# design 1

$ cat src/rtl/spi4_display_tx.sv
// Buffered 4-wire SPI transmitter (CS/SCK/SDO/DC) for SSD1306-class displays.
// Entries queue in a small FIFO; back-to-back words to the same select stream gaplessly.
module spi4_display_tx #(
  parameter int unsigned DATA_W     = 8,
  parameter int unsigned FIFO_DEPTH = 4,
  parameter int unsigned DIV_W      = 8,
  parameter int unsigned NUM_CS     = 1,
  parameter int unsigned CS_W       = (NUM_CS > 1) ? $clog2(NUM_CS) : 1,
  parameter int unsigned LVL_W      = $clog2(FIFO_DEPTH + 1)
) (
  input  logic              clk,
  input  logic              rst,
  input  logic              wr_valid,
  output logic              wr_ready,
  input  logic [DATA_W-1:0] wr_data,
  input  logic              wr_dc,
  input  logic [CS_W-1:0]   wr_cs,
  input  logic [DIV_W-1:0]  cfg_div,
  input  logic              cfg_cpol,
  input  logic              cfg_lsb_first,
  output logic              sck,
  output logic              sdo,
  output logic              dc,
  output logic [NUM_CS-1:0] cs_n,
  output logic              busy,
  output logic              done,
  output logic [LVL_W-1:0]  fifo_level
);

  localparam int unsigned     PTR_W    = $clog2(FIFO_DEPTH);
  localparam int unsigned     BC_W     = $clog2(DATA_W);
  localparam logic [LVL_W-1:0] DEPTH_V  = LVL_W'(FIFO_DEPTH);
  localparam logic [BC_W-1:0]  LAST_BIT = BC_W'(DATA_W - 1);
  localparam logic [CS_W:0]    NUM_CS_V = (CS_W + 1)'(NUM_CS);

  typedef enum logic [1:0] {S_IDLE, S_SETUP, S_SHIFT, S_HOLD} state_t;

  state_t r_state;
  state_t w_next;

  logic [DATA_W-1:0] r_mem_data [FIFO_DEPTH];
  logic              r_mem_dc   [FIFO_DEPTH];
  logic [CS_W-1:0]   r_mem_cs   [FIFO_DEPTH];
  logic [PTR_W-1:0]  r_wr_ptr;
  logic [PTR_W-1:0]  r_rd_ptr;
  logic [LVL_W-1:0]  r_count;
  logic [LVL_W-1:0]  w_count_next;

  logic [DIV_W-1:0]  r_div;
  logic [DIV_W-1:0]  r_div_cnt;
  logic              r_cpol;
  logic              r_lsb;
  logic              r_phase;
  logic [DATA_W-1:0] r_shift;
  logic [BC_W-1:0]   r_bit_cnt;
  logic [CS_W-1:0]   r_cur_cs;
  logic              r_sck;
  logic              r_sdo;
  logic              r_dc;
  logic [NUM_CS-1:0] r_cs_n;
  logic              r_busy;
  logic              r_done;

  logic              w_push;
  logic              w_empty;
  logic [CS_W-1:0]   w_cs_in;
  logic [DATA_W-1:0] w_head_data;
  logic              w_head_dc;
  logic [CS_W-1:0]   w_head_cs;
  logic              w_first_bit;
  logic [NUM_CS-1:0] w_cs_sel_n;
  logic              w_tick;
  logic              w_pop_idle;
  logic              w_lead;
  logic              w_trail;
  logic              w_last;
  logic              w_chain;
  logic              w_pop;
  logic              w_hold_end;

  assign w_empty     = (r_count == '0);
  assign w_push      = wr_valid && (r_count != DEPTH_V);
  assign w_cs_in     = ({1'b0, wr_cs} < NUM_CS_V) ? wr_cs : '0;
  assign w_head_data = r_mem_data[r_rd_ptr];
  assign w_head_dc   = r_mem_dc[r_rd_ptr];
  assign w_head_cs   = r_mem_cs[r_rd_ptr];
  assign w_first_bit = cfg_lsb_first ? w_head_data[0] : w_head_data[DATA_W-1];

  always_comb begin
    w_cs_sel_n = '1;
    for (int unsigned i = 0; i < NUM_CS; i++) begin
      if (CS_W'(i) == w_head_cs) w_cs_sel_n[i] = 1'b0;
    end
  end

  // FIFO storage needs no reset; an empty count makes stale entries unreachable
  always_ff @(posedge clk) begin
    if (w_push) begin
      r_mem_data[r_wr_ptr] <= wr_data;
      r_mem_dc[r_wr_ptr]   <= wr_dc;
      r_mem_cs[r_wr_ptr]   <= w_cs_in;
    end
  end

  always_comb begin
    w_count_next = r_count;
    if (w_push && !w_pop)      w_count_next = r_count + LVL_W'(1);
    else if (!w_push && w_pop) w_count_next = r_count - LVL_W'(1);
  end

  always_ff @(posedge clk or posedge rst) begin
    if (rst) begin
      r_wr_ptr <= '0;
      r_rd_ptr <= '0;
      r_count  <= '0;
    end else begin
      if (w_push) r_wr_ptr <= r_wr_ptr + PTR_W'(1);
      if (w_pop)  r_rd_ptr <= r_rd_ptr + PTR_W'(1);
      r_count <= w_count_next;
    end
  end

  always_ff @(posedge clk or posedge rst) begin
    if (rst) r_state <= S_IDLE;
    else     r_state <= w_next;
  end

  always_comb begin
    w_next = r_state;
    unique case (r_state)
      S_IDLE:  if (!w_empty) w_next = S_SETUP;
      S_SETUP: if (w_tick) w_next = S_SHIFT;
      S_SHIFT: if (w_last && !w_chain) w_next = S_HOLD;
      S_HOLD:  if (w_tick) w_next = S_IDLE;
      default: w_next = S_IDLE;
    endcase
  end

  // r_phase marks SCK sitting at its active level, so the next tick is a trailing edge
  always_comb begin
    w_tick     = (r_state != S_IDLE) && (r_div_cnt == r_div);
    w_pop_idle = (r_state == S_IDLE) && !w_empty;
    w_lead     = ((r_state == S_SETUP) && w_tick) ||
                 ((r_state == S_SHIFT) && w_tick && !r_phase);
    w_trail    = (r_state == S_SHIFT) && w_tick && r_phase;
    w_last     = w_trail && (r_bit_cnt == LAST_BIT);
    w_chain    = w_last && !w_empty && (w_head_cs == r_cur_cs);
    w_pop      = w_pop_idle || w_chain;
    w_hold_end = (r_state == S_HOLD) && w_tick;
  end

  always_ff @(posedge clk or posedge rst) begin
    if (rst) begin
      r_div     <= '0;
      r_div_cnt <= '0;
      r_cpol    <= 1'b0;
      r_lsb     <= 1'b0;
      r_phase   <= 1'b0;
      r_shift   <= '0;
      r_bit_cnt <= '0;
      r_cur_cs  <= '0;
      r_sck     <= 1'b0;
      r_sdo     <= 1'b0;
      r_dc      <= 1'b0;
      r_cs_n    <= '1;
      r_busy    <= 1'b0;
      r_done    <= 1'b0;
    end else begin
      r_done <= w_last;
      r_busy <= (w_next != S_IDLE) || (w_count_next != '0);

      if (w_pop || w_tick || (r_state == S_IDLE)) r_div_cnt <= '0;
      else                                        r_div_cnt <= r_div_cnt + DIV_W'(1);

      if (w_pop) begin
        r_div     <= cfg_div;
        r_cpol    <= cfg_cpol;
        r_lsb     <= cfg_lsb_first;
        r_shift   <= w_head_data;
        r_dc      <= w_head_dc;
        r_sdo     <= w_first_bit;
        r_cur_cs  <= w_head_cs;
        r_bit_cnt <= '0;
      end else if (w_trail && !w_last) begin
        r_shift   <= r_lsb ? (r_shift >> 1) : (r_shift << 1);
        r_sdo     <= r_lsb ? r_shift[1] : r_shift[DATA_W-2];
        r_bit_cnt <= r_bit_cnt + BC_W'(1);
      end else if ((r_state == S_SETUP) && w_tick) begin
        r_bit_cnt <= '0;
      end

      if (w_pop_idle)      r_cs_n <= w_cs_sel_n;
      else if (w_hold_end) r_cs_n <= '1;

      if (r_state == S_IDLE) begin
        r_sck   <= cfg_cpol;
        r_phase <= 1'b0;
      end else if (w_lead) begin
        r_sck   <= ~r_cpol;
        r_phase <= 1'b1;
      end else if (w_trail) begin
        r_sck   <= r_cpol;
        r_phase <= 1'b0;
      end
    end
  end

  assign wr_ready   = (r_count != DEPTH_V);
  assign fifo_level = r_count;
  assign sck        = r_sck;
  assign sdo        = r_sdo;
  assign dc         = r_dc;
  assign cs_n       = r_cs_n;
  assign busy       = r_busy;
  assign done       = r_done;

endmodule

$ cat config.mk
export PLATFORM = sky130hd
export DESIGN_NAME = spi4_display_tx
export DESIGN_NICKNAME = d
export VERILOG_FILES = /design/src/rtl/spi4_display_tx.sv
export SDC_FILE = /design/constraint.sdc
export NUM_CORES = 1
export LEC_CHECK = 0
export ABC_AREA = 1
export CAP_MARGIN = 20
export CORE_ASPECT_RATIO = 0.75
export CORE_MARGIN = 2
export CORE_UTILIZATION = 42
export CTS_CLUSTER_SIZE = 40
export DETAILED_ROUTE_END_ITERATION = 8
export GPL_TIMING_DRIVEN = 0
export PLACE_DENSITY_LB_ADDON = 0.3
export SETUP_SLACK_MARGIN = 0.5
export SYNTH_ARGS = -nofsm -noshare
export SYNTH_HDL_FRONTEND = slang
export SYNTH_SLANG_ARGS = --single-unit
$ cat constraint.sdc
create_clock -name clk -period 3.75 [get_ports clk]
set_input_delay 0.75 -clock clk [delete_from_list [all_inputs] [get_ports clk]]
set_output_delay 0.75 -clock clk [all_outputs]
set_load 0.05 [all_outputs]
Figure 1. M1 wires (design 1).
Scale: 2 px per um. Supply wires on this layer in gray.
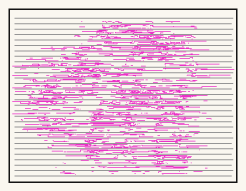
share of all routed wire: 50%
nets with wire on the layer: 426
global routing met1 resource utilization: 24.1%
Routed Wire Length: 7.63 mm

Figure 2. Met3 routing (design 1).
Scale: 4 px per um.
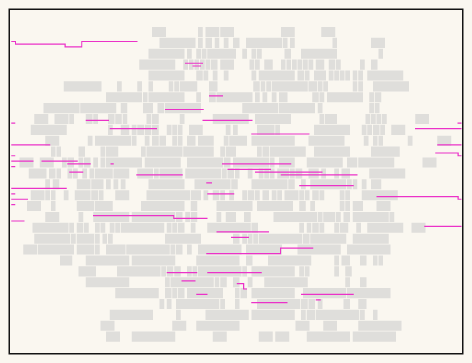
wire length on this layer: 429 um
longest straight run: 20.2 um
nets with wire on the layer: 40
met3 Track Usage GR: 4.73%
DR vias: 2759

Figure 3. Clock distribution (design 1).
Scale: 3 px per um.
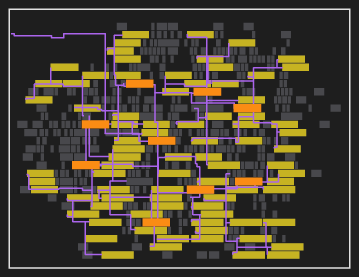
legend:
  orange:
    item: clock drivers
    count: 9
  yellow:
    item: flip-flops
    count: 81
  purple:
    item: clock wires
    length: 990 um
routed clock nets: 10

==> results.txt <==
Here are the numbers from the latest Yosys + OpenROAD run.

The run finished, with violations left. The final reports fail on DRC. The initial antenna violation count is 0. The I/O pin total came out at 33. According to the tapcell log, the count of inserted taps is roughly 110. Measured on the final layout, the clock distribution area share stands at between 6 and 7%. Synthesis inferred approximately 80 register bits. The root buffer cell chosen for the clock tree is sky130_fd_sc_hd__clkbuf_16. The internal power consumption is about 2.2 mW. The normalized max-slew margin came out at between 30 and 40%.

The total half-perimeter wirelength after legalization and detailed placement is about 5.3 mm. The worst register-to-register path has a depth of 5. The fraction of the core area covered by cells at the end of the flow came out at approximately 53%.

Of all nets on the critical path, the largest fanout is 4. The post-synthesis cell count from yosys came out at roughly 400. The leakage component of the power was reported as between 1.5 and 2 nW. The final critical-path required period is 2.71 ns. The share of total power in the clock network is around a quarter.

The gate count of the mapped netlist is 393. The total number of multi-input combinational cells is 256. The worst-case vdd ir drop came out at between 0.0004 and 0.0005 V. The first global-routing pass estimated approximately 13 mm of wire. The logic gate fraction of the total cell area came out at around 29%. The number of cells upsized or downsized after cts came out at 0.

The mux contribution to synthesized area is 0.268%. The insertion delay to the later sink of the worst-skew pair came out at between 0.3 and 0.4 ns. The switching share of power came out at between 30% and 40%. The global-route total usage across every layer is 16.8%.

For reference, the top cells by area after synthesis are sky130_fd_sc_hd__dfrtp_1 29%, sky130_fd_sc_hd__edfxtp_1 29%, sky130_fd_sc_hd__nand2_1 10%. The number of warnings in the stage logs came out at 32. The global-route track usage on met2 came out at 25.4%. The routed layout reports a DRC error count of 2. In this run the power density over the cells is between 700 and 800 nW/um2. The combinational share of power came out at a little over a third.

The post-route worst setup slack came out at between 1 and 1.5 ns. The final report lists a non-filler cell total of ~550. Looking at the cell usage after synthesis, the top flip-flop cell is sky130_fd_sc_hd__dfrtp_1. The register cell area after layout came out at about 2200 um2.

The clock skew came out at between 0.01 and 0.015 ns. The biggest area contributor in the post-synthesis netlist is sky130_fd_sc_hd__dfrtp_1. The post-synthesis async set-or-reset flop share is around 56%.

The layer with the highest usage after global routing is met2. The chip height is about 86 um. The post-CTS setup-driven buffer insertion count came out at 0. The critical path class is register to primary output. After the last flow step, the layout net total stands at approximately 470.

The dominant kind of combinational cell is simple AND/OR/NAND/NOR gates. The arrival time reported for the critical path endpoint is between 1.5 and 2 ns. Yosys reports that the most numerous cell types are 101 x sky130_fd_sc_hd__nand2_1, 45 x sky130_fd_sc_hd__nor2_1, 44 x sky130_fd_sc_hd__dfrtp_1. The last element of the critical path is wr_ready.

The count of clock tree sinks came out at 81. The area share of fa/ha/maj cells after synthesis is 3.34%. Walking the worst path, the cells encountered are inv_1 -> ha_1 -> nand2_1 -> clkdlybuf4s50_1. In this run, placement finished with an instance count of 533.

The yosys synthesis chip area came out at between 3000 and 4000 um2. The total negative slack is 0 ns. The run reported a max-capacitance violation count of 0. The path type of the worst min-delay path is register to register. The synthesized area divided by synthesized cell count came out at ~9.5 um2. The cell row count is 29.
[critical path: cells and delay by family (launching register included)]
| family | cells | cell delay (ns) |
|---|---|---|
| adder cells (fa/ha/maj) | 1 | 0.23 |
| buffers and inverters | 2 | 0.90 |
| flip-flops | 1 | 0.41 |
| AND/OR/NAND/NOR | 1 | 0.09 |
[power by group through the flow]
stage          clock (mW)  combinational [mW]  sequential [mW]
2_1_floorplan           0               0.825             1.49
3_3_place_gp            0                1.26             1.40
3_5_place_dp            0                1.30             1.40
4_1_cts             0.926                1.31             1.39
5_1_grt             0.971                1.47             1.42
6_report            0.913                1.30             1.39

# design 2

==> config.mk <==
export PLATFORM = sky130hd
export DESIGN_NAME = hazard_stall_ctrl
export DESIGN_NICKNAME = d
export VERILOG_FILES = /design/src/rtl/hazard_stall_ctrl.sv
export SDC_FILE = /design/constraint.sdc
export NUM_CORES = 1
export LEC_CHECK = 0
export ABC_AREA = 1
export CORE_UTILIZATION = 49
export CTS_BUF_LIST = sky130_fd_sc_hd__clkbuf_4 sky130_fd_sc_hd__clkbuf_8
export CTS_CLUSTER_SIZE = 28
export DETAILED_ROUTE_END_ITERATION = 8
export PLACE_DENSITY_LB_ADDON = 0.05
export SYNTH_ARGS = -nofsm -noshare
export SYNTH_HDL_FRONTEND = slang
export SYNTH_SLANG_ARGS = --single-unit
==> constraint.sdc <==
create_clock -name cpu_clk -period 2.2 [get_ports cpu_clk]
set_input_delay 0.55 -clock cpu_clk [delete_from_list [all_inputs] [get_ports cpu_clk]]
set_output_delay 0.55 -clock cpu_clk [all_outputs]
set_load 0.05 [all_outputs]
==> src/rtl/hazard_stall_ctrl.sv <==
// Pipeline enable-code generator: load-use stalls, branch flushes and memory-busy freezes.
// Codes and pc_en are combinational (zero latency); state and counters are registered.
module hazard_stall_ctrl #(
  parameter int LOAD_STALL_CYC = 1,
  parameter int FLUSH_CYC      = 1,
  parameter int CNT_W          = 32
) (
  input  logic             cpu_clk,
  input  logic             reset,
  input  logic [4:0]       rs1_id,
  input  logic [4:0]       rs2_id,
  input  logic             use_rs1,
  input  logic             use_rs2,
  input  logic [4:0]       opcode_ex,
  input  logic [4:0]       rd_ex,
  input  logic             rwben_ex,
  input  logic             pcsel_ex,
  input  logic             mem_busy,
  input  logic             cnt_clr,
  output logic [1:0]       enb_1,
  output logic [1:0]       enb_2,
  output logic             pc_en,
  output logic             haz,
  output logic [CNT_W-1:0] stall_cnt,
  output logic [CNT_W-1:0] flush_cnt
);

  localparam logic [1:0] EN_PASS   = 2'b01;
  localparam logic [1:0] EN_BUBBLE = 2'b00;
  localparam logic [1:0] EN_HOLD   = 2'b10;

  localparam int MAXC = (LOAD_STALL_CYC > FLUSH_CYC) ? LOAD_STALL_CYC : FLUSH_CYC;
  localparam int CW   = (MAXC < 2) ? 1 : $clog2(MAXC);

  typedef enum logic [1:0] {
    ST_RUN    = 2'd0,
    ST_FLUSH  = 2'd1,
    ST_LSTALL = 2'd2
  } state_t;

  state_t           state_q, state_d;
  logic [CW-1:0]    cnt_q, cnt_d;
  logic [CNT_W-1:0] stall_cnt_q, stall_cnt_d;
  logic [CNT_W-1:0] flush_cnt_q, flush_cnt_d;
  logic             stall_inc, flush_inc;
  logic             lu_hit;

  // rd_ex==0 is the hardwired zero register, so it can never carry a dependency.
  assign lu_hit = (opcode_ex == 5'b00000) && rwben_ex && (rd_ex != 5'd0) &&
                  ((use_rs1 && (rs1_id == rd_ex)) || (use_rs2 && (rs2_id == rd_ex)));

  always_comb begin
    state_d   = state_q;
    cnt_d     = cnt_q;
    enb_1     = EN_PASS;
    enb_2     = EN_PASS;
    pc_en     = 1'b1;
    stall_inc = 1'b0;
    flush_inc = 1'b0;

    if (reset) begin
      enb_1 = EN_BUBBLE;
      enb_2 = EN_BUBBLE;
      pc_en = 1'b0;
    end else if (mem_busy) begin
      enb_1 = EN_HOLD;
      enb_2 = EN_HOLD;
      pc_en = 1'b0;
    end else begin
      case (state_q)
        ST_RUN: begin
          if (pcsel_ex) begin
            enb_1     = EN_BUBBLE;
            enb_2     = EN_BUBBLE;
            flush_inc = 1'b1;
            if (FLUSH_CYC > 1) begin
              state_d = ST_FLUSH;
              cnt_d   = CW'(FLUSH_CYC - 1);
            end
          end else if (lu_hit) begin
            enb_1     = EN_HOLD;
            enb_2     = EN_BUBBLE;
            pc_en     = 1'b0;
            stall_inc = 1'b1;
            if (LOAD_STALL_CYC > 1) begin
              state_d = ST_LSTALL;
              cnt_d   = CW'(LOAD_STALL_CYC - 1);
            end
          end
        end
        ST_FLUSH: begin
          enb_1     = EN_BUBBLE;
          enb_2     = EN_BUBBLE;
          flush_inc = 1'b1;
          cnt_d     = cnt_q - CW'(1);
          if (cnt_q == CW'(1)) state_d = ST_RUN;
        end
        ST_LSTALL: begin
          enb_1     = EN_HOLD;
          enb_2     = EN_BUBBLE;
          pc_en     = 1'b0;
          stall_inc = 1'b1;
          cnt_d     = cnt_q - CW'(1);
          if (cnt_q == CW'(1)) state_d = ST_RUN;
        end
        default: state_d = ST_RUN;
      endcase
    end

    haz = (enb_1 != EN_PASS) || (enb_2 != EN_PASS);
  end

  // Clear takes precedence over a same-cycle increment; increments stop at all-ones.
  always_comb begin
    stall_cnt_d = stall_cnt_q;
    flush_cnt_d = flush_cnt_q;
    if (cnt_clr) begin
      stall_cnt_d = '0;
      flush_cnt_d = '0;
    end else begin
      if (stall_inc && (stall_cnt_q != {CNT_W{1'b1}})) stall_cnt_d = stall_cnt_q + CNT_W'(1);
      if (flush_inc && (flush_cnt_q != {CNT_W{1'b1}})) flush_cnt_d = flush_cnt_q + CNT_W'(1);
    end
  end

  always_ff @(posedge cpu_clk or posedge reset) begin
    if (reset) begin
      state_q     <= ST_RUN;
      cnt_q       <= '0;
      stall_cnt_q <= '0;
      flush_cnt_q <= '0;
    end else begin
      state_q     <= state_d;
      cnt_q       <= cnt_d;
      stall_cnt_q <= stall_cnt_d;
      flush_cnt_q <= flush_cnt_d;
    end
  end

  assign stall_cnt = stall_cnt_q;
  assign flush_cnt = flush_cnt_q;

endmodule

Figure 4. M1 wires (design 2).
Scale: 3 px per um. Supply wires on this layer in gray.
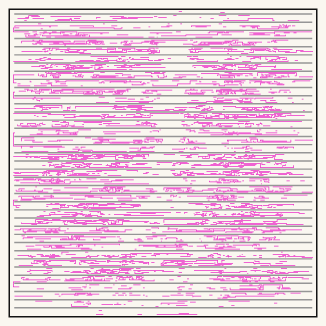
longest straight run: 29.4 um
share of all routed wire: 40%
main direction: horizontal
wire length on this layer: 5920 um

[worst min path at each step]
stage	end	slack, ns	cells past startpoint
finish	flush_cnt[19]	0.53	4
global route	flush_cnt[15]	0.56	4
CTS	stall_cnt[8]	0.53	4
detailed placement	flush_cnt[9]	0.57	2
global placement	stall_cnt[1]	0.54	2
floorplan	flush_cnt[8]	0.79	2
[registers in the layout, summed over array words and instances, names as in the netlist]
signal,flops
flush_cnt,32
stall_cnt,32
[routing by layer]
metal  vias to the layer above  track usage (%)
li1                       2647                -
met1                      2474             32.9
met2                       133             54.7
met3                        38             3.08
met4                         0             16.5
met5                         -                0
==> results.txt <==
Here are the numbers from the latest Yosys + OpenROAD run.

The flow ran to the end, and the final reports show no timing, DRC or antenna violations. The register clock-pin slew on the reported worst setup and hold paths came out at 0.08 ns. The post-placement worst setup slack is -0.382 ns.

STA lists the maximum fanout along the critical path as 5. The total number of nets in the final design is 908. The portion of the clock cycle consumed by the worst path in the final layout is 98.8%. The critical path required time came out at between 1.5 and 2 ns. The endpoint identified for the worst register-to-register timing path is flush_cnt[22]. The post-detailed-route wirelength per cell came out at 14.4 um. The clock network consumes a total of slightly below 1 mW. After floorplanning, the core was divided into 36 placement rows.

The final max-slew violation count came out at 0. After global routing the overflow that remains totals 0. The worst setup path is launched from a register. The sum of met2 wire segment lengths after detailed routing came out at about 7.6 mm. The pin closest to its max-slew limit shows a slew of roughly 0.52 ns. The leakage power of the design is approximately 3.6 nW. The total of max-cap violations came out at 0. The final tally of hold violations is 0. The non-clock buffer share of cell area came out at 19.4%.

The flop-to-flop setup slack came out at 0.24 ns. The detailed-router iteration count before antenna repair is 5. The TritonCTS clock tree is yes. The chip height came out at 102 um.

Post-CTS repair changed the size of between 80 and 90 cells. Counting the warning lines in the Yosys log gives 0. Summing all placed instances gives a cell area of approximately 6200 um2. The maximum number of pins on one net before global-route repair is 45. The synthesis stats list as the most numerous cell sky130_fd_sc_hd__nand2_1. The delay of the slowest cell on the worst path came out at 0.84 ns. For this run, the detailed router reports a per-instance via density of around 5.2. The sequential cell power came out at about 1.2 mW. The H-tree depth came out at 3. The arrival time reported for the critical path endpoint came out at around 1.6 ns. STA shows the worst reg2reg path with a cell count of 10. OpenSTA lists the critical path endpoint as flush_cnt[8]. Across all stage logs, warnings added up to 27. Clock buffers in the final layout number 10.

The highest clock frequency the design can meet is approximately 460 MHz. As reported, the later end of the worst-skew pair has a clock insertion delay of around 0.36 ns. For the final routed database, the setup TNS stands at 0 ns. The number of vias after detailed routing is approximately 5300. The detailed route wirelength on metal3 came out at approximately 520 um. The cell type that accounts for the most area after synthesis is sky130_fd_sc_hd__dfrtp_1. The synthesized design contains 0 enable-type register cells. The post-route worst setup slack is roughly 0.026 ns.

The filler cell count came out at between 900 and 1000. The width of the die is roughly 100 um. The post-synthesis async set-or-reset flop share is 100%. The fraction of final layout cells sized beyond drive strength 1 came out at 15.9%. Per the synth stats, the flop cell with the highest instance count is sky130_fd_sc_hd__dfrtp_1.

In this run, the number of DRC markers left after iteration 0 of detailed routing was approximately 180. The final critical-path required period is ~2.2 ns.

# design 3

Figure 5. Local utilization (design 3).
Scale: 3 px per um. 11 x 11 tiles, from white (low) to dark blue (high), 0 to 100% covered.
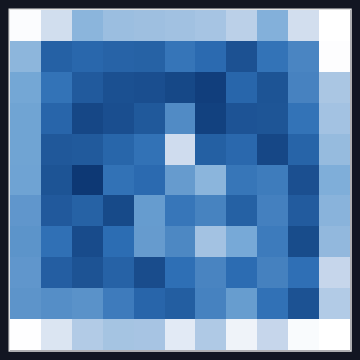
--- config.mk ---
export PLATFORM = sky130hd
export DESIGN_NAME = cfg_sp_mem_loader
export DESIGN_NICKNAME = d
export VERILOG_FILES = /design/src/rtl/cfg_sp_mem_loader.sv
export SDC_FILE = /design/constraint.sdc
export NUM_CORES = 1
export LEC_CHECK = 0
export ABC_AREA = 1
export CAP_MARGIN = 20
export CORE_MARGIN = 3
export CORE_UTILIZATION = 55
export DETAILED_ROUTE_END_ITERATION = 7
export PLACE_DENSITY = 0.84
export SETUP_SLACK_MARGIN = 0.5
export SLEW_MARGIN = 20
export SYNTH_ARGS = -nofsm -noshare
export SYNTH_HDL_FRONTEND = slang
export SYNTH_SLANG_ARGS = --single-unit
export TNS_END_PERCENT = 30
--- constraint.sdc ---
create_clock -name clk -period 4.75 [get_ports clk]
set_input_delay 0.95 -clock clk [delete_from_list [all_inputs] [get_ports clk]]
set_output_delay 0.95 -clock clk [all_outputs]
set_load 0.01 [all_outputs]
--- src/rtl/cfg_sp_mem_loader.sv ---
// rtl/cfg_sp_mem_loader.sv - run-time image loader for a single-port memory
//
// Takes a command (start address, entry count) and a stream of SEGW-bit
// segments. It packs SEGS segments per entry, first segment least
// significant, and issues one single-port write per entry. The address
// increments after each write and wraps from DEPTH-1 back to 0.
//
// Ports:
//   clk, rst_n            clock; synchronous active-low reset
//   cmd_valid/cmd_ready   command handshake
//   cmd_addr, cmd_len     first entry address; number of entries (0..DEPTH)
//   s_valid/s_ready       segment handshake
//   s_data                segment payload
//   me, we, addr, wdata   single-port memory write interface
//   busy                  high whenever the loader is not idle
//   done, err             one-cycle completion pulse; err marks a rejected command
module cfg_sp_mem_loader #(
  parameter  int BLKS      = 2,
  parameter  int BDEPTH    = 32,
  parameter  int SEGS      = 2,
  parameter  int SEGW      = 32,
  localparam int DEPTH     = BLKS * BDEPTH,
  localparam int ADDR_BITS = ($clog2(DEPTH) >= 1) ? $clog2(DEPTH) : 1,
  localparam int LEN_BITS  = $clog2(DEPTH + 1)
) (
  input  logic                   clk,
  input  logic                   rst_n,
  input  logic                   cmd_valid,
  output logic                   cmd_ready,
  input  logic [ADDR_BITS-1:0]   cmd_addr,
  input  logic [LEN_BITS-1:0]    cmd_len,
  input  logic                   s_valid,
  output logic                   s_ready,
  input  logic [SEGW-1:0]        s_data,
  output logic                   me,
  output logic                   we,
  output logic [ADDR_BITS-1:0]   addr,
  output logic [SEGS*SEGW-1:0]   wdata,
  output logic                   busy,
  output logic                   done,
  output logic                   err
);

  localparam int CNT_BITS = (SEGS > 1) ? $clog2(SEGS) : 1;

  typedef enum logic [1:0] {
    IDLE  = 2'd0,
    FILL  = 2'd1,
    WRITE = 2'd2,
    FIN   = 2'd3
  } state_t;

  state_t                 state_q, state_d;
  logic [CNT_BITS-1:0]    seg_cnt_q, seg_cnt_d;
  logic [ADDR_BITS-1:0]   cur_addr_q, cur_addr_d;
  logic [LEN_BITS-1:0]    rem_q, rem_d;
  logic [SEGS*SEGW-1:0]   asm_q, asm_d;
  logic                   err_flag_q, err_flag_d;

  logic                   cmd_ready_q, cmd_ready_d;
  logic                   s_ready_q, s_ready_d;
  logic                   me_q, me_d;
  logic [ADDR_BITS-1:0]   addr_q, addr_d;
  logic [SEGS*SEGW-1:0]   wdata_q, wdata_d;
  logic                   busy_q, busy_d;
  logic                   done_q, done_d;
  logic                   err_q, err_d;

  logic                   addr_bad;
  logic                   len_bad;

  // When DEPTH fills the whole address space no out-of-range address can be
  // expressed, so the check collapses to a constant.
  if (DEPTH < (1 << ADDR_BITS)) begin : g_addr_chk
    assign addr_bad = (cmd_addr >= ADDR_BITS'(DEPTH));
  end else begin : g_addr_full
    assign addr_bad = 1'b0;
  end

  assign len_bad = (cmd_len > LEN_BITS'(DEPTH));

  always_comb begin
    state_d    = state_q;
    seg_cnt_d  = seg_cnt_q;
    cur_addr_d = cur_addr_q;
    rem_d      = rem_q;
    asm_d      = asm_q;
    err_flag_d = err_flag_q;

    unique case (state_q)
      IDLE: begin
        if (cmd_valid && cmd_ready_q) begin
          cur_addr_d = cmd_addr;
          rem_d      = cmd_len;
          seg_cnt_d  = '0;
          err_flag_d = addr_bad || len_bad;
          if (addr_bad || len_bad || (cmd_len == '0)) begin
            state_d = FIN;
          end else begin
            state_d = FILL;
          end
        end
      end
      FILL: begin
        if (s_valid) begin
          asm_d[int'(seg_cnt_q)*SEGW +: SEGW] = s_data;
          if (seg_cnt_q == CNT_BITS'(SEGS - 1)) begin
            seg_cnt_d = '0;
            state_d   = WRITE;
          end else begin
            seg_cnt_d = seg_cnt_q + CNT_BITS'(1);
          end
        end
      end
      WRITE: begin
        // Explicit wrap compare: DEPTH need not be a power of two.
        cur_addr_d = (cur_addr_q == ADDR_BITS'(DEPTH - 1)) ? '0
                                                          : cur_addr_q + ADDR_BITS'(1);
        rem_d      = rem_q - LEN_BITS'(1);
        seg_cnt_d  = '0;
        state_d    = (rem_q == LEN_BITS'(1)) ? FIN : FILL;
      end
      FIN: begin
        err_flag_d = 1'b0;
        state_d    = IDLE;
      end
      default: begin
        state_d = IDLE;
      end
    endcase

    // Outputs are decoded from the next state so each flop is valid during
    // the state cycle it belongs to. WRITE is only ever entered from FILL,
    // where cur_addr is unchanged, so cur_addr_q is the write address.
    cmd_ready_d = (state_d == IDLE);
    s_ready_d   = (state_d == FILL);
    busy_d      = (state_d != IDLE);
    me_d        = (state_d == WRITE);
    addr_d      = me_d ? cur_addr_q : addr_q;
    wdata_d     = me_d ? asm_d : wdata_q;
    done_d      = (state_d == FIN);
    err_d       = (state_d == FIN) && err_flag_d;
  end

  always_ff @(posedge clk) begin
    if (!rst_n) begin
      state_q     <= IDLE;
      seg_cnt_q   <= '0;
      cur_addr_q  <= '0;
      rem_q       <= '0;
      asm_q       <= '0;
      err_flag_q  <= 1'b0;
      cmd_ready_q <= 1'b1;
      s_ready_q   <= 1'b0;
      me_q        <= 1'b0;
      addr_q      <= '0;
      wdata_q     <= '0;
      busy_q      <= 1'b0;
      done_q      <= 1'b0;
      err_q       <= 1'b0;
    end else begin
      state_q     <= state_d;
      seg_cnt_q   <= seg_cnt_d;
      cur_addr_q  <= cur_addr_d;
      rem_q       <= rem_d;
      asm_q       <= asm_d;
      err_flag_q  <= err_flag_d;
      cmd_ready_q <= cmd_ready_d;
      s_ready_q   <= s_ready_d;
      me_q        <= me_d;
      addr_q      <= addr_d;
      wdata_q     <= wdata_d;
      busy_q      <= busy_d;
      done_q      <= done_d;
      err_q       <= err_d;
    end
  end

  assign cmd_ready = cmd_ready_q;
  assign s_ready   = s_ready_q;
  assign me        = me_q;
  assign we        = me_q;
  assign addr      = addr_q;
  assign wdata     = wdata_q;
  assign busy      = busy_q;
  assign done      = done_q;
  assign err       = err_q;

endmodule
==> results.txt <==
Here are the numbers from the latest Yosys + OpenROAD run.

The run finished with clean final reports. The mux contribution to synthesized area is 10.1%. The area after detailed placement came out at between 7000 and 8000 um2. The netlist area before placement came out at approximately 6300 um2.

The area share of fa/ha/maj cells after synthesis is 1.38%. The total half-perimeter wirelength after legalization and detailed placement came out at 9.81 mm. Entering global routing, the biggest net connects between 100 and 150 pins. In the routed design, unresolved DRC markers number 0. The setup path with the least slack is of type input pin to register. The total power of the final layout came out at 5.65 mW.

Per the synthesis report, the dominant area consumer among library cells is sky130_fd_sc_hd__dfxtp_1. The H-tree depth came out at 4. The number of non-clock inverters came out at 31. Post-CTS timing repair inserted 0 buffers for setup. The highest clock frequency the design can meet came out at 329 MHz. Cell internal power was estimated by the tool at 3.50 mW. The detailed router finished its first iteration with between 400 and 500 violations. The worst-case vdd ir drop came out at 0.000479 V. The most frequent logic cell in the layout is sky130_fd_sc_hd__dfxtp_1. The global-route congestion overflow total came out at 0. The count of clock buffers in the final design came out at 23. The normalized max-slew margin is between 30% and 40%.

The antenna diode instance count came out at 0. Per the detail_route report, routed wire per instance is about 15 um. Across the routed clock network, the largest skew measured is roughly 0.0096 ns.

The count of clock tree sinks is 157. The critical path's slowest stage uses the library cell sky130_fd_sc_hd__a21oi_2. The number of sequential cells reported for the layout is ~160. The power per cell area is 701 nW/um2. The area inside the core boundary came out at ~11000 um2.

For flop-to-flop paths, the worst setup slack is approximately 1.8 ns. The sequential share of power is between 30% and 40%. The xor and xnor fraction of the mapped netlist area came out at 0%. The via count of the first global-routing pass is between 5000 and 6000. The simple-gate share of the synthesized area is approximately 22%. The routed layout has about 5600 vias.

The slew at the pin closest to its max-slew limit is 0.913 ns. The launch point of the worst register-to-register path is recorded as state_q[0]. The main flop type after synthesis is sky130_fd_sc_hd__dfxtp_1.

The critical hold path startpoint is wdata[11]. The chip height is approximately 110 um.
Notes on Figure 5 above:
nearly empty tiles: 4.1%
tiles over 75% full: 39%
mean over tiles: 61%

## worst paths after layout
check,endpoint
setup / recovery,wdata[36]
setup reg to reg,wdata[36]
hold reg to reg,wdata[11]
hold / removal,wdata[11]
## routing by layer
| metal | track usage (%) | up-vias | part of all wire (%) |
|---|---|---|---|
| met5 | 0 | - | 0 |
| met4 | 11.9 | 0 | 2.1 |
| met3 | 7.32 | 32 | 7.3 |
| met2 | 41.0 | 198 | 49 |
| met1 | 30.4 | 2603 | 42 |
| li1 | - | 2765 | - |

# design 4

Figure 6. Met3 routing (design 4).
Scale: 3 px per um.
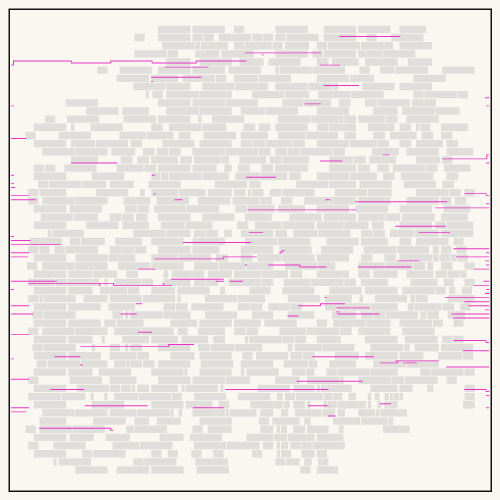
Figure 7. Clock routing (design 4).
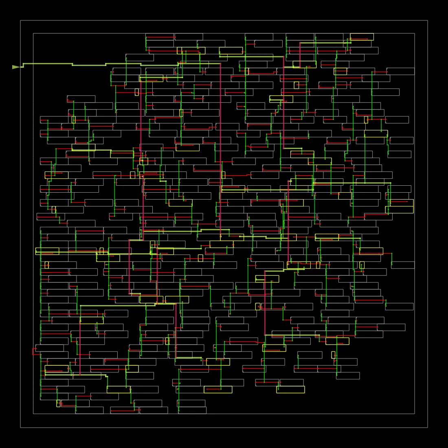
===== config.mk =====
export PLATFORM = sky130hd
export DESIGN_NAME = dsec_out_serializer_flat
export DESIGN_NICKNAME = d
export VERILOG_FILES = /design/src/rtl/dsec_pkg.sv /design/src/rtl/dsec_out_serializer_if.sv /design/src/rtl/dsec_sync_fifo.sv /design/src/rtl/dsec_out_serializer.sv /design/src/flat_wrapper.sv
export SDC_FILE = /design/constraint.sdc
export NUM_CORES = 1
export LEC_CHECK = 0
export CAP_MARGIN = 20
export CORE_MARGIN = 5
export CORE_UTILIZATION = 59
export DETAILED_ROUTE_END_ITERATION = 10
export PLACE_DENSITY = 0.77
export SLEW_MARGIN = 20
export SYNTH_ARGS = -nofsm -noshare
export SYNTH_HDL_FRONTEND = slang
export SYNTH_HIERARCHICAL = 1
export SYNTH_SLANG_ARGS = --single-unit
export TNS_END_PERCENT = 1

===== constraint.sdc =====
create_clock -name clk -period 4.45 [get_ports clk]
set_clock_uncertainty 0.15 [all_clocks]
set_input_delay 0.445 -clock clk [delete_from_list [all_inputs] [get_ports clk]]
set_output_delay 0.445 -clock clk [all_outputs]
set_load 0.01 [all_outputs]

===== src/rtl/dsec_pkg.sv =====
// Shared types and constants for the dsec output path.
// Word/byte geometry and the serializer FSM encoding.
package dsec_pkg;

  localparam int WORD_W         = 64;
  localparam int BYTE_W         = 8;
  localparam int BYTES_PER_WORD = 8;
  localparam int ENTRY_W        = WORD_W + 1;

  typedef enum logic {
    IDLE = 1'b0,
    SEND = 1'b1
  } ser_state_e;

  typedef struct packed {
    logic              err;
    logic [WORD_W-1:0] word;
  } fifo_entry_t;

endpackage


===== src/rtl/dsec_out_serializer_if.sv =====
// Word-in / byte-out handshake bundle of the serializer.
// slave = serializer side, master = environment side.
interface dsec_out_serializer_if
  import dsec_pkg::*;
#(
  parameter int DEPTH = 4
) ();

  localparam int CNT_W = $clog2(DEPTH + 1);

  logic [WORD_W-1:0] data_in;
  logic              in_valid;
  logic              error_in;
  logic              out_rcvd;
  logic [BYTE_W-1:0] byte_out;
  logic              byte_valid;
  logic              byte_ready;
  logic              byte_last;
  logic              err_flag;
  logic [CNT_W-1:0]  fifo_count;

  modport slave (
    input  data_in,
    input  in_valid,
    input  error_in,
    input  byte_ready,
    output out_rcvd,
    output byte_out,
    output byte_valid,
    output byte_last,
    output err_flag,
    output fifo_count
  );

  modport master (
    output data_in,
    output in_valid,
    output error_in,
    output byte_ready,
    input  out_rcvd,
    input  byte_out,
    input  byte_valid,
    input  byte_last,
    input  err_flag,
    input  fifo_count
  );

endinterface


===== src/rtl/dsec_sync_fifo.sv =====
// Single-clock FIFO holding a tagged word per entry.
// count spans 0..DEPTH so full and empty never alias.
module dsec_sync_fifo
  import dsec_pkg::*;
#(
  parameter  int DEPTH = 4,
  parameter  int W     = ENTRY_W,
  localparam int AW    = $clog2(DEPTH),
  localparam int CW    = $clog2(DEPTH + 1)
) (
  input  logic          clk,
  input  logic          rst,
  input  logic          wr_en,
  input  logic [W-1:0]  wr_data,
  input  logic          rd_en,
  output logic [W-1:0]  rd_data,
  output logic [CW-1:0] count,
  output logic          full,
  output logic          empty
);

  logic [W-1:0]  mem [DEPTH];
  logic [AW-1:0] wr_ptr;
  logic [AW-1:0] rd_ptr;
  logic          wr_ok;
  logic          rd_ok;

  assign full  = (count == CW'(DEPTH));
  assign empty = (count == '0);
  assign wr_ok = wr_en & ~full;
  assign rd_ok = rd_en & ~empty;

  // power-of-two depth: natural pointer overflow is the wrap
  always_ff @(posedge clk or negedge rst) begin
    if (!rst) begin
      wr_ptr <= '0;
      rd_ptr <= '0;
      count  <= '0;
    end else begin
      if (wr_ok) wr_ptr <= wr_ptr + 1'b1;
      if (rd_ok) rd_ptr <= rd_ptr + 1'b1;
      count <= count + CW'(wr_ok) - CW'(rd_ok);
    end
  end

  always_ff @(posedge clk) begin
    if (wr_ok) mem[wr_ptr] <= wr_data;
  end

  assign rd_data = mem[rd_ptr];

endmodule


===== src/rtl/dsec_out_serializer.sv =====
// Buffers tagged 64-bit dsec words and emits them MSB byte first.
// Back-to-back words stream without a bubble at word boundaries.
module dsec_out_serializer
  import dsec_pkg::*;
#(
  parameter int DEPTH = 4
) (
  input logic                  clk,
  input logic                  rst,
  dsec_out_serializer_if.slave io
);

  localparam int CW = $clog2(DEPTH + 1);
  localparam int KW = $clog2(BYTES_PER_WORD);
  localparam logic [KW-1:0] LAST_K =
    KW'(BYTES_PER_WORD - 1);

  ser_state_e        state;
  ser_state_e        state_nx;
  logic [WORD_W-1:0] shreg;
  logic              tag;
  logic [KW-1:0]     k;
  logic              rcvd_q;
  logic              capture;
  logic              xfer;
  logic              at_last;
  logic              pop;
  logic              full;
  logic              empty;
  logic [CW-1:0]     count;
  fifo_entry_t       wr_entry;
  fifo_entry_t       head;
  logic [ENTRY_W-1:0] head_raw;

  // rcvd_q gates capture so dsec sees one pulse per word
  assign capture  = io.in_valid & ~full & ~rcvd_q;
  assign wr_entry = '{err: io.error_in, word: io.data_in};
  assign head     = fifo_entry_t'(head_raw);
  assign xfer     = (state == SEND) & io.byte_ready;
  assign at_last  = (k == LAST_K);
  assign pop      = ~empty &
                    ((state == IDLE) | (xfer & at_last));

  dsec_sync_fifo #(
    .DEPTH (DEPTH),
    .W     (ENTRY_W)
  ) u_fifo (
    .clk     (clk),
    .rst     (rst),
    .wr_en   (capture),
    .wr_data (wr_entry),
    .rd_en   (pop),
    .rd_data (head_raw),
    .count   (count),
    .full    (full),
    .empty   (empty)
  );

  always_ff @(posedge clk or negedge rst) begin
    if (!rst) rcvd_q <= 1'b0;
    else      rcvd_q <= capture;
  end

  always_ff @(posedge clk or negedge rst) begin
    if (!rst) state <= IDLE;
    else      state <= state_nx;
  end

  always_comb begin
    state_nx = state;
    unique case (1'b1)
      state == IDLE:
        if (!empty) state_nx = SEND;
      state == SEND:
        if (xfer && at_last && empty)
          state_nx = IDLE;
      default: state_nx = IDLE;
    endcase
  end

  always_ff @(posedge clk or negedge rst) begin
    if (!rst) begin
      shreg <= '0;
      tag   <= 1'b0;
      k     <= '0;
    end else if (pop) begin
      shreg <= head.word;
      tag   <= head.err;
      k     <= '0;
    end else if (xfer) begin
      shreg <= shreg << BYTE_W;
      k     <= k + 1'b1;
    end
  end

  always_comb begin
    io.byte_valid = 1'b0;
    io.byte_out   = '0;
    io.byte_last  = 1'b0;
    io.err_flag   = 1'b0;
    if (state == SEND) begin
      io.byte_valid = 1'b1;
      io.byte_out   = shreg[WORD_W-1 -: BYTE_W];
      io.byte_last  = at_last;
      io.err_flag   = tag;
    end
  end

  assign io.out_rcvd   = rcvd_q;
  assign io.fifo_count = count;

endmodule


===== src/flat_wrapper.sv =====
// flat-port wrapper written by rule: the top's interface ports become plain ports
module dsec_out_serializer_flat import dsec_pkg::*;
#(
  parameter int DEPTH = 4
)
  (clk, rst, io_data_in, io_in_valid, io_error_in, io_byte_ready, io_out_rcvd, io_byte_out, io_byte_valid, io_byte_last, io_err_flag, io_fifo_count);
  dsec_out_serializer_if #(.DEPTH(DEPTH)) io_i ();
  input logic clk;
  input logic rst;
  input wire logic [$bits(io_i.data_in)-1:0] io_data_in;
  input wire logic [$bits(io_i.in_valid)-1:0] io_in_valid;
  input wire logic [$bits(io_i.error_in)-1:0] io_error_in;
  input wire logic [$bits(io_i.byte_ready)-1:0] io_byte_ready;
  output wire logic [$bits(io_i.out_rcvd)-1:0] io_out_rcvd;
  output wire logic [$bits(io_i.byte_out)-1:0] io_byte_out;
  output wire logic [$bits(io_i.byte_valid)-1:0] io_byte_valid;
  output wire logic [$bits(io_i.byte_last)-1:0] io_byte_last;
  output wire logic [$bits(io_i.err_flag)-1:0] io_err_flag;
  output wire logic [$bits(io_i.fifo_count)-1:0] io_fifo_count;
  assign io_i.data_in = io_data_in;
  assign io_i.in_valid = io_in_valid;
  assign io_i.error_in = io_error_in;
  assign io_i.byte_ready = io_byte_ready;
  assign io_out_rcvd = io_i.out_rcvd;
  assign io_byte_out = io_i.byte_out;
  assign io_byte_valid = io_i.byte_valid;
  assign io_byte_last = io_i.byte_last;
  assign io_err_flag = io_i.err_flag;
  assign io_fifo_count = io_i.fifo_count;
  dsec_out_serializer #(.DEPTH(DEPTH)) u_core (.clk(clk), .rst(rst), .io(io_i));
endmodule

==> results.txt <==
Here are the numbers from the latest Yosys + OpenROAD run.

The run finished with clean final reports. The total negative slack is 0 ns. TritonCTS built the clock tree. The synthesis report lists the Yosys warning total as 6. The timing report shows that the slowest cell on the worst path is sky130_fd_sc_hd__nor3b_1.

The final weighted congestion of routability-driven global placement came out at slightly above 0.7. The register clock-pin slew on the reported worst setup and hold paths came out at ~0.060 ns. The number of design-rule violations left by the first detailed-router iteration is just over 400. Sequential power for this build is 4.57 mW.

The power per cell area came out at between 600 and 700 nW/um2. The footprint of the multi-input gates came out at about 3300 um2. The slew at the pin closest to its max-slew limit came out at just over 1 ns. The post-synthesis async set-or-reset flop share is a little under a quarter. Per Yosys stat, the portion of area used by sequential elements is 73.2%. The registers reported with the highest flop counts are u_core/u_fifo/mem (260), u_core/shreg (64).

The arrival time reported for the critical path endpoint is 3.47 ns. The first global-routing pass estimated between 30 and 40 mm of wire. The final max-slew violation count came out at 0.

The total of max-cap violations is 0. In the setup report, the worst path falls into the class register to register. The delay of the slowest cell on the worst path came out at approximately 0.73 ns. The routed metal-1 wire length is 10.0 mm. The number of standard cells in the final layout excluding fillers is roughly 1000. Detailed routing placed a total of approximately 13 mm of wire on met2. The portion of the clock cycle consumed by the worst path in the final layout is between 70% and 80%. The area share of fa/ha/maj cells after synthesis is less than 1%.

The filler cell count is between 1000 and 1500. The number of warnings in the stage logs came out at 29. The global-route track usage on met2 came out at between 30% and 40%.

By area the synthesized netlist is led by sky130_fd_sc_hd__edfxtp_1 59%, sky130_fd_sc_hd__dfrtp_1 14%, sky130_fd_sc_hd__mux4_2 11%. Sorting the synthesis cell report by count puts at the top sky130_fd_sc_hd__edfxtp_1. The maximum number of pins on one net before global-route repair came out at around 78.

The worst-case vdd ir drop is between 0.0004 and 0.0005 V. The leakage component of the power was reported as about 5.6 nW. The post-synth tally of flip-flops with integrated enable is 260. The initial antenna violation count was 0. The switching share of power came out at 26.0%.

The flip-flop and latch count after synthesis is 337. Counting flops per register, the top entry is u_core/u_fifo/mem. The number of buffers between clock root and the deepest sink came out at 3. Once layout is done, the placed cells without fillers occupy between 15000 and 20000 um2. In this run the worst setup path terminates at u_core/u_fifo/count[2]. The highest clock frequency the design can meet came out at a little over 300 MHz.

The critical path required time came out at about 4.7 ns. The insertion delay to the later sink of the worst-skew pair is roughly 0.52 ns. The hold path depth came out at 2.

The register cell area after layout came out at roughly 9700 um2. The share of total power in the clock network is approximately 30%. The global-route total usage across every layer is 19.8%.

The library cell used most frequently in the layout, excluding fill and tap cells, is sky130_fd_sc_hd__edfxtp_1. The number of cells upsized or downsized after cts came out at 0. The number of antenna diodes in the final layout is 0.

The final antenna-violating net count came out at 0. The post-detailed-route wirelength per cell is between 20 and 25 um. The post-placement worst setup slack is approximately 1 ns.

After the last flow step, the layout net total stands at slightly above 800. For this run, the leading register cell type out of synthesis is sky130_fd_sc_hd__edfxtp_1.
About Figure 6:
wire length on this layer: 1070 um
nets with wire on the layer: 76
met3 Track Usage GR: 3.74%
DR vias: 6151
Routed Wire Length: 24.2 mm

About Figure 7:
power drawn by the clock network: 2.84 mW
sinks on the clock net: 337
cts bufs inserted: 35

## per-stage QoR
step	power, mW	util (%)
finish	9.57	69.5
global route	10.1	69.5
CTS	9.70	69.4
detailed placement	6.82	64.3
global placement	6.71	64.3
floorplan	6.11	-
## worst max-delay path: cells and delay by family (launching register included)
family	cells	cell delay [ns]
xor gates and xnor gates	2	0.35
adders and majority gates	3	0.97
buffers and inverters	1	0.05
DFF	1	0.48
and+or+nand+nor	3	1.12
## cell type report
class	instances	area share, %
repair buffers	96	6.46
inverters	14	0.337
clock inverters	15	1.04
clock buffers	49	6.29
well taps	285	2.29
multi-input cells	248	21.1
flip-flops and latches	337	62.5

# design 5

===== config.mk =====
export PLATFORM = sky130hd
export DESIGN_NAME = instr_fetch_ctrl
export DESIGN_NICKNAME = d
export VERILOG_FILES = /design/src/rtl/fetch_pkg.sv /design/src/rtl/fetch_pc_reg.sv /design/src/rtl/instr_fetch_ctrl.sv
export SDC_FILE = /design/constraint.sdc
export NUM_CORES = 1
export LEC_CHECK = 0
export CAP_MARGIN = 20
export CORE_MARGIN = 4
export CORE_UTILIZATION = 32
export CTS_BUF_LIST = sky130_fd_sc_hd__clkbuf_8
export CTS_CLUSTER_SIZE = 30
export DETAILED_ROUTE_END_ITERATION = 6
export GPL_TIMING_DRIVEN = 0
export PLACE_DENSITY_LB_ADDON = 0.08
export SKIP_LAST_GASP = 1
export SYNTH_ARGS = -nofsm -noshare
export SYNTH_HDL_FRONTEND = slang
export SYNTH_HIERARCHICAL = 1
export SYNTH_SLANG_ARGS = --single-unit

===== constraint.sdc =====
create_clock -name clk -period 2.57 [get_ports clk]
set_clock_uncertainty 0.05 [all_clocks]
set_input_delay 0.514 -clock clk [delete_from_list [all_inputs] [get_ports clk]]
set_output_delay 0.514 -clock clk [all_outputs]
set_load 0.005 [all_outputs]

===== src/rtl/fetch_pkg.sv =====
// Shared state encoding and default widths for the instruction fetch controller.
package fetch_pkg;

  localparam int FETCH_AW = 8;
  localparam int FETCH_DW = 16;
  localparam logic [FETCH_AW-1:0] FETCH_RESET_PC = 8'h00;

  typedef enum logic [1:0] {
    S_IDLE = 2'd0,
    S_REQ  = 2'd1,
    S_WAIT = 2'd2,
    S_HOLD = 2'd3
  } fetch_state_e;

endpackage


===== src/rtl/fetch_pc_reg.sv =====
// Program counter register: reset load, redirect load (highest priority), increment.
module fetch_pc_reg
  import fetch_pkg::*;
#(
  parameter int AW = FETCH_AW,
  parameter logic [AW-1:0] RESET_PC = AW'(FETCH_RESET_PC)
) (
  input  logic          clk,
  input  logic          reset,
  input  logic          inc,
  input  logic          redirect,
  input  logic [AW-1:0] redirect_pc,
  output logic [AW-1:0] pc
);

  localparam logic [AW-1:0] ONE = {{(AW-1){1'b0}}, 1'b1};

  // Wrap at 2^AW falls out of the natural AW-bit add.
  always_ff @(posedge clk) begin
    if (reset) begin
      pc <= RESET_PC;
    end else if (redirect) begin
      pc <= redirect_pc;
    end else if (inc) begin
      pc <= pc + ONE;
    end
  end

endmodule


===== src/rtl/instr_fetch_ctrl.sv =====
// Instruction fetch controller: one outstanding imem request, decode hand-off, redirect handling.
// Optional performance counters are enabled by defining FETCH_PERF_EN.
//
// state | meaning
// IDLE  | no request pending; waits for halt low
// REQ   | imem_req_valid high, imem_addr = pc, waiting for imem_req_ready
// WAIT  | request accepted, waiting for imem_rsp_valid
// HOLD  | id_valid high with a captured word, waiting for id_ready
module instr_fetch_ctrl
  import fetch_pkg::*;
#(
  parameter int AW = FETCH_AW,
  parameter int DW = FETCH_DW,
  parameter logic [AW-1:0] RESET_PC = AW'(FETCH_RESET_PC)
) (
  input  logic          clk,
  input  logic          reset,
  input  logic          halt,
  input  logic          redirect_valid,
  input  logic [AW-1:0] redirect_pc,
  output logic          imem_req_valid,
  input  logic          imem_req_ready,
  output logic [AW-1:0] imem_addr,
  input  logic          imem_rsp_valid,
  input  logic [DW-1:0] imem_rsp_data,
  output logic          id_valid,
  input  logic          id_ready,
  output logic [DW-1:0] id_instr,
  output logic [AW-1:0] id_pc,
  output logic [AW-1:0] pc
`ifdef FETCH_PERF_EN
  ,
  output logic [15:0]   fetch_count,
  output logic [15:0]   discard_count
`endif
);

  localparam logic [1:0] IDLE = S_IDLE;
  localparam logic [1:0] REQ  = S_REQ;
  localparam logic [1:0] WAIT = S_WAIT;
  localparam logic [1:0] HOLD = S_HOLD;

  logic [1:0]    state;
  logic [1:0]    state_nxt;
  logic          discard;
  logic [AW-1:0] req_addr;

  logic accept;
  logic rsp_in_wait;
  logic drop;
  logic capture;
  logic hold_release;
  logic resume_state_is_req;

  assign accept       = (state == REQ) && imem_req_ready;
  assign rsp_in_wait  = (state == WAIT) && imem_rsp_valid;
  // A redirect arriving together with the response makes that response stale too.
  assign drop         = rsp_in_wait && (discard || redirect_valid);
  assign capture      = rsp_in_wait && !drop;
  assign hold_release = (state == HOLD) && (id_ready || redirect_valid);
  assign resume_state_is_req = !halt;

  assign imem_req_valid = (state == REQ);
  assign imem_addr      = pc;

  fetch_pc_reg #(
    .AW       (AW),
    .RESET_PC (RESET_PC)
  ) u_pc_reg (
    .clk         (clk),
    .reset       (reset),
    .inc         (accept),
    .redirect    (redirect_valid),
    .redirect_pc (redirect_pc),
    .pc          (pc)
  );

  always_comb begin
    state_nxt = state;
    case (state)
      IDLE: begin
        if (!halt) state_nxt = REQ;
      end
      REQ: begin
        if (imem_req_ready) state_nxt = WAIT;
      end
      WAIT: begin
        if (capture) begin
          state_nxt = HOLD;
        end else if (drop) begin
          state_nxt = resume_state_is_req ? REQ : IDLE;
        end
      end
      HOLD: begin
        if (hold_release) state_nxt = resume_state_is_req ? REQ : IDLE;
      end
      default: state_nxt = IDLE;
    endcase
  end

  always_ff @(posedge clk) begin
    if (reset) begin
      state    <= IDLE;
      discard  <= 1'b0;
      req_addr <= RESET_PC;
    end else begin
      state <= state_nxt;
      if (accept) begin
        req_addr <= pc;
        discard  <= redirect_valid;
      end else if (state == WAIT) begin
        // Any response in WAIT consumes the outstanding request, so the flag never survives it.
        discard <= imem_rsp_valid ? 1'b0 : (discard || redirect_valid);
      end
    end
  end

  always_ff @(posedge clk) begin
    if (reset) begin
      id_valid <= 1'b0;
      id_instr <= '0;
      id_pc    <= RESET_PC;
    end else if (capture) begin
      id_valid <= 1'b1;
      id_instr <= imem_rsp_data;
      id_pc    <= req_addr;
    end else if (hold_release) begin
      id_valid <= 1'b0;
    end
  end

`ifdef FETCH_PERF_EN
  logic fetch_event;

  assign fetch_event = id_valid && id_ready;

  always_ff @(posedge clk) begin
    if (reset) begin
      fetch_count   <= 16'h0000;
      discard_count <= 16'h0000;
    end else begin
      if (fetch_event && (fetch_count != 16'hFFFF)) begin
        fetch_count <= fetch_count + 16'h0001;
      end
      if (drop && (discard_count != 16'hFFFF)) begin
        discard_count <= discard_count + 16'h0001;
      end
    end
  end
`endif

endmodule


Figure 8. Met3 routing (design 5).
Scale: 6 px per um.
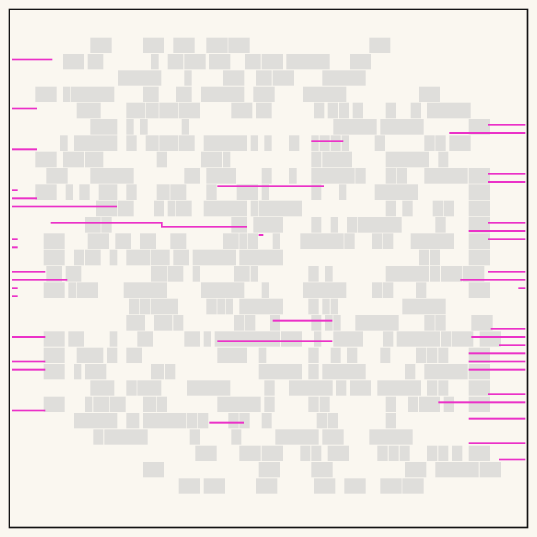
wire length on this layer: 321 um
share of all routed wire: 6.1%
main direction: horizontal
longest straight run: 18.9 um
met3 Track Usage GR: 3.46%
Routed Wire Length: 5.25 mm
DR vias: 1915

==> results.txt <==
Here are the numbers from the latest Yosys + OpenROAD run.

In the layout the tool counted multi-input logic cells amounting to 160. Looking at the max-slew report, the worst-margin pin has a slew of between 0.5 and 0.6 ns. The die is between 80 and 90 um wide. The count of clock buffers in the final design is 5. The xor and xnor fraction of the mapped netlist area came out at 1.79%.

The area share of fa/ha/maj cells after synthesis is less than 1%. The worst register-to-register path has a depth of 7. The switching power total is 0.362 mW. After synthesis, the mean cell area works out to between 8 and 9 um2. The count of clock tree sinks is ~44. The area inside the core boundary came out at 5920 um2. The floorplan has 28 rows.

Post-synth the commonest register cell is sky130_fd_sc_hd__dfxtp_1. The fraction of the core area covered by cells at the end of the flow came out at between 40% and 50%. The final weighted congestion of routability-driven global placement came out at slightly above 0.7. The pre-antenna-repair detailed-routing pass consisted of 4 iterations. The critical hold path startpoint is req_addr[4]. The non-clock buffer share of cell area came out at 30.5%. The initial antenna violation count is 0. The final setup violation count came out at 0. The final tally of hold violations is 0. Per the summary, power density relative to cell area is 512 nW/um2. The clock distribution power is ~0.52 mW.

Per report_power, the Sequential row totals just over 0.7 mW. The terminating pin of the worst hold path is req_addr[4]. The total number of nets in the final design came out at ~350. The gate count of the mapped netlist came out at between 200 and 250.

The flow ran to the end, and the final reports show no timing, DRC or antenna violations. Per report_power, the sequential group accounts for 48.9% of the total. According to the hold report, the worst path is of the register to register type. The via count of the first global-routing pass is roughly 1900. The root buffer cell chosen for the clock tree is sky130_fd_sc_hd__clkbuf_8. The number of warnings in the stage logs is 26. The detailed router used layers up to and including met4. Yosys mapped a number of flops with a built-in enable equal to 0. Counting instances in the post-synthesis netlist gives the leading cell types as 44 x sky130_fd_sc_hd__dfxtp_1, 37 x sky130_fd_sc_hd__a21oi_1, 27 x sky130_fd_sc_hd__nand3_1. Synthesis produced a netlist with a net count of around 270. The netlist area before placement is ~2000 um2. Counting flops per register, the top entry is id_instr.
-- worst max-delay path, cell delays in order --
cell                              delay, ns
sky130_fd_sc_hd__clkdlybuf4s50_1       0.51
sky130_fd_sc_hd__nand3b_2              0.24
sky130_fd_sc_hd__clkinvlp_4            0.21
sky130_fd_sc_hd__buf_6                 0.15
sky130_fd_sc_hd__or3b_1                0.35
sky130_fd_sc_hd__or4_1                 0.47
sky130_fd_sc_hd__o211ai_1              0.10
-- repair_timing --
item | CTS | global route
buffers inserted | 0 | 2
setup endpoints to repair | 0 | 1
hold buffers | 0 | 0
resized | 0 | 1

# design 6

Figure 9. Clock routing (design 6).
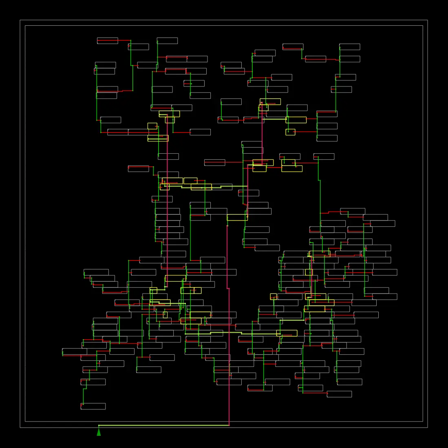
<file path="src/rtl/instr_encoder_loader_pkg.sv">
// Shared definitions for the instruction encoder/loader: MIPS opcode
// constants, instruction format classes, the request bundle, the FIFO entry
// layout and the field-assembly helpers used by the loader top.
package instr_encoder_loader_pkg;

  localparam logic [5:0] OP_R_TYPE = 6'h00;
  localparam logic [5:0] OP_J      = 6'h02;
  localparam logic [5:0] OP_BEQ    = 6'h04;
  localparam logic [5:0] OP_BNE    = 6'h05;
  localparam logic [5:0] OP_ADDI   = 6'h08;
  localparam logic [5:0] OP_ANDI   = 6'h0C;
  localparam logic [5:0] OP_ORI    = 6'h0D;
  localparam logic [5:0] OP_XORI   = 6'h0E;
  localparam logic [5:0] OP_LUI    = 6'h0F;
  localparam logic [5:0] OP_CP1    = 6'h11;
  localparam logic [5:0] OP_LW     = 6'h23;
  localparam logic [5:0] OP_SW     = 6'h2B;
  localparam logic [5:0] OP_LWC1   = 6'h31;
  localparam logic [5:0] OP_SWC1   = 6'h39;

  typedef enum logic [1:0] {FMT_R, FMT_I, FMT_J, FMT_ILL} fmt_e;

  typedef struct packed {
    logic [5:0]  opcode;
    logic [4:0]  rs;
    logic [4:0]  rt;
    logic [4:0]  rd;
    logic [4:0]  shamt;
    logic [5:0]  funct;
    logic [15:0] imm;
    logic [25:0] target;
    logic        last;
  } req_t;

  typedef struct packed {
    logic        last;
    logic [31:0] word;
  } fifo_ent_t;

  function automatic fmt_e op_fmt(input logic [5:0] op);
    case (op)
      OP_R_TYPE, OP_CP1: return FMT_R;
      OP_LW, OP_SW, OP_BEQ, OP_BNE, OP_ADDI, OP_ANDI, OP_ORI, OP_XORI,
      OP_LUI, OP_LWC1, OP_SWC1: return FMT_I;
      OP_J: return FMT_J;
      default: return FMT_ILL;
    endcase
  endfunction

  // LUI has no source register; rs is forced to zero so the word is canonical.
  function automatic logic [31:0] encode(input req_t r);
    case (op_fmt(r.opcode))
      FMT_R:   return {r.opcode, r.rs, r.rt, r.rd, r.shamt, r.funct};
      FMT_I:   return {r.opcode, (r.opcode == OP_LUI) ? 5'd0 : r.rs, r.rt, r.imm};
      FMT_J:   return {r.opcode, r.target};
      default: return 32'd0;
    endcase
  endfunction

endpackage

</file>
<file path="src/rtl/instr_word_fifo.sv">
// Small synchronous FIFO holding encoded instruction words plus their
// end-of-program flag.
//  clk, rst_n      clock / async active-low reset (pointers and count only)
//  push, din       write an entry (caller guarantees !full)
//  pop             drop the head entry (caller guarantees !empty)
//  dout            head entry, valid while !empty
//  full, empty     occupancy flags; count gives exact occupancy
module instr_word_fifo #(
  parameter int DEPTH = 4,
  parameter int W     = 33
) (
  input  logic                     clk,
  input  logic                     rst_n,
  input  logic                     push,
  input  logic [W-1:0]             din,
  input  logic                     pop,
  output logic [W-1:0]             dout,
  output logic                     full,
  output logic                     empty,
  output logic [$clog2(DEPTH):0]   count
);
  localparam int PW = $clog2(DEPTH);
  localparam int CW = PW + 1;

  logic [DEPTH-1:0][W-1:0] mem;
  logic [PW-1:0]           wr_ptr, rd_ptr;

  assign dout  = mem[rd_ptr];
  assign full  = (count == CW'(DEPTH));
  assign empty = (count == '0);

  always_ff @(posedge clk) begin
    if (push) mem[wr_ptr] <= din;
  end

  always_ff @(posedge clk or negedge rst_n) begin
    if (!rst_n) begin
      wr_ptr <= '0;
      rd_ptr <= '0;
      count  <= '0;
    end else begin
      if (push) wr_ptr <= wr_ptr + PW'(1);
      if (pop)  rd_ptr <= rd_ptr + PW'(1);
      case ({push, pop})
        2'b10:   count <= count + CW'(1);
        2'b01:   count <= count - CW'(1);
        default: count <= count;
      endcase
    end
  end
endmodule

</file>
<file path="src/rtl/instr_encoder_loader.sv">
// Assembles decoded instruction fields into 32-bit MIPS words and writes them
// sequentially into instruction memory.
//  load_start/base_addr   arm the loader at a word-aligned base address
//  req_*                  valid/ready field bundle; req_last ends the program
//  imem_we/addr/wdata     write request, held stable until imem_ack
//  busy, done             armed-and-running / one-cycle completion pulse
//  word_count             words acked since load_start (saturating)
//  err_illegal            sticky flag for unsupported opcodes
module instr_encoder_loader
  import instr_encoder_loader_pkg::*;
#(
  parameter int ADDR_W     = 32,
  parameter int FIFO_DEPTH = 4,
  parameter int CNT_W      = 16
) (
  input  logic              clk,
  input  logic              rst_n,
  input  logic              load_start,
  input  logic [ADDR_W-1:0] base_addr,
  input  logic              req_valid,
  output logic              req_ready,
  input  logic [5:0]        req_opcode,
  input  logic [4:0]        req_rs,
  input  logic [4:0]        req_rt,
  input  logic [4:0]        req_rd,
  input  logic [4:0]        req_shamt,
  input  logic [5:0]        req_funct,
  input  logic [15:0]       req_imm,
  input  logic [25:0]       req_target,
  input  logic              req_last,
  output logic              imem_we,
  output logic [ADDR_W-1:0] imem_addr,
  output logic [31:0]       imem_wdata,
  input  logic              imem_ack,
  output logic              busy,
  output logic              done,
  output logic [CNT_W-1:0]  word_count,
  output logic              err_illegal
);
  localparam logic [1:0] S_IDLE  = 2'd0;
  localparam logic [1:0] S_ARMED = 2'd1;
  localparam logic [1:0] S_WRITE = 2'd2;
  localparam logic [1:0] S_DONE  = 2'd3;
  localparam int FCW = $clog2(FIFO_DEPTH) + 1;

  logic [1:0]        state, state_nxt;
  logic [ADDR_W-1:0] addr;
  logic              last_seen;
  req_t              req;
  fifo_ent_t         push_ent, head;
  logic              fifo_full, fifo_empty;
  logic [FCW-1:0]    fifo_count;
  logic              accept, legal, push, ack, start;

  always_comb begin
    req        = '0;
    req.opcode = req_opcode;
    req.rs     = req_rs;
    req.rt     = req_rt;
    req.rd     = req_rd;
    req.shamt  = req_shamt;
    req.funct  = req_funct;
    req.imm    = req_imm;
    req.target = req_target;
    req.last   = req_last;
  end

  assign busy      = (state == S_ARMED) || (state == S_WRITE);
  // Deliberately ignores a same-cycle pop: no full-bypass path.
  assign req_ready = busy && !fifo_full && !last_seen;
  assign accept    = req_valid && req_ready;
  assign legal     = (op_fmt(req.opcode) != FMT_ILL);
  assign push      = accept && legal;
  assign ack       = (state == S_WRITE) && imem_ack;
  assign start     = load_start && ((state == S_IDLE) || (state == S_DONE));

  assign push_ent.last = req.last;
  assign push_ent.word = encode(req);

  instr_word_fifo #(.DEPTH(FIFO_DEPTH), .W($bits(fifo_ent_t))) u_fifo (
    .clk   (clk),
    .rst_n (rst_n),
    .push  (push),
    .din   (push_ent),
    .pop   (ack),
    .dout  (head),
    .full  (fifo_full),
    .empty (fifo_empty),
    .count (fifo_count)
  );

  assign imem_we    = (state == S_WRITE);
  assign imem_addr  = addr;
  assign imem_wdata = imem_we ? head.word : 32'd0;
  assign done       = (state == S_DONE);

  // ARMED looks at the incoming push so the first write starts the cycle
  // after acceptance. After an ack, WRITE continues without a bubble when
  // anything is left (or arriving); otherwise an end marker finishes the run.
  always_comb begin
    state_nxt = state;
    case (state)
      S_IDLE:  if (start) state_nxt = S_ARMED;
      S_ARMED: begin
        if (!fifo_empty || push) state_nxt = S_WRITE;
        else if (last_seen)      state_nxt = S_DONE;
      end
      S_WRITE: begin
        if (ack) begin
          if ((fifo_count > FCW'(1)) || push) state_nxt = S_WRITE;
          else if (head.last || last_seen)    state_nxt = S_DONE;
          else                                state_nxt = S_ARMED;
        end
      end
      default: state_nxt = start ? S_ARMED : S_IDLE;
    endcase
  end

  always_ff @(posedge clk or negedge rst_n) begin
    if (!rst_n) begin
      state       <= S_IDLE;
      addr        <= '0;
      word_count  <= '0;
      err_illegal <= 1'b0;
      last_seen   <= 1'b0;
    end else begin
      state <= state_nxt;
      if (start) begin
        addr        <= base_addr & ~ADDR_W'(3);
        word_count  <= '0;
        err_illegal <= 1'b0;
        last_seen   <= 1'b0;
      end else begin
        if (ack) begin
          addr <= addr + ADDR_W'(4);
          if (word_count != '1) word_count <= word_count + CNT_W'(1);
        end
        if (accept && !legal)   err_illegal <= 1'b1;
        if (accept && req_last) last_seen   <= 1'b1;
      end
    end
  end
endmodule

</file>
<file path="config.mk">
export PLATFORM = sky130hd
export DESIGN_NAME = instr_encoder_loader
export DESIGN_NICKNAME = d
export VERILOG_FILES = /design/src/rtl/instr_encoder_loader_pkg.sv /design/src/rtl/instr_word_fifo.sv /design/src/rtl/instr_encoder_loader.sv
export SDC_FILE = /design/constraint.sdc
export NUM_CORES = 1
export LEC_CHECK = 0
export CAP_MARGIN = 40
export CORE_MARGIN = 2
export CORE_UTILIZATION = 28
export CTS_CLUSTER_SIZE = 16
export DETAILED_ROUTE_END_ITERATION = 12
export GPL_TIMING_DRIVEN = 0
export PLACE_DENSITY = 0.62
export SKIP_LAST_GASP = 1
export SLEW_MARGIN = 20
export SYNTH_ARGS = -nofsm -noshare
export SYNTH_HDL_FRONTEND = slang
export SYNTH_SLANG_ARGS = --single-unit
</file>
<file path="constraint.sdc">
create_clock -name clk -period 2.78 [get_ports clk]
set_input_delay 0.278 -clock clk [delete_from_list [all_inputs] [get_ports clk]]
set_output_delay 0.278 -clock clk [all_outputs]
set_load 0.005 [all_outputs]
</file>
==> results.txt <==
Here are the numbers from the latest Yosys + OpenROAD run.

The worst-case vdd ir drop came out at between 0.0004 and 0.0005 V. Counting pins that exceed their max-slew limit in the final report gives 0. The critical path required time is around 2.5 ns.

The total negative slack is 0 ns. The number of design-rule violations left by the first detailed-router iteration came out at about 320. The launch point of the worst register-to-register path is recorded as state[1]. The worst register-to-register path ends at u_fifo.mem[91]. The detailed route wirelength on metal3 came out at 732 um.

The total number of nets in the final design is about 1000. The synthesized area divided by synthesized cell count is 13.4 um2. The final antenna diode tally reported by the flow is 0. Once placement completed, the tool counted placed cells totaling 1260. In the synthesized netlist, the number of instances is roughly 660.

The simple-gate share of the synthesized area came out at a little under an eighth. The number of cells upsized or downsized after cts came out at 13. The total power of the final layout is 10.0 mW. The number of standard cells in the final layout excluding fillers is 1292. The first-pass GRT wire length is roughly 35 mm.

Once layout is complete, the utilization of the core stands at around 39%. The clock drives about 190 sinks. The final critical-path required period came out at around 2.7 ns. For reference, the critical path cell chain is buf_2 -> mux4_2 -> and2_1 -> clkdlybuf4s50_1. The largest register by flop count is u_fifo.mem. Setup slack on the worst reg-to-reg path comes out at 0.15 ns. The delay of the slowest cell on the worst path is around 0.54 ns. The synthesis report lists the most area-consuming cells as sky130_fd_sc_hd__edfxtp_1 45%, sky130_fd_sc_hd__dfrtp_1 16%, sky130_fd_sc_hd__mux4_2 8.4%. The number of vias after detailed routing came out at 6021.

On met3, the global router reports a usage of under 10%. For this run the top cell type by instance count after synthesis was sky130_fd_sc_hd__edfxtp_1. The run finished with clean final reports. Along the critical path, the tally of buffer and inverter instances is 2. Sequential elements use 60.8% of the synthesized area. For this run, the number of Yosys warnings is 0. The width of the die is 182 um. The flip-flop and latch count after synthesis is around 190. sky130_fd_sc_hd__edfxtp_1 takes more of the synthesized area than any other cell. The insertion delay to the later sink of the worst-skew pair came out at between 0.4 and 0.5 ns. The switching share of power is 32.8%. The area after detailed placement came out at between 10000 and 15000 um2. The worst setup path is captured at a primary output. The final weighted congestion of routability-driven global placement is between 0.8 and 0.9.
About Figure 9:
FFs & Latches: 189
cts bufs inserted: 17

==> power groups by stage <==
| stage | clock network (mW) | registers, mW | logic [mW] |
|---|---|---|---|
| 2_1_floorplan | 0 | 3.76 | 1.97 |
| 3_3_place_gp | 0 | 3.81 | 3.70 |
| 3_5_place_dp | 0 | 3.81 | 3.76 |
| 4_1_cts | 2.57 | 3.78 | 3.80 |
| 5_1_grt | 2.69 | 3.83 | 4.08 |
| 6_report | 2.50 | 3.78 | 3.73 |

# design 7

Figure 10. Local utilization (design 7).
Scale: 1 px per um. 38 x 38 tiles, from white (low) to dark blue (high), 0 to 100% covered.
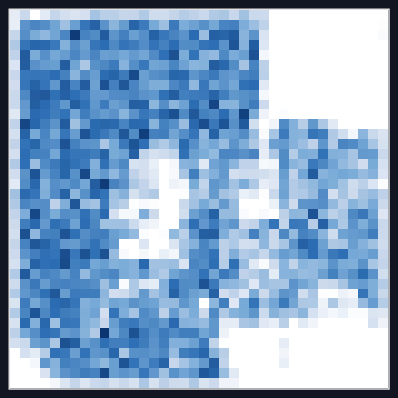
Figure 11. M1 wires (design 7).
Scale: 1 px per um. Supply wires on this layer in gray.
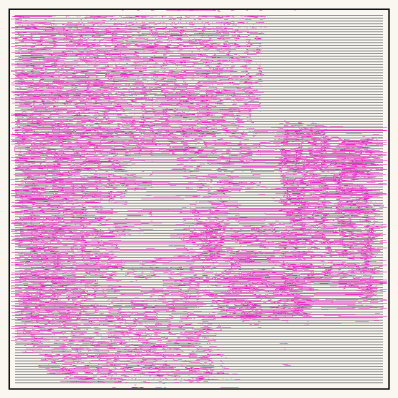
$ cat src/rtl/qkv_row_fetch_pkg.sv
// Shared types for the Q/K/V row fetch engine: memory bus types, FSM states,
// row container and the tag-table entry layout.
package qkv_row_fetch_pkg;

  localparam int BLOCKS_PER_ROW = 8;
  localparam int ROW_IDX_W      = 16;
  localparam int NUM_SLOTS      = 2;
  localparam int ROW_BYTES      = 64;
  localparam int ADDR_W         = 32;
  localparam int TAG_W          = 4;
  localparam int BEAT_W         = $clog2(BLOCKS_PER_ROW);

  typedef logic [ADDR_W-1:0]    addr_t;
  typedef logic [63:0]          mem_block_t;
  typedef logic [TAG_W-1:0]     mem_tag_t;
  typedef logic [ROW_IDX_W-1:0] row_idx_t;
  typedef logic [BEAT_W-1:0]    beat_t;

  typedef enum logic [1:0] {
    MEM_NONE  = 2'd0,
    MEM_LOAD  = 2'd1,
    MEM_STORE = 2'd2
  } mem_command_t;

  typedef enum logic [1:0] {
    IDLE  = 2'd0,
    FETCH = 2'd1,
    DRAIN = 2'd2,
    FIN   = 2'd3
  } fetch_state_t;

  typedef logic [BLOCKS_PER_ROW-1:0][63:0] row_data_t;

  typedef struct packed {
    logic  valid;
    logic  slot;
    beat_t beat;
  } tag_entry_t;

  // Byte address of one beat; wraps modulo 2^32 by construction.
  function automatic addr_t beat_addr(addr_t base, row_idx_t row, beat_t beat);
    return base + (addr_t'(row) * addr_t'(ROW_BYTES)) + (addr_t'(beat) << 3);
  endfunction

endpackage

$ cat src/rtl/qkv_row_fetch_if.sv
// Memory-port and row-stream signals of the fetch engine, grouped as one bundle.
// Row stream: a row transfers on a cycle where row_valid && row_ready; once
// row_valid rises, row_data/row_idx hold until that transfer happens.
interface qkv_row_fetch_if;
  import qkv_row_fetch_pkg::*;

  logic         mem_grant;
  mem_command_t mem_command;
  addr_t        mem_addr;
  mem_tag_t     mem_transaction_tag;
  mem_block_t   mem_data;
  mem_tag_t     mem_data_tag;
  logic         row_valid;
  logic         row_ready;
  row_data_t    row_data;
  row_idx_t     row_idx;

  modport master (
    input  mem_grant, mem_transaction_tag, mem_data, mem_data_tag, row_ready,
    output mem_command, mem_addr, row_valid, row_data, row_idx
  );

  modport slave (
    output mem_grant, mem_transaction_tag, mem_data, mem_data_tag, row_ready,
    input  mem_command, mem_addr, row_valid, row_data, row_idx
  );

endinterface

$ cat src/rtl/qkv_row_fetch_buf.sv
// Two-slot row assembly buffer: per-beat received bits, slot allocation flags
// and the in-order delivery pointer.
module qkv_row_fetch_buf
  import qkv_row_fetch_pkg::*;
(
  input  logic                 clk,
  input  logic                 rst,
  input  logic                 wr_en,
  input  logic                 wr_slot,
  input  beat_t                wr_beat,
  input  mem_block_t           wr_data,
  input  logic                 alloc_en,
  input  logic                 alloc_slot,
  output logic [NUM_SLOTS-1:0] slot_alloc,
  output logic                 row_valid,
  input  logic                 row_ready,
  output row_data_t            row_data,
  output logic                 row_fire
);

  row_data_t                 data_q [NUM_SLOTS];
  logic [BLOCKS_PER_ROW-1:0] rcvd_q [NUM_SLOTS];
  logic [NUM_SLOTS-1:0]      alloc_q;
  logic                      out_slot;

  assign row_valid  = &rcvd_q[out_slot];
  assign row_data   = data_q[out_slot];
  assign row_fire   = row_valid && row_ready;
  assign slot_alloc = alloc_q;

  // A full slot is never written, so the presented row stays stable.
  always_ff @(posedge clk or posedge rst) begin
    if (rst) begin
      for (int s = 0; s < NUM_SLOTS; s++) rcvd_q[s] <= '0;
      alloc_q  <= '0;
      out_slot <= 1'b0;
    end else begin
      if (row_fire) begin
        rcvd_q[out_slot]  <= '0;
        alloc_q[out_slot] <= 1'b0;
        out_slot          <= ~out_slot;
      end
      if (wr_en) rcvd_q[wr_slot][wr_beat] <= 1'b1;
      if (alloc_en) alloc_q[alloc_slot] <= 1'b1;
    end
  end

  always_ff @(posedge clk) begin
    if (wr_en) data_q[wr_slot][wr_beat] <= wr_data;
  end

endmodule

$ cat src/rtl/qkv_row_fetch.sv
// Row fetch engine: issues MEM_LOADs for a contiguous run of 64 B rows, tracks
// outstanding beats by tag and streams assembled rows out in order.
module qkv_row_fetch
  import qkv_row_fetch_pkg::*;
(
  input  logic            clk,
  input  logic            rst,
  input  logic            start,
  input  addr_t           base_addr,
  input  row_idx_t        num_rows,
  output logic            busy,
  output logic            done,
  output fetch_state_t    dbg_state,
  qkv_row_fetch_if.master bus
);

  fetch_state_t         state, next_state;
  addr_t                base_q;
  row_idx_t             rows_q, issue_row, out_row;
  beat_t                issue_beat;
  logic                 issue_slot;
  tag_entry_t           tag_tbl [2**TAG_W];
  tag_entry_t           ret_entry;
  logic [NUM_SLOTS-1:0] slot_alloc;
  logic                 accept, last_beat, ret_hit, row_fire;
  mem_command_t         cmd;

  assign ret_entry = tag_tbl[bus.mem_data_tag];
  assign ret_hit   = (bus.mem_data_tag != '0) && ret_entry.valid;
  assign last_beat = (issue_beat == beat_t'(BLOCKS_PER_ROW - 1));
  // Issuing stalls while the issue slot still holds a row not yet handed off.
  assign cmd       = (state == FETCH && !slot_alloc[issue_slot]) ? MEM_LOAD : MEM_NONE;
  assign accept    = (cmd == MEM_LOAD) && bus.mem_grant && (bus.mem_transaction_tag != '0);

  assign bus.mem_command = cmd;
  assign bus.row_idx     = out_row;
  assign dbg_state       = state;

  always_comb begin
    next_state   = state;
    bus.mem_addr = '0;
    case (state)
      IDLE:  if (start) next_state = (num_rows == '0) ? FIN : FETCH;
      FETCH: begin
        bus.mem_addr = beat_addr(base_q, issue_row, issue_beat);
        if (accept && last_beat && (issue_row + row_idx_t'(1) == rows_q)) next_state = DRAIN;
      end
      DRAIN: if (out_row == rows_q) next_state = FIN;
      FIN:   next_state = IDLE;
      default: next_state = IDLE;
    endcase
  end

  always_ff @(posedge clk or posedge rst) begin
    if (rst) begin
      state      <= IDLE;
      busy       <= 1'b0;
      done       <= 1'b0;
      base_q     <= '0;
      rows_q     <= '0;
      issue_row  <= '0;
      issue_beat <= '0;
      issue_slot <= 1'b0;
      out_row    <= '0;
    end else begin
      state <= next_state;
      done  <= (state == FIN);
      if (state == IDLE && start) begin
        busy       <= 1'b1;
        base_q     <= base_addr;
        rows_q     <= num_rows;
        issue_row  <= '0;
        issue_beat <= '0;
        out_row    <= '0;
      end else if (state == FIN) begin
        busy <= 1'b0;
      end
      if (accept) begin
        issue_beat <= last_beat ? beat_t'(0) : issue_beat + beat_t'(1);
        if (last_beat) begin
          issue_row  <= issue_row + row_idx_t'(1);
          issue_slot <= ~issue_slot;
        end
      end
      if (row_fire) out_row <= out_row + row_idx_t'(1);
    end
  end

  // Return is retired before a same-cycle allocation so the new owner keeps the entry.
  always_ff @(posedge clk or posedge rst) begin
    if (rst) begin
      for (int t = 0; t < 2**TAG_W; t++) tag_tbl[t] <= '0;
    end else begin
      if (ret_hit) tag_tbl[bus.mem_data_tag].valid <= 1'b0;
      if (accept) tag_tbl[bus.mem_transaction_tag] <= '{valid: 1'b1, slot: issue_slot, beat: issue_beat};
    end
  end

  qkv_row_fetch_buf u_buf (
    .clk        (clk),
    .rst        (rst),
    .wr_en      (ret_hit),
    .wr_slot    (ret_entry.slot),
    .wr_beat    (ret_entry.beat),
    .wr_data    (bus.mem_data),
    .alloc_en   (accept && last_beat),
    .alloc_slot (issue_slot),
    .slot_alloc (slot_alloc),
    .row_valid  (bus.row_valid),
    .row_ready  (bus.row_ready),
    .row_data   (bus.row_data),
    .row_fire   (row_fire)
  );

endmodule

$ cat src/flat_wrapper.sv
// flat-port wrapper written by rule: the top's interface ports become plain ports
module qkv_row_fetch_flat import qkv_row_fetch_pkg::*;
  (clk, rst, start, base_addr, num_rows, busy, done, dbg_state, bus_mem_grant, bus_mem_transaction_tag, bus_mem_data, bus_mem_data_tag, bus_row_ready, bus_mem_command, bus_mem_addr, bus_row_valid, bus_row_data, bus_row_idx);
  qkv_row_fetch_if bus_i ();
  input  logic clk;
  input  logic rst;
  input  logic start;
  input  addr_t base_addr;
  input  row_idx_t num_rows;
  output logic busy;
  output logic done;
  output fetch_state_t dbg_state;
  input wire logic [$bits(bus_i.mem_grant)-1:0] bus_mem_grant;
  input wire logic [$bits(bus_i.mem_transaction_tag)-1:0] bus_mem_transaction_tag;
  input wire logic [$bits(bus_i.mem_data)-1:0] bus_mem_data;
  input wire logic [$bits(bus_i.mem_data_tag)-1:0] bus_mem_data_tag;
  input wire logic [$bits(bus_i.row_ready)-1:0] bus_row_ready;
  output wire logic [$bits(bus_i.mem_command)-1:0] bus_mem_command;
  output wire logic [$bits(bus_i.mem_addr)-1:0] bus_mem_addr;
  output wire logic [$bits(bus_i.row_valid)-1:0] bus_row_valid;
  output wire logic [$bits(bus_i.row_data)-1:0] bus_row_data;
  output wire logic [$bits(bus_i.row_idx)-1:0] bus_row_idx;
  assign bus_i.mem_grant = bus_mem_grant;
  assign bus_i.mem_transaction_tag = bus_mem_transaction_tag;
  assign bus_i.mem_data = bus_mem_data;
  assign bus_i.mem_data_tag = bus_mem_data_tag;
  assign bus_i.row_ready = bus_row_ready;
  assign bus_mem_command = bus_i.mem_command;
  assign bus_mem_addr = bus_i.mem_addr;
  assign bus_row_valid = bus_i.row_valid;
  assign bus_row_data = bus_i.row_data;
  assign bus_row_idx = bus_i.row_idx;
  qkv_row_fetch u_core (.clk(clk), .rst(rst), .start(start), .base_addr(base_addr), .num_rows(num_rows), .busy(busy), .done(done), .dbg_state(dbg_state), .bus(bus_i));
endmodule
$ cat config.mk
export PLATFORM = sky130hd
export DESIGN_NAME = qkv_row_fetch_flat
export DESIGN_NICKNAME = d
export VERILOG_FILES = /design/src/rtl/qkv_row_fetch_pkg.sv /design/src/rtl/qkv_row_fetch_if.sv /design/src/rtl/qkv_row_fetch_buf.sv /design/src/rtl/qkv_row_fetch.sv /design/src/flat_wrapper.sv
export SDC_FILE = /design/constraint.sdc
export NUM_CORES = 1
export LEC_CHECK = 0
export ABC_AREA = 1
export CORE_MARGIN = 5
export CORE_UTILIZATION = 35
export DETAILED_ROUTE_END_ITERATION = 8
export PLACE_DENSITY = 0.6
export SYNTH_ARGS = -nofsm -noshare
export SYNTH_HDL_FRONTEND = slang
export SYNTH_SLANG_ARGS = --single-unit
$ cat constraint.sdc
create_clock -name clk -period 6.65 [get_ports clk]
set_input_delay 0.665 -clock clk [delete_from_list [all_inputs] [get_ports clk]]
set_output_delay 0.665 -clock clk [all_outputs]
set_load 0.02 [all_outputs]
==> results.txt <==
Here are the numbers from the latest Yosys + OpenROAD run.

In this run the layout overhead on the synthesized area is reported as 27.7%. Per report_power, the top consumer among the power groups is registers. The flow ran to the end, and the final reports show no timing, DRC or antenna violations.

The register clock-pin slew on the reported worst setup and hold paths came out at 0.06 ns. Port buffering added slightly below 700 buffers. The chip occupies 143000 um2. The xor and xnor fraction of the mapped netlist area came out at 0.351%. The total power of the final layout is approximately 16 mW. Clock latency on the worst-skew pair, taken at its later pin, is 0.75 ns. In this build the clock could be raised as far as ~220 MHz. The cell count after placement is 6395.

The tap cell count came out at roughly 1800. The area taken by sequential standard cells is reported as approximately 35000 um2. The highest fanout seen on the critical path came out at 94.

The number of design-rule violations left by the first detailed-router iteration is roughly 3400. The yosys synthesis chip area is 47400 um2. The largest cell class by area is flip-flops and latches.
Notes on Figure 10 above:
fullest tile: 98%
tiles over 75% full: 9.7%
emptiest ninth of the die: north-east
share of the core filled with cells: 44.9%
initial cell density of the core: 35.1%
Core Box Area: 135000 um2

Notes on Figure 11 above:
longest straight run: 173 um
nets with wire on the layer: 4527
wire length on this layer: 65.8 mm
main direction: horizontal
share of all routed wire: 41%

==> state kept, by name (all words and copies together) (netlist names), 2 cells and up <==
signal                   cells
u_core.u_buf.data_q       1024
u_core.rows_q               16
u_core.issue_row            16
u_core.base_q               32
u_core.issue_beat            3
u_core.u_buf.slot_alloc      2
u_core.dbg_state             2
u_core.u_buf.rcvd_q         16
u_core.bus.row_idx          16
u_core.tag_tbl              79
==> per-layer routing <==
metal | track usage, % | part of all wire, %
met5 | 0.583 | 0.076
met4 | 6.57 | 2.9
met3 | 7.62 | 10
met2 | 34.1 | 46
met1 | 28.7 | 41

# design 8

Figure 12. M1 wires (design 8).
Scale: 4 px per um. Supply wires on this layer in gray.
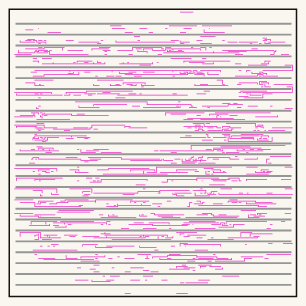
--- src/rtl/axi_lite_write_ctrl.sv ---
// AXI4-Lite write-channel controller: joins independently arriving AW and W beats,
// issues a one-cycle register-file write strobe, then returns a B response.
module axi_lite_write_ctrl #(
    parameter int unsigned ADDR_WIDTH = 8,
    parameter int unsigned DATA_WIDTH = 32,
    parameter int unsigned NUM_REGS   = 16
) (
    input  logic                    i_clock,
    input  logic                    i_areset_n,
    input  logic [ADDR_WIDTH-1:0]   i_awaddr,
    input  logic                    i_awvalid,
    output logic                    o_awready,
    input  logic [DATA_WIDTH-1:0]   i_wdata,
    input  logic [DATA_WIDTH/8-1:0] i_wstrb,
    input  logic                    i_wvalid,
    output logic                    o_wready,
    output logic [1:0]              o_bresp,
    output logic                    o_bvalid,
    input  logic                    i_bready,
    output logic                    o_wr_en,
    output logic [ADDR_WIDTH-3:0]   o_wr_addr,
    output logic [DATA_WIDTH-1:0]   o_wr_data,
    output logic [DATA_WIDTH/8-1:0] o_wr_strb
);

    localparam int unsigned IDX_W  = ADDR_WIDTH - 2;
    localparam int unsigned STRB_W = DATA_WIDTH / 8;
    localparam logic [1:0] RESP_OKAY   = 2'b00;
    localparam logic [1:0] RESP_SLVERR = 2'b10;

    typedef enum logic [1:0] {
        IDLE  = 2'd0,
        WRITE = 2'd1,
        RESP  = 2'd2
    } state_t;

    state_t              state;
    logic                run;
    logic                aw_held;
    logic                w_held;
    logic                err;
    logic [IDX_W-1:0]    addr_q;
    logic [DATA_WIDTH-1:0] data_q;
    logic [STRB_W-1:0]   strb_q;
    logic                wr_en_q;
    logic                bvalid_q;
    logic [1:0]          bresp_q;

    logic                aw_hs;
    logic                w_hs;
    logic [IDX_W-1:0]    next_idx;
    logic                in_range;
    logic                unused_addr_lsb;

    // Ready terms come only from registers; run keeps them low through reset.
    assign o_awready = run & (state == IDLE) & ~aw_held;
    assign o_wready  = run & (state == IDLE) & ~w_held;

    assign aw_hs    = i_awvalid & o_awready;
    assign w_hs     = i_wvalid & o_wready;
    assign next_idx = aw_hs ? i_awaddr[ADDR_WIDTH-1:2] : addr_q;
    assign in_range = {1'b0, next_idx} < (IDX_W + 1)'(NUM_REGS);

    // Byte lane within the word is irrelevant: unaligned accesses hit the containing word.
    assign unused_addr_lsb = ^i_awaddr[1:0];

    assign o_wr_en   = wr_en_q;
    assign o_wr_addr = addr_q;
    assign o_wr_data = data_q;
    assign o_wr_strb = strb_q;
    assign o_bvalid  = bvalid_q;
    assign o_bresp   = bresp_q;

    always_ff @(posedge i_clock) begin
        if (!i_areset_n) begin
            state    <= IDLE;
            run      <= 1'b0;
            aw_held  <= 1'b0;
            w_held   <= 1'b0;
            err      <= 1'b0;
            addr_q   <= '0;
            data_q   <= '0;
            strb_q   <= '0;
            wr_en_q  <= 1'b0;
            bvalid_q <= 1'b0;
            bresp_q  <= RESP_OKAY;
        end else begin
            run     <= 1'b1;
            wr_en_q <= 1'b0;
            case (state)
                IDLE: begin
                    if (aw_hs) begin
                        addr_q  <= i_awaddr[ADDR_WIDTH-1:2];
                        aw_held <= 1'b1;
                    end
                    if (w_hs) begin
                        data_q <= i_wdata;
                        strb_q <= i_wstrb;
                        w_held <= 1'b1;
                    end
                    // Both beats present (held or arriving now): commit the write.
                    if ((aw_held | aw_hs) && (w_held | w_hs)) begin
                        state   <= WRITE;
                        wr_en_q <= in_range;
                        err     <= ~in_range;
                    end
                end
                WRITE: begin
                    state    <= RESP;
                    bvalid_q <= 1'b1;
                    bresp_q  <= err ? RESP_SLVERR : RESP_OKAY;
                end
                RESP: begin
                    if (i_bready) begin
                        state    <= IDLE;
                        bvalid_q <= 1'b0;
                        bresp_q  <= RESP_OKAY;
                        aw_held  <= 1'b0;
                        w_held   <= 1'b0;
                    end
                end
                default: state <= IDLE;
            endcase
        end
    end

endmodule

--- config.mk ---
export PLATFORM = sky130hd
export DESIGN_NAME = axi_lite_write_ctrl
export DESIGN_NICKNAME = d
export VERILOG_FILES = /design/src/rtl/axi_lite_write_ctrl.sv
export SDC_FILE = /design/constraint.sdc
export NUM_CORES = 1
export LEC_CHECK = 0
export ABC_AREA = 1
export ABC_CLOCK_PERIOD_IN_PS = 3300
export CORE_UTILIZATION = 47
export CTS_BUF_LIST = sky130_fd_sc_hd__clkbuf_8
export CTS_CLUSTER_DIAMETER = 80
export CTS_CLUSTER_SIZE = 8
export DETAILED_ROUTE_END_ITERATION = 7
export PLACE_DENSITY = 0.95
export REMOVE_ABC_BUFFERS = 1
export SLEW_MARGIN = 0
export SYNTH_ARGS = -nofsm -noshare
export SYNTH_HDL_FRONTEND = slang
export SYNTH_SLANG_ARGS = --single-unit
--- constraint.sdc ---
create_clock -name i_clock -period 3.3 [get_ports i_clock]
set_input_delay 0.66 -clock i_clock [delete_from_list [all_inputs] [get_ports i_clock]]
set_output_delay 0.66 -clock i_clock [all_outputs]
set_load 0.01 [all_outputs]
==> results.txt <==
Here are the numbers from the latest Yosys + OpenROAD run.

In this run the power spent charging and discharging nets is 0.354 mW. The delay of the slowest cell on the worst path came out at slightly above 0.6 ns. The finished layout cell area came out at between 3000 and 4000 um2.

The antenna diode instance count came out at 0. The script computed the net switching share of total power as between 20% and 30%. The flip-flop and latch count after synthesis came out at about 51. The number of non-clock inverters came out at 7. The core region is between 4000 and 5000 um2. For this run, the number of Yosys warnings is 0. The non-clock buffer share of cell area is between 30% and 40%. The layer with the highest usage after global routing is met2. For the worst min-delay path, the startpoint reported by OpenROAD is o_wr_data[29]. The initial cell density of the core is between 50% and 60%. The flow ran to the end, and the final reports show no timing, DRC or antenna violations.

The buffer-and-inverter tally for the worst setup path is 1. The post-CTS setup-driven buffer insertion count is 0. The dominant power group in this design is registers.

The synthesis stats list as the most numerous cell sky130_fd_sc_hd__dfxtp_1. The post-synth tally of flip-flops with integrated enable came out at 0. Multi-input logic gates represent a cell area share of roughly a third. The H-tree depth came out at 2. Max-slew check failures listed in the final report amount to 0.

The flop count is roughly 51. In the Yosys report the total cell count is about 230. The critical path goes through nor2_4 -> nand2_4 -> nor2_1 -> clkdlybuf4s50_1. Before any placement, the netlist area is recorded as roughly 2300 um2.

The clock-cell share of area came out at 3.15%. Global routing used about 39% of the available met2 tracks. The portion of the clock cycle consumed by the worst path in the final layout came out at approximately three quarters. The insertion delay to the later sink of the worst-skew pair is 0.29 ns. The count of clock tree sinks is slightly above 50. Grouping stages by cell kind, the critical path spends the most delay in buffers and inverters.

The dominant kind of combinational cell is simple AND/OR/NAND/NOR gates. The sequential share of power is 50.1%. The number of warnings in the stage logs came out at 27.

The clock network consumes a total of roughly 0.38 mW. The top cell type by area accounts for a little under half of the synthesized area. The combinational share of power is a little over a fifth. In this run the critical register-to-register path is launched from state[1]. In the finished layout, the clock tree contains a buffer count of 7. The footprint of the multi-input gates came out at between 1000 and 1500 um2. The timing report shows that the slowest cell on the worst path is sky130_fd_sc_hd__clkdlybuf4s50_1. The leakage power of the design is roughly 1.1 nW.

The endpoint of the worst hold path is reported as o_wr_data[29]. The proportion of cell area occupied by registers is between 30% and 40%. The timing startpoint of the critical path is state[1]. The total power of the final layout came out at 1.34 mW. In this run the critical register-to-register path is captured at o_wr_data[26]. The startpoint kind of the worst setup timing path is a register.
Notes on Figure 12 above:
wire length on this layer: 2300 um
main direction: horizontal
longest straight run: 39.1 um

routing by layer:
layer,vias to the layer above,part of all wire [%]
li1,938,-
met1,893,43
met2,69,49
met3,5,7.0
met4,0,0.85
met5,-,0
stage by stage:
step | instances | hold slack, ns
3_3_place_gp | 363 | 0.448
3_5_place_dp | 363 | 0.456
6_report | 371 | 0.466
4_1_cts | 371 | 0.470
5_1_grt | 371 | 0.486
2_1_floorplan | 214 | 0.459
state kept, by name (all words and copies together) (netlist names):
name	cells
aw_held	1
err	1
o_bresp	1
o_bvalid	1
o_wr_addr	6
o_wr_data	32
o_wr_en	1
o_wr_strb	4
run	1
state	2
w_held	1

# design 9

### src/rtl/bridge_fifo_arbiter.sv
// Round-robin bridge: pulls length-prefixed frames from two port FIFOs and
// forwards their payload bytes to a single sink, aborting frames that stall.
module bridge_fifo_arbiter #(
    parameter int unsigned TIMEOUT = 255
) (
    input  logic        clk,
    input  logic        rst_n,
    input  logic [7:0]  fifo0_data,
    input  logic [7:0]  fifo1_data,
    input  logic        fifo0_empty,
    input  logic        fifo1_empty,
    input  logic        fifo0_frame_rdy,
    input  logic        fifo1_frame_rdy,
    output logic        fifo0_read,
    output logic        fifo1_read,
    input  logic        out_ready,
    output logic        out_valid,
    output logic        out_sof,
    output logic        out_eof,
    output logic [7:0]  out_data,
    output logic        out_abort,
    output logic [1:0]  grant,
    output logic [1:0]  port_dis,
    output logic [15:0] frames0,
    output logic [15:0] frames1
);

    localparam int unsigned DW = 8;
    localparam int unsigned CW = 16;
    localparam logic [DW-1:0] STALL_LAST = DW'(TIMEOUT - 32'd1);

    typedef enum logic [1:0] {IDLE, LEN, PAY, LAST} state_t;

    state_t        state;
    state_t        state_next;
    logic          sel_q;
    logic          last_q;
    logic          first_q;
    logic [DW-1:0] remaining;
    logic [DW-1:0] stall;
    logic [1:0]    grant_q;

    logic          q0_c;
    logic          q1_c;
    logic          pick1_c;
    logic          port_c;
    logic          empty_c;
    logic          rd_c;
    logic          start_c;
    logic          pay_rd_c;
    logic          abort_c;
    logic [DW-1:0] data_c;

    // Bytes arrive registered from the FIFO, so the presented byte is the
    // currently selected FIFO output gated by the registered valid.
    assign data_c     = sel_q ? fifo1_data : fifo0_data;
    assign out_data   = out_valid ? data_c : '0;
    assign fifo0_read = rd_c & ~port_c;
    assign fifo1_read = rd_c & port_c;
    assign grant      = grant_q | (start_c ? (pick1_c ? 2'b10 : 2'b01) : 2'b00);

    always_ff @(posedge clk or negedge rst_n) begin
        if (!rst_n) state <= IDLE;
        else        state <= state_next;
    end

    always_comb begin
        state_next = state;
        rd_c       = 1'b0;
        start_c    = 1'b0;
        pay_rd_c   = 1'b0;
        abort_c    = 1'b0;
        q0_c       = fifo0_frame_rdy & ~fifo0_empty & ~port_dis[0];
        q1_c       = fifo1_frame_rdy & ~fifo1_empty & ~port_dis[1];
        pick1_c    = q1_c & (~q0_c | ~last_q);
        port_c     = (state == IDLE) ? pick1_c : sel_q;
        empty_c    = sel_q ? fifo1_empty : fifo0_empty;
        case (state)
            // No new grant during the abort pulse so grant stays with the aborted port.
            IDLE: begin
                if (out_ready && !out_abort && (q0_c || q1_c)) begin
                    start_c    = 1'b1;
                    rd_c       = 1'b1;
                    state_next = LEN;
                end
            end
            LEN: state_next = (data_c == '0) ? IDLE : PAY;
            PAY: begin
                if (!empty_c) begin
                    if (out_ready) begin
                        rd_c     = 1'b1;
                        pay_rd_c = 1'b1;
                        if (remaining == DW'(1)) state_next = LAST;
                    end
                end else if (stall == STALL_LAST) begin
                    abort_c    = 1'b1;
                    state_next = IDLE;
                end
            end
            LAST:    state_next = IDLE;
            default: state_next = IDLE;
        endcase
    end

    always_ff @(posedge clk or negedge rst_n) begin
        if (!rst_n) begin
            sel_q     <= 1'b0;
            last_q    <= 1'b1;
            first_q   <= 1'b0;
            remaining <= '0;
            stall     <= '0;
            grant_q   <= 2'b00;
            out_valid <= 1'b0;
            out_sof   <= 1'b0;
            out_eof   <= 1'b0;
            out_abort <= 1'b0;
            port_dis  <= 2'b00;
            frames0   <= '0;
            frames1   <= '0;
        end else begin
            out_valid <= pay_rd_c;
            out_sof   <= pay_rd_c & first_q;
            out_eof   <= pay_rd_c & (remaining == DW'(1));
            out_abort <= abort_c;
            if (start_c) begin
                sel_q   <= pick1_c;
                last_q  <= pick1_c;
                grant_q <= pick1_c ? 2'b10 : 2'b01;
            end
            case (state)
                LEN: begin
                    remaining <= data_c;
                    first_q   <= 1'b1;
                    stall     <= '0;
                    if (data_c == '0) grant_q <= 2'b00;
                end
                PAY: begin
                    if (pay_rd_c) begin
                        remaining <= remaining - DW'(1);
                        first_q   <= 1'b0;
                        stall     <= '0;
                    end else if (abort_c) begin
                        port_dis[sel_q] <= 1'b1;
                        stall           <= '0;
                    end else if (empty_c) begin
                        stall <= stall + DW'(1);
                    end
                end
                LAST: begin
                    grant_q <= 2'b00;
                    if (sel_q) frames1 <= frames1 + CW'(1);
                    else       frames0 <= frames0 + CW'(1);
                end
                IDLE: begin
                    if (out_abort) grant_q <= 2'b00;
                end
                default: ;
            endcase
        end
    end

endmodule
### config.mk
export PLATFORM = sky130hd
export DESIGN_NAME = bridge_fifo_arbiter
export DESIGN_NICKNAME = d
export VERILOG_FILES = /design/src/rtl/bridge_fifo_arbiter.sv
export SDC_FILE = /design/constraint.sdc
export NUM_CORES = 1
export LEC_CHECK = 0
export ABC_AREA = 1
export CAP_MARGIN = 30
export CORE_MARGIN = 2
export CORE_UTILIZATION = 40
export DETAILED_ROUTE_END_ITERATION = 6
export MAX_ROUTING_LAYER = met4
export PLACE_DENSITY = 0.71
export SLEW_MARGIN = 20
export SYNTH_ARGS = -nofsm -noshare
export SYNTH_HDL_FRONTEND = slang
export SYNTH_SLANG_ARGS = --single-unit
### constraint.sdc
create_clock -name clk -period 2 [get_ports clk]
set_input_delay 0.3 -clock clk [delete_from_list [all_inputs] [get_ports clk]]
set_output_delay 0.3 -clock clk [all_outputs]
set_load 0.02 [all_outputs]
Figure 13. M1 wires (design 9).
Scale: 3 px per um. Supply wires on this layer in gray.
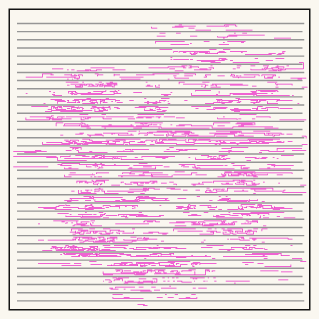
nets with wire on the layer: 561
longest straight run: 26.7 um
share of all routed wire: 47%
DR vias: 3281
global routing met1 resource utilization: 22.8%
Routed Wire Length: 8.21 mm

==> results.txt <==
Here are the numbers from the latest Yosys + OpenROAD run.

The flow ran to the end, and the final reports show no timing, DRC or antenna violations. The total number of nets in the final design came out at about 630. The number of nets at floorplan is just over 500. The flop count came out at ~61. The logic depth of the worst setup path including buffers came out at 8.

For this run, the detailed router's first-pass iteration total came to 5. The floorplan report lists the tap cell count as around 110. The cell row count is 34. The portion of the clock cycle consumed by the worst path in the final layout came out at 97.0%. The antenna diode instance count came out at 0. The count of different cell masters after synthesis is 35. The detailed router used layers up to and including met4. The delay of the slowest cell on the worst path came out at approximately 0.51 ns. Clock skew on the completed layout was measured at 0.0123 ns.

The area after detailed placement is 4730 um2. The I/O pin total is around 73. Across all register-to-register paths, the minimum setup slack is between 0.2 and 0.3 ns.

Among all stages on the critical path, the largest delay is contributed by sky130_fd_sc_hd__clkdlybuf4s50_1. The final timing report lists a hold violation count of 0. The post-synth tally of flip-flops with integrated enable is 0. The dominant cell by count in the synthesized netlist is sky130_fd_sc_hd__nand2_1. Traced cell by cell, the critical path runs through clkdlybuf4s50_1 -> nand3_4 -> nor2_4 -> nor2_2 -> buf_4 -> or2_4 -> nand2_4 -> buf_6. The yosys synthesis chip area came out at ~3700 um2.

The TritonCTS clock tree is yes. For the worst reg-to-reg path, the startpoint reported by OpenROAD is state[1]. The xor and xnor fraction of the mapped netlist area is 6.46%. The largest total area in the synthesized netlist belongs to sky130_fd_sc_hd__dfrtp_1. The final critical-path required period is ~1.9 ns. In the layout the commonest cells are 143 x sky130_fd_sc_hd__nand2_1, 73 x sky130_fd_sc_hd__inv_1, 60 x sky130_fd_sc_hd__dfrtp_1. The endpoint type of the worst setup path is a primary output. From the final report, the count of setup violators was given as 0.
Figure 14. Clock distribution (design 9).
Scale: 4 px per um.
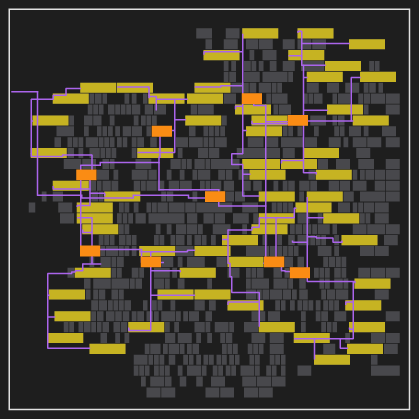
legend:
  orange:
    item: clock drivers
    count: 9
  yellow:
    item: flip-flops
    count: 61
  purple:
    item: clock wires
    length: 870 um
flops lie: widely spread

==> power breakdown <==
group | internal (mW) | leakage [nW] | switching (mW)
clock network | 0.578 | 0.0918 | 0.529
registers | 1.23 | 0.776 | 0
logic | 0.0633 | 1.71 | 0.0589
total | 1.87 | 2.57 | 0.588
==> per-stage QoR <==
stage	setup TNS [ns]	hold WS (ns)	instances
finish	0	0.484	707
global route	-0.0211	0.514	707
CTS	-0.0774	0.484	706
detailed placement	-1.59	0.337	689
global placement	-1.54	0.338	689
floorplan	0	0.00441	481

# design 10

Figure 15. Clock routing (design 10).
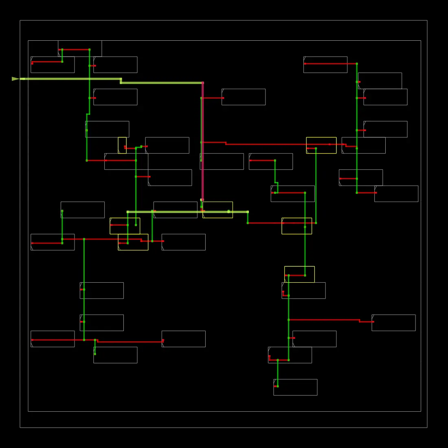
$ cat config.mk
export PLATFORM = sky130hd
export DESIGN_NAME = negedge_gen
export DESIGN_NICKNAME = d
export VERILOG_FILES = /design/src/rtl/negedge_gen_pkg.sv /design/src/rtl/negedge_gen.sv
export SDC_FILE = /design/constraint.sdc
export NUM_CORES = 1
export LEC_CHECK = 0
export ABC_AREA = 0
export CELL_PAD_IN_SITES_DETAIL_PLACEMENT = 1
export CELL_PAD_IN_SITES_GLOBAL_PLACEMENT = 1
export CORE_UTILIZATION = 41
export CTS_CLUSTER_DIAMETER = 80
export DETAILED_ROUTE_END_ITERATION = 12
export PLACE_DENSITY_LB_ADDON = 0.1
export SLEW_MARGIN = 20
export SYNTH_ARGS = -nofsm -noshare
export SYNTH_HDL_FRONTEND = slang
export SYNTH_SLANG_ARGS = --single-unit
$ cat constraint.sdc
create_clock -name clk -period 4.75 [get_ports clk]
set_input_delay 0.475 -clock clk [delete_from_list [all_inputs] [get_ports clk]]
set_output_delay 0.475 -clock clk [all_outputs]
set_load 0.05 [all_outputs]
$ cat src/rtl/negedge_gen_pkg.sv
// Shared types and default widths for the falling-edge burst generator.
package negedge_gen_pkg;

    // Default width of the edge count and the num_edges field.
    localparam int DEFAULT_CNT_W = 8;
    // Default width of the high_len / low_len phase-length fields.
    localparam int DEFAULT_W_W   = 4;

    // Generator control states. The waveform level follows the state:
    // HIGH drives sig=1 before each fall, LOW drives sig=0 after it.
    typedef enum logic [1:0] {
        IDLE = 2'd0,
        HIGH = 2'd1,
        LOW  = 2'd2
    } state_t;

endpackage

$ cat src/rtl/negedge_gen.sv
// Programmable falling-edge burst generator.
// Handshake (valid/ready): a request transfers on a rising edge where
// start_valid and start_ready are both high; start_ready is high exactly
// when the generator is IDLE, so it never depends on start_valid.
// After acceptance sig runs N cycles of (h high, l low), producing N
// falling edges, then done pulses for one cycle. N=0 gives only a done
// pulse one cycle after the handshake. abort ends a burst early without done.
module negedge_gen
    import negedge_gen_pkg::*;
#(
    parameter int CNT_W = DEFAULT_CNT_W,
    parameter int W_W   = DEFAULT_W_W
) (
    input  logic             clk,
    input  logic             rst,
    input  logic             start_valid,
    output logic             start_ready,
    input  logic [CNT_W-1:0] num_edges,
    input  logic [W_W-1:0]   high_len,
    input  logic [W_W-1:0]   low_len,
    input  logic             abort,
    output logic             sig,
    output logic             busy,
    output logic             done,
    output logic [CNT_W-1:0] edge_cnt,
    output state_t           fsm_state
);

    // A programmed length of 0 behaves as a single cycle.
    function automatic logic [W_W-1:0] phase_len(input logic [W_W-1:0] v);
        return (v == '0) ? W_W'(1) : v;
    endfunction

    state_t           state_q,   state_n;
    logic [W_W-1:0]   cnt_q,     cnt_n;      // cycles left in current phase, minus one
    logic [CNT_W-1:0] edge_n;
    logic [CNT_W-1:0] n_lat_q,   n_lat_n;    // requested edge count
    logic [W_W-1:0]   h_lat_q,   h_lat_n;    // effective high length
    logic [W_W-1:0]   l_lat_q,   l_lat_n;    // effective low length
    logic             sig_n;
    logic             done_n;
    logic             zero_pend_q, zero_pend_n; // N=0 request waiting for its done pulse
    logic             handshake;

    assign start_ready = (state_q == IDLE);
    assign busy        = (state_q != IDLE);
    assign fsm_state   = state_q;
    assign handshake   = start_valid & start_ready;

    // State and datapath registers; reset returns every output to its idle value.
    always_ff @(posedge clk) begin
        if (rst) begin
            state_q     <= IDLE;
            cnt_q       <= '0;
            edge_cnt    <= '0;
            n_lat_q     <= '0;
            h_lat_q     <= W_W'(1);
            l_lat_q     <= W_W'(1);
            sig         <= 1'b1;
            done        <= 1'b0;
            zero_pend_q <= 1'b0;
        end else begin
            state_q     <= state_n;
            cnt_q       <= cnt_n;
            edge_cnt    <= edge_n;
            n_lat_q     <= n_lat_n;
            h_lat_q     <= h_lat_n;
            l_lat_q     <= l_lat_n;
            sig         <= sig_n;
            done        <= done_n;
            zero_pend_q <= zero_pend_n;
        end
    end

    // Next-state, phase counting and waveform decisions.
    always_comb begin
        state_n     = state_q;
        cnt_n       = cnt_q;
        edge_n      = edge_cnt;
        n_lat_n     = n_lat_q;
        h_lat_n     = h_lat_q;
        l_lat_n     = l_lat_q;
        sig_n       = sig;
        done_n      = 1'b0;
        zero_pend_n = 1'b0;

        case (state_q)
            IDLE: begin
                sig_n = 1'b1;
                // An empty burst reports completion one cycle after acceptance.
                if (zero_pend_q) begin
                    done_n = 1'b1;
                end
                // abort is meaningless here; a request in the same cycle still goes through.
                if (handshake) begin
                    n_lat_n = num_edges;
                    h_lat_n = phase_len(high_len);
                    l_lat_n = phase_len(low_len);
                    edge_n  = '0;
                    if (num_edges == '0) begin
                        zero_pend_n = 1'b1;
                    end else begin
                        state_n = HIGH;
                        cnt_n   = phase_len(high_len) - W_W'(1);
                    end
                end
            end

            HIGH: begin
                if (abort) begin
                    state_n = IDLE;
                    sig_n   = 1'b1;
                end else if (cnt_q == '0) begin
                    // End of the high phase: emit the falling edge.
                    state_n = LOW;
                    sig_n   = 1'b0;
                    edge_n  = edge_cnt + CNT_W'(1);
                    cnt_n   = l_lat_q - W_W'(1);
                end else begin
                    cnt_n = cnt_q - W_W'(1);
                end
            end

            LOW: begin
                if (abort) begin
                    state_n = IDLE;
                    sig_n   = 1'b1;
                end else if (cnt_q == '0) begin
                    sig_n = 1'b1;
                    if (edge_cnt == n_lat_q) begin
                        // All requested edges emitted: finish with the final rise.
                        state_n = IDLE;
                        done_n  = 1'b1;
                    end else begin
                        state_n = HIGH;
                        cnt_n   = h_lat_q - W_W'(1);
                    end
                end else begin
                    cnt_n = cnt_q - W_W'(1);
                end
            end

            default: begin
                state_n = IDLE;
                sig_n   = 1'b1;
            end
        endcase
    end

endmodule
==> results.txt <==
Here are the numbers from the latest Yosys + OpenROAD run.

The share of total power in the clock network is 17.8%. A synthesized cell averages approximately 8.1 um2. The cell row count is 23.

In the synthesized netlist, the dominant kind of combinational cell is simple AND/OR/NAND/NOR gates. The tree is rooted in a sky130_fd_sc_hd__clkbuf_8. The highest clock frequency the design can meet came out at 409 MHz. The total of buffers placed on input and output ports is 33. The final max-slew violation count is 0.

The path class of the tightest hold or removal check is register to register. The switching share of power is a little over two fifths. The pre-antenna-repair detailed-routing pass consisted of 4 iterations.

The final setup violation count came out at 0. The script logs the ratio of routed vias to standard cells as between 5 and 6. The endpoint type of the worst setup path is a primary output. For this sky-water flow run, the detailed-routed wirelength per cell is reported as approximately 15 um.

The flow ran to the end, and the final reports show no timing, DRC or antenna violations. The register clock-pin slew on the reported worst setup and hold paths is 0.06 ns. The launch point of the worst reg-to-reg path is cnt_q[0]. In the layout the commonest cells are 41 x sky130_fd_sc_hd__nand2_1, 33 x sky130_fd_sc_hd__dfxtp_1, 33 x sky130_fd_sc_hd__clkdlybuf4s50_1. The final routed DRC violation total is 0. The maximum number of pins on one net before global-route repair is 27. The gate count of the mapped netlist is between 200 and 250. The script extracted a net switching power of roughly 0.49 mW.
Notes on Figure 15 above:
sinks on the clock net: 33
power drawn by the clock network: 0.205 mW

layout make-up:
class | count | area share [%]
multi-input cells | 171 | 47.7
flip-flops and latches | 33 | 29.0
repair buffers | 34 | 14.8
clock buffers | 7 | 3.79
well taps | 50 | 2.74
inverters | 12 | 1.98
critical path: stages, from the launching register on:
cell and delay [ns]:
sky130_fd_sc_hd__dfxtp_1 0.34, sky130_fd_sc_hd__inv_1 0.11, sky130_fd_sc_hd__ha_1 0.37, sky130_fd_sc_hd__clkdlybuf4s50_1 0.87

# design 11

Figure 16. Local utilization (design 11).
Scale: 3 px per um. 13 x 13 tiles, from white (low) to dark blue (high), 0 to 100% covered.
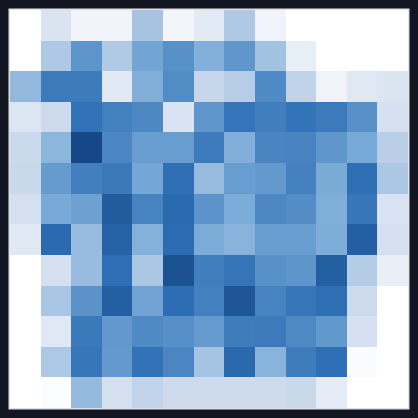
Figure 17. M1 wires (design 11).
Scale: 2 px per um. Supply wires on this layer in gray.
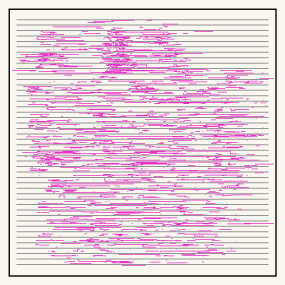
$ cat src/rtl/uart_tx.sv
// uart_tx: 8N1 serial transmitter fed by a circular transmit FIFO.
// The line is registered one clock behind the FSM so tx never glitches.
module uart_tx #(
    parameter int UART_BAUD  = 115200,
    parameter int F_CLK      = 12_000_000,
    parameter int FIFO_DEPTH = 16
) (
    input  logic                        clk,
    input  logic                        rst_n,
    input  logic                        tx_dv,
    input  logic [7:0]                  tx_byte,
    output logic                        tx_ready,
    output logic                        tx,
    output logic                        tx_busy,
    output logic [$clog2(FIFO_DEPTH):0] fifo_count
);
    localparam int CPB = F_CLK / UART_BAUD;
    localparam int AW  = $clog2(FIFO_DEPTH);
    localparam int CW  = (CPB > 1) ? $clog2(CPB) : 1;
    localparam logic [CW-1:0] CNT_LAST = CW'(CPB - 1);
    localparam logic [AW:0]   DEPTH_V  = (AW + 1)'(FIFO_DEPTH);

    typedef enum logic [1:0] {IDLE, START, DATA, STOP} state_e;

    state_e        state_q, state_d;
    logic [CW-1:0] cnt_q, cnt_d;
    logic [2:0]    idx_q, idx_d;
    logic [7:0]    shift_q, shift_d;
    logic          tx_q, tx_d;

    logic [7:0]    mem_q [FIFO_DEPTH];
    logic [AW-1:0] wr_ptr_q, wr_ptr_d;
    logic [AW-1:0] rd_ptr_q, rd_ptr_d;
    logic [AW:0]   count_q, count_d;
    logic          ready_q, ready_d;

    logic accept;
    logic pop;
    logic bit_end;
    logic fifo_nempty;

    // ready is registered, so a pop never frees a slot for the same edge
    assign accept      = tx_dv & ready_q;
    assign fifo_nempty = (count_q != '0);
    assign bit_end     = (cnt_q == CNT_LAST);

    always_ff @(posedge clk or negedge rst_n) begin
        if (!rst_n) begin
            state_q <= IDLE;
            cnt_q   <= '0;
            idx_q   <= '0;
            shift_q <= '0;
            tx_q    <= 1'b1;
        end else begin
            state_q <= state_d;
            cnt_q   <= cnt_d;
            idx_q   <= idx_d;
            shift_q <= shift_d;
            tx_q    <= tx_d;
        end
    end

    always_comb begin
        state_d = state_q;
        idx_d   = idx_q;
        shift_d = shift_q;
        pop     = 1'b0;
        unique case (state_q)
            IDLE: begin
                if (fifo_nempty) begin
                    pop     = 1'b1;
                    state_d = START;
                end
            end
            START: begin
                if (bit_end) state_d = DATA;
            end
            DATA: begin
                if (bit_end) begin
                    if (idx_q == 3'd7) state_d = STOP;
                    else idx_d = idx_q + 3'd1;
                end
            end
            STOP: begin
                if (bit_end) begin
                    if (fifo_nempty) begin
                        pop     = 1'b1;
                        state_d = START;
                    end else begin
                        state_d = IDLE;
                    end
                end
            end
            default: state_d = IDLE;
        endcase
        if (pop) shift_d = mem_q[rd_ptr_q];
        if (state_q == IDLE || bit_end) cnt_d = '0;
        else cnt_d = cnt_q + 1'b1;
        if (state_d != state_q) idx_d = '0;
    end

    always_comb begin
        tx_d = 1'b1;
        unique case (state_q)
            START:   tx_d = 1'b0;
            DATA:    tx_d = shift_q[idx_q];
            default: tx_d = 1'b1;
        endcase
    end

    assign tx_busy = (state_q != IDLE);
    assign tx      = tx_q;

    always_comb begin
        wr_ptr_d = wr_ptr_q;
        rd_ptr_d = rd_ptr_q;
        if (accept) wr_ptr_d = wr_ptr_q + 1'b1;
        if (pop) rd_ptr_d = rd_ptr_q + 1'b1;
        unique case ({accept, pop})
            2'b10:   count_d = count_q + 1'b1;
            2'b01:   count_d = count_q - 1'b1;
            default: count_d = count_q;
        endcase
        ready_d = (count_d < DEPTH_V);
    end

    always_ff @(posedge clk or negedge rst_n) begin
        if (!rst_n) begin
            wr_ptr_q <= '0;
            rd_ptr_q <= '0;
            count_q  <= '0;
            ready_q  <= 1'b1;
        end else begin
            wr_ptr_q <= wr_ptr_d;
            rd_ptr_q <= rd_ptr_d;
            count_q  <= count_d;
            ready_q  <= ready_d;
        end
    end

    always_ff @(posedge clk) begin
        if (accept) mem_q[wr_ptr_q] <= tx_byte;
    end

    assign tx_ready   = ready_q;
    assign fifo_count = count_q;

endmodule
$ cat config.mk
export PLATFORM = sky130hd
export DESIGN_NAME = uart_tx
export DESIGN_NICKNAME = d
export VERILOG_FILES = /design/src/rtl/uart_tx.sv
export SDC_FILE = /design/constraint.sdc
export NUM_CORES = 1
export LEC_CHECK = 0
export CAP_MARGIN = 20
export CELL_PAD_IN_SITES_DETAIL_PLACEMENT = 0
export CELL_PAD_IN_SITES_GLOBAL_PLACEMENT = 2
export CORE_MARGIN = 3
export CORE_UTILIZATION = 43
export DETAILED_ROUTE_END_ITERATION = 10
export HOLD_SLACK_MARGIN = 0.08
export PLACE_DENSITY = 0.73
export SYNTH_ARGS = -nofsm -noshare
export SYNTH_HDL_FRONTEND = slang
export SYNTH_SLANG_ARGS = --single-unit
$ cat constraint.sdc
create_clock -name clk -period 3.1 [get_ports clk]
set_input_delay 0.62 -clock clk [delete_from_list [all_inputs] [get_ports clk]]
set_output_delay 0.62 -clock clk [all_outputs]
set_load 0.02 [all_outputs]
==> results.txt <==
Here are the numbers from the latest Yosys + OpenROAD run.

The flop count is around 160. In the final layout, the registers with the most flip-flops are mem_q (128), shift_q (8), cnt_q (7). The worst-case reg-to-reg path depth is 11. The netlist area before placement is ~6900 um2. The number of warnings in the stage logs is 33. The main flop type after synthesis is sky130_fd_sc_hd__edfxtp_1. After detailed routing, the met2 layer carries approximately 6.4 mm of wire. The minimum hold slack came out at roughly 0.30 ns. The routed metal-1 wire length is 6.08 mm. The die is 133 um tall. The synthesized design spends more area on one cell type than any other, namely sky130_fd_sc_hd__edfxtp_1. The cell row count came out at 45. The final tally of hold violations came out at 0. For this run, the chip area from Yosys synthesis comes to between 6000 and 7000 um2.

The count of different cell masters after synthesis came out at 46. After detailed placement, the design holds a cell count of 606. Among all cell classes, the greatest summed area belongs to flip-flops and latches. For reference, the top cells by area after synthesis are sky130_fd_sc_hd__edfxtp_1 56%, sky130_fd_sc_hd__dfrtp_1 12%, sky130_fd_sc_hd__mux4_2 11%. The area after detailed placement came out at between 7000 and 8000 um2. The final setup violation count came out at 0. The delay of the slowest cell on the worst path came out at roughly 0.47 ns. Setup repair after global routing left no endpoint under its margin.

The total power of the final layout is between 5 and 6 mW. The insertion delay to the later sink of the worst-skew pair is 0.42 ns. The xor and xnor fraction of the mapped netlist area came out at under 10%. The combinational-cell power consumption came out at approximately 0.6 mW. The area share of and-or/or-and cells after synthesis is roughly 3.8%. The timing report gives the worst reg2reg path a setup slack of around 0.17 ns. The final max-slew violation count is 0.

The global-route total usage across every layer is 15.8%. The finished layout cell area is 7860 um2. The clock skew is roughly 0.0070 ns. The flip-flop count of the largest register, all copies and words added is about 130. The area share of fa/ha/maj cells after synthesis came out at 3.37%. The logic depth of the worst setup path including buffers is 11. At floorplan, the net count of the design was reported as around 420. The I/O pin total came out at 19.

The plain and repair buffers instantiated in the layout total 23. After its last routability iteration, the placer logged a weighted congestion of 0.718. The initial antenna violation count is 0. The synthesized area divided by synthesized cell count came out at approximately 18 um2. The flow reports that combinational logic draws roughly 11% of the design power. For this run, the register share of the synthesized area comes to between 60 and 70%.

TritonRoute reported its final design rule violation total as 0. The tool flagged a number of max-cap violations equal to 0. The via count of the first global-routing pass came out at roughly 3600.

The synthesized instance count is ~390. The share of synthesized area in the top cell type comes to a little under three fifths. Looking at the critical path, the single cell with the biggest stage delay is sky130_fd_sc_hd__dfrtp_1. The number of non-clock inverters came out at 10. The flow ran to the end, and the final reports show no timing, DRC or antenna violations. The tap cell count came out at around 210. The register cell area after layout is 4720 um2. The simple-gate share of the synthesized area is 6.55%. The final antenna diode tally reported by the flow is 0.
## Picture notes: Figure 16
fullest tile: 91%
emptiest ninth of the die: north-east
nearly empty tiles: 12%
mean over tiles: 43%
tiles over 75% full: 8.3%
Core Box Area: 15400 um2
initial cell density of the core: 44.7%

## Picture notes: Figure 17
main direction: horizontal
wire length on this layer: 6080 um
nets with wire on the layer: 418
DR vias: 3478
Routed Wire Length: 13.2 mm

[layout by cell type, fill, tap and decap left out, drive strengths merged, types with 3 or more instances in the layout]
cell	netlist	final
edfxtp	128	128
mux4	34	34
dfrtp	33	33
a22oi	17	17
ha	17	17
clkbuf	3	17
clkdlybuf4s50	0	17
nand2	14	14
and2	13	13
inv	10	12
nor3	10	10
mux2	10	10
xnor2	9	9
o21ai	9	9
and3	8	8
nor2	8	8
xor2	7	7
nor2b	7	7
clkinv	0	7
nand3	6	6
buf	11	6
mux2i	5	5
nor3b	5	5
clkinvlp	0	4
a21oi	3	3


==> notes/layouts.md <==
Pictures saved along the way, in no particular order.

Clock routing.
Plate I
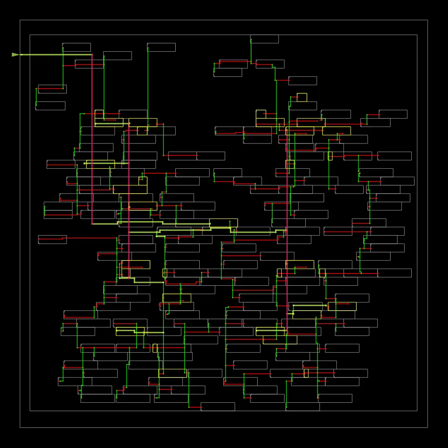
Plate II
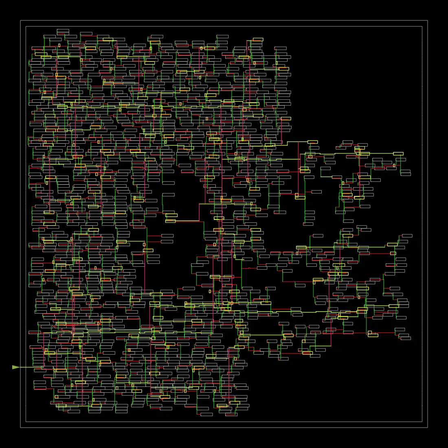
Plate III
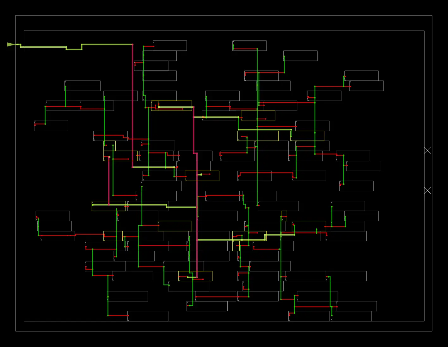
Plate IV
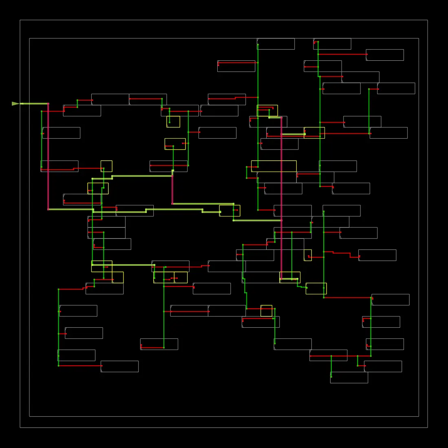
Plate V
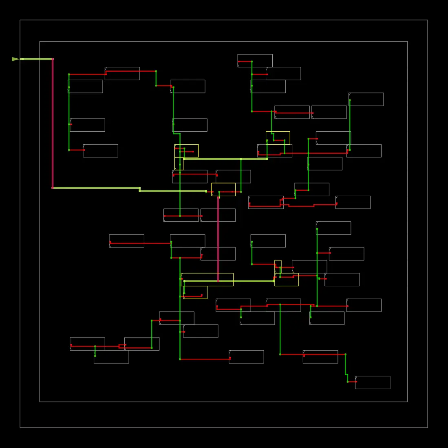
Plate VI
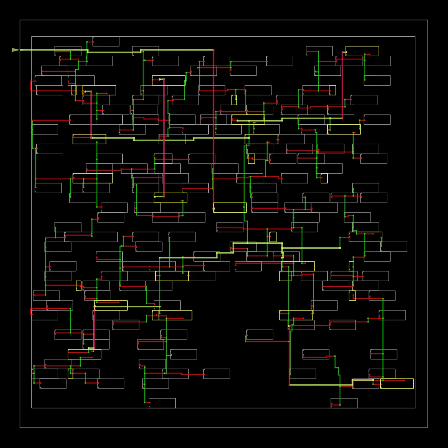
| picture | from |
|---|---|
| Plate III | design 1 |
| Plate V | design 5 |
| Plate IV | design 9 |
| Plate II | design 7 |
| Plate VI | design 3 |
| Plate I | design 11 |


==> gallery <==
M1 wires.
picture 1
Scale: 1.5 px per um. Supply wires on this layer in gray.
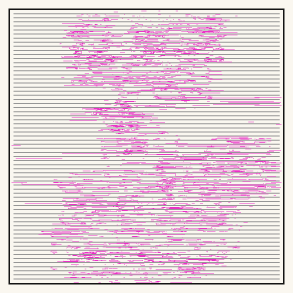
picture 2
Scale: 4 px per um. Supply wires on this layer in gray.
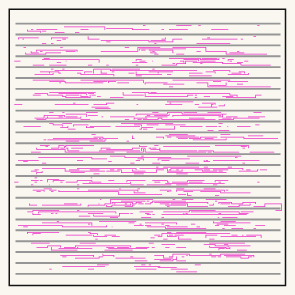
picture 3
Scale: 2 px per um. Supply wires on this layer in gray.
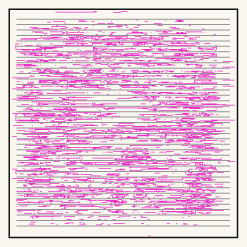
picture 4
Scale: 1.5 px per um. Supply wires on this layer in gray.
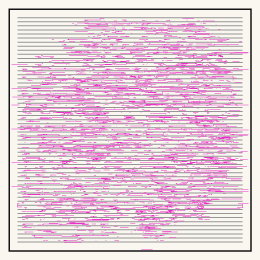
picture 5
Scale: 3 px per um. Supply wires on this layer in gray.
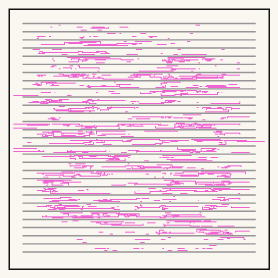
| picture | from |
|---|---|
| picture 4 | design 4 |
| picture 1 | design 6 |
| picture 3 | design 3 |
| picture 2 | design 10 |
| picture 5 | design 5 |

Power figures rest on the tool's default switching activity, not on a simulated workload.
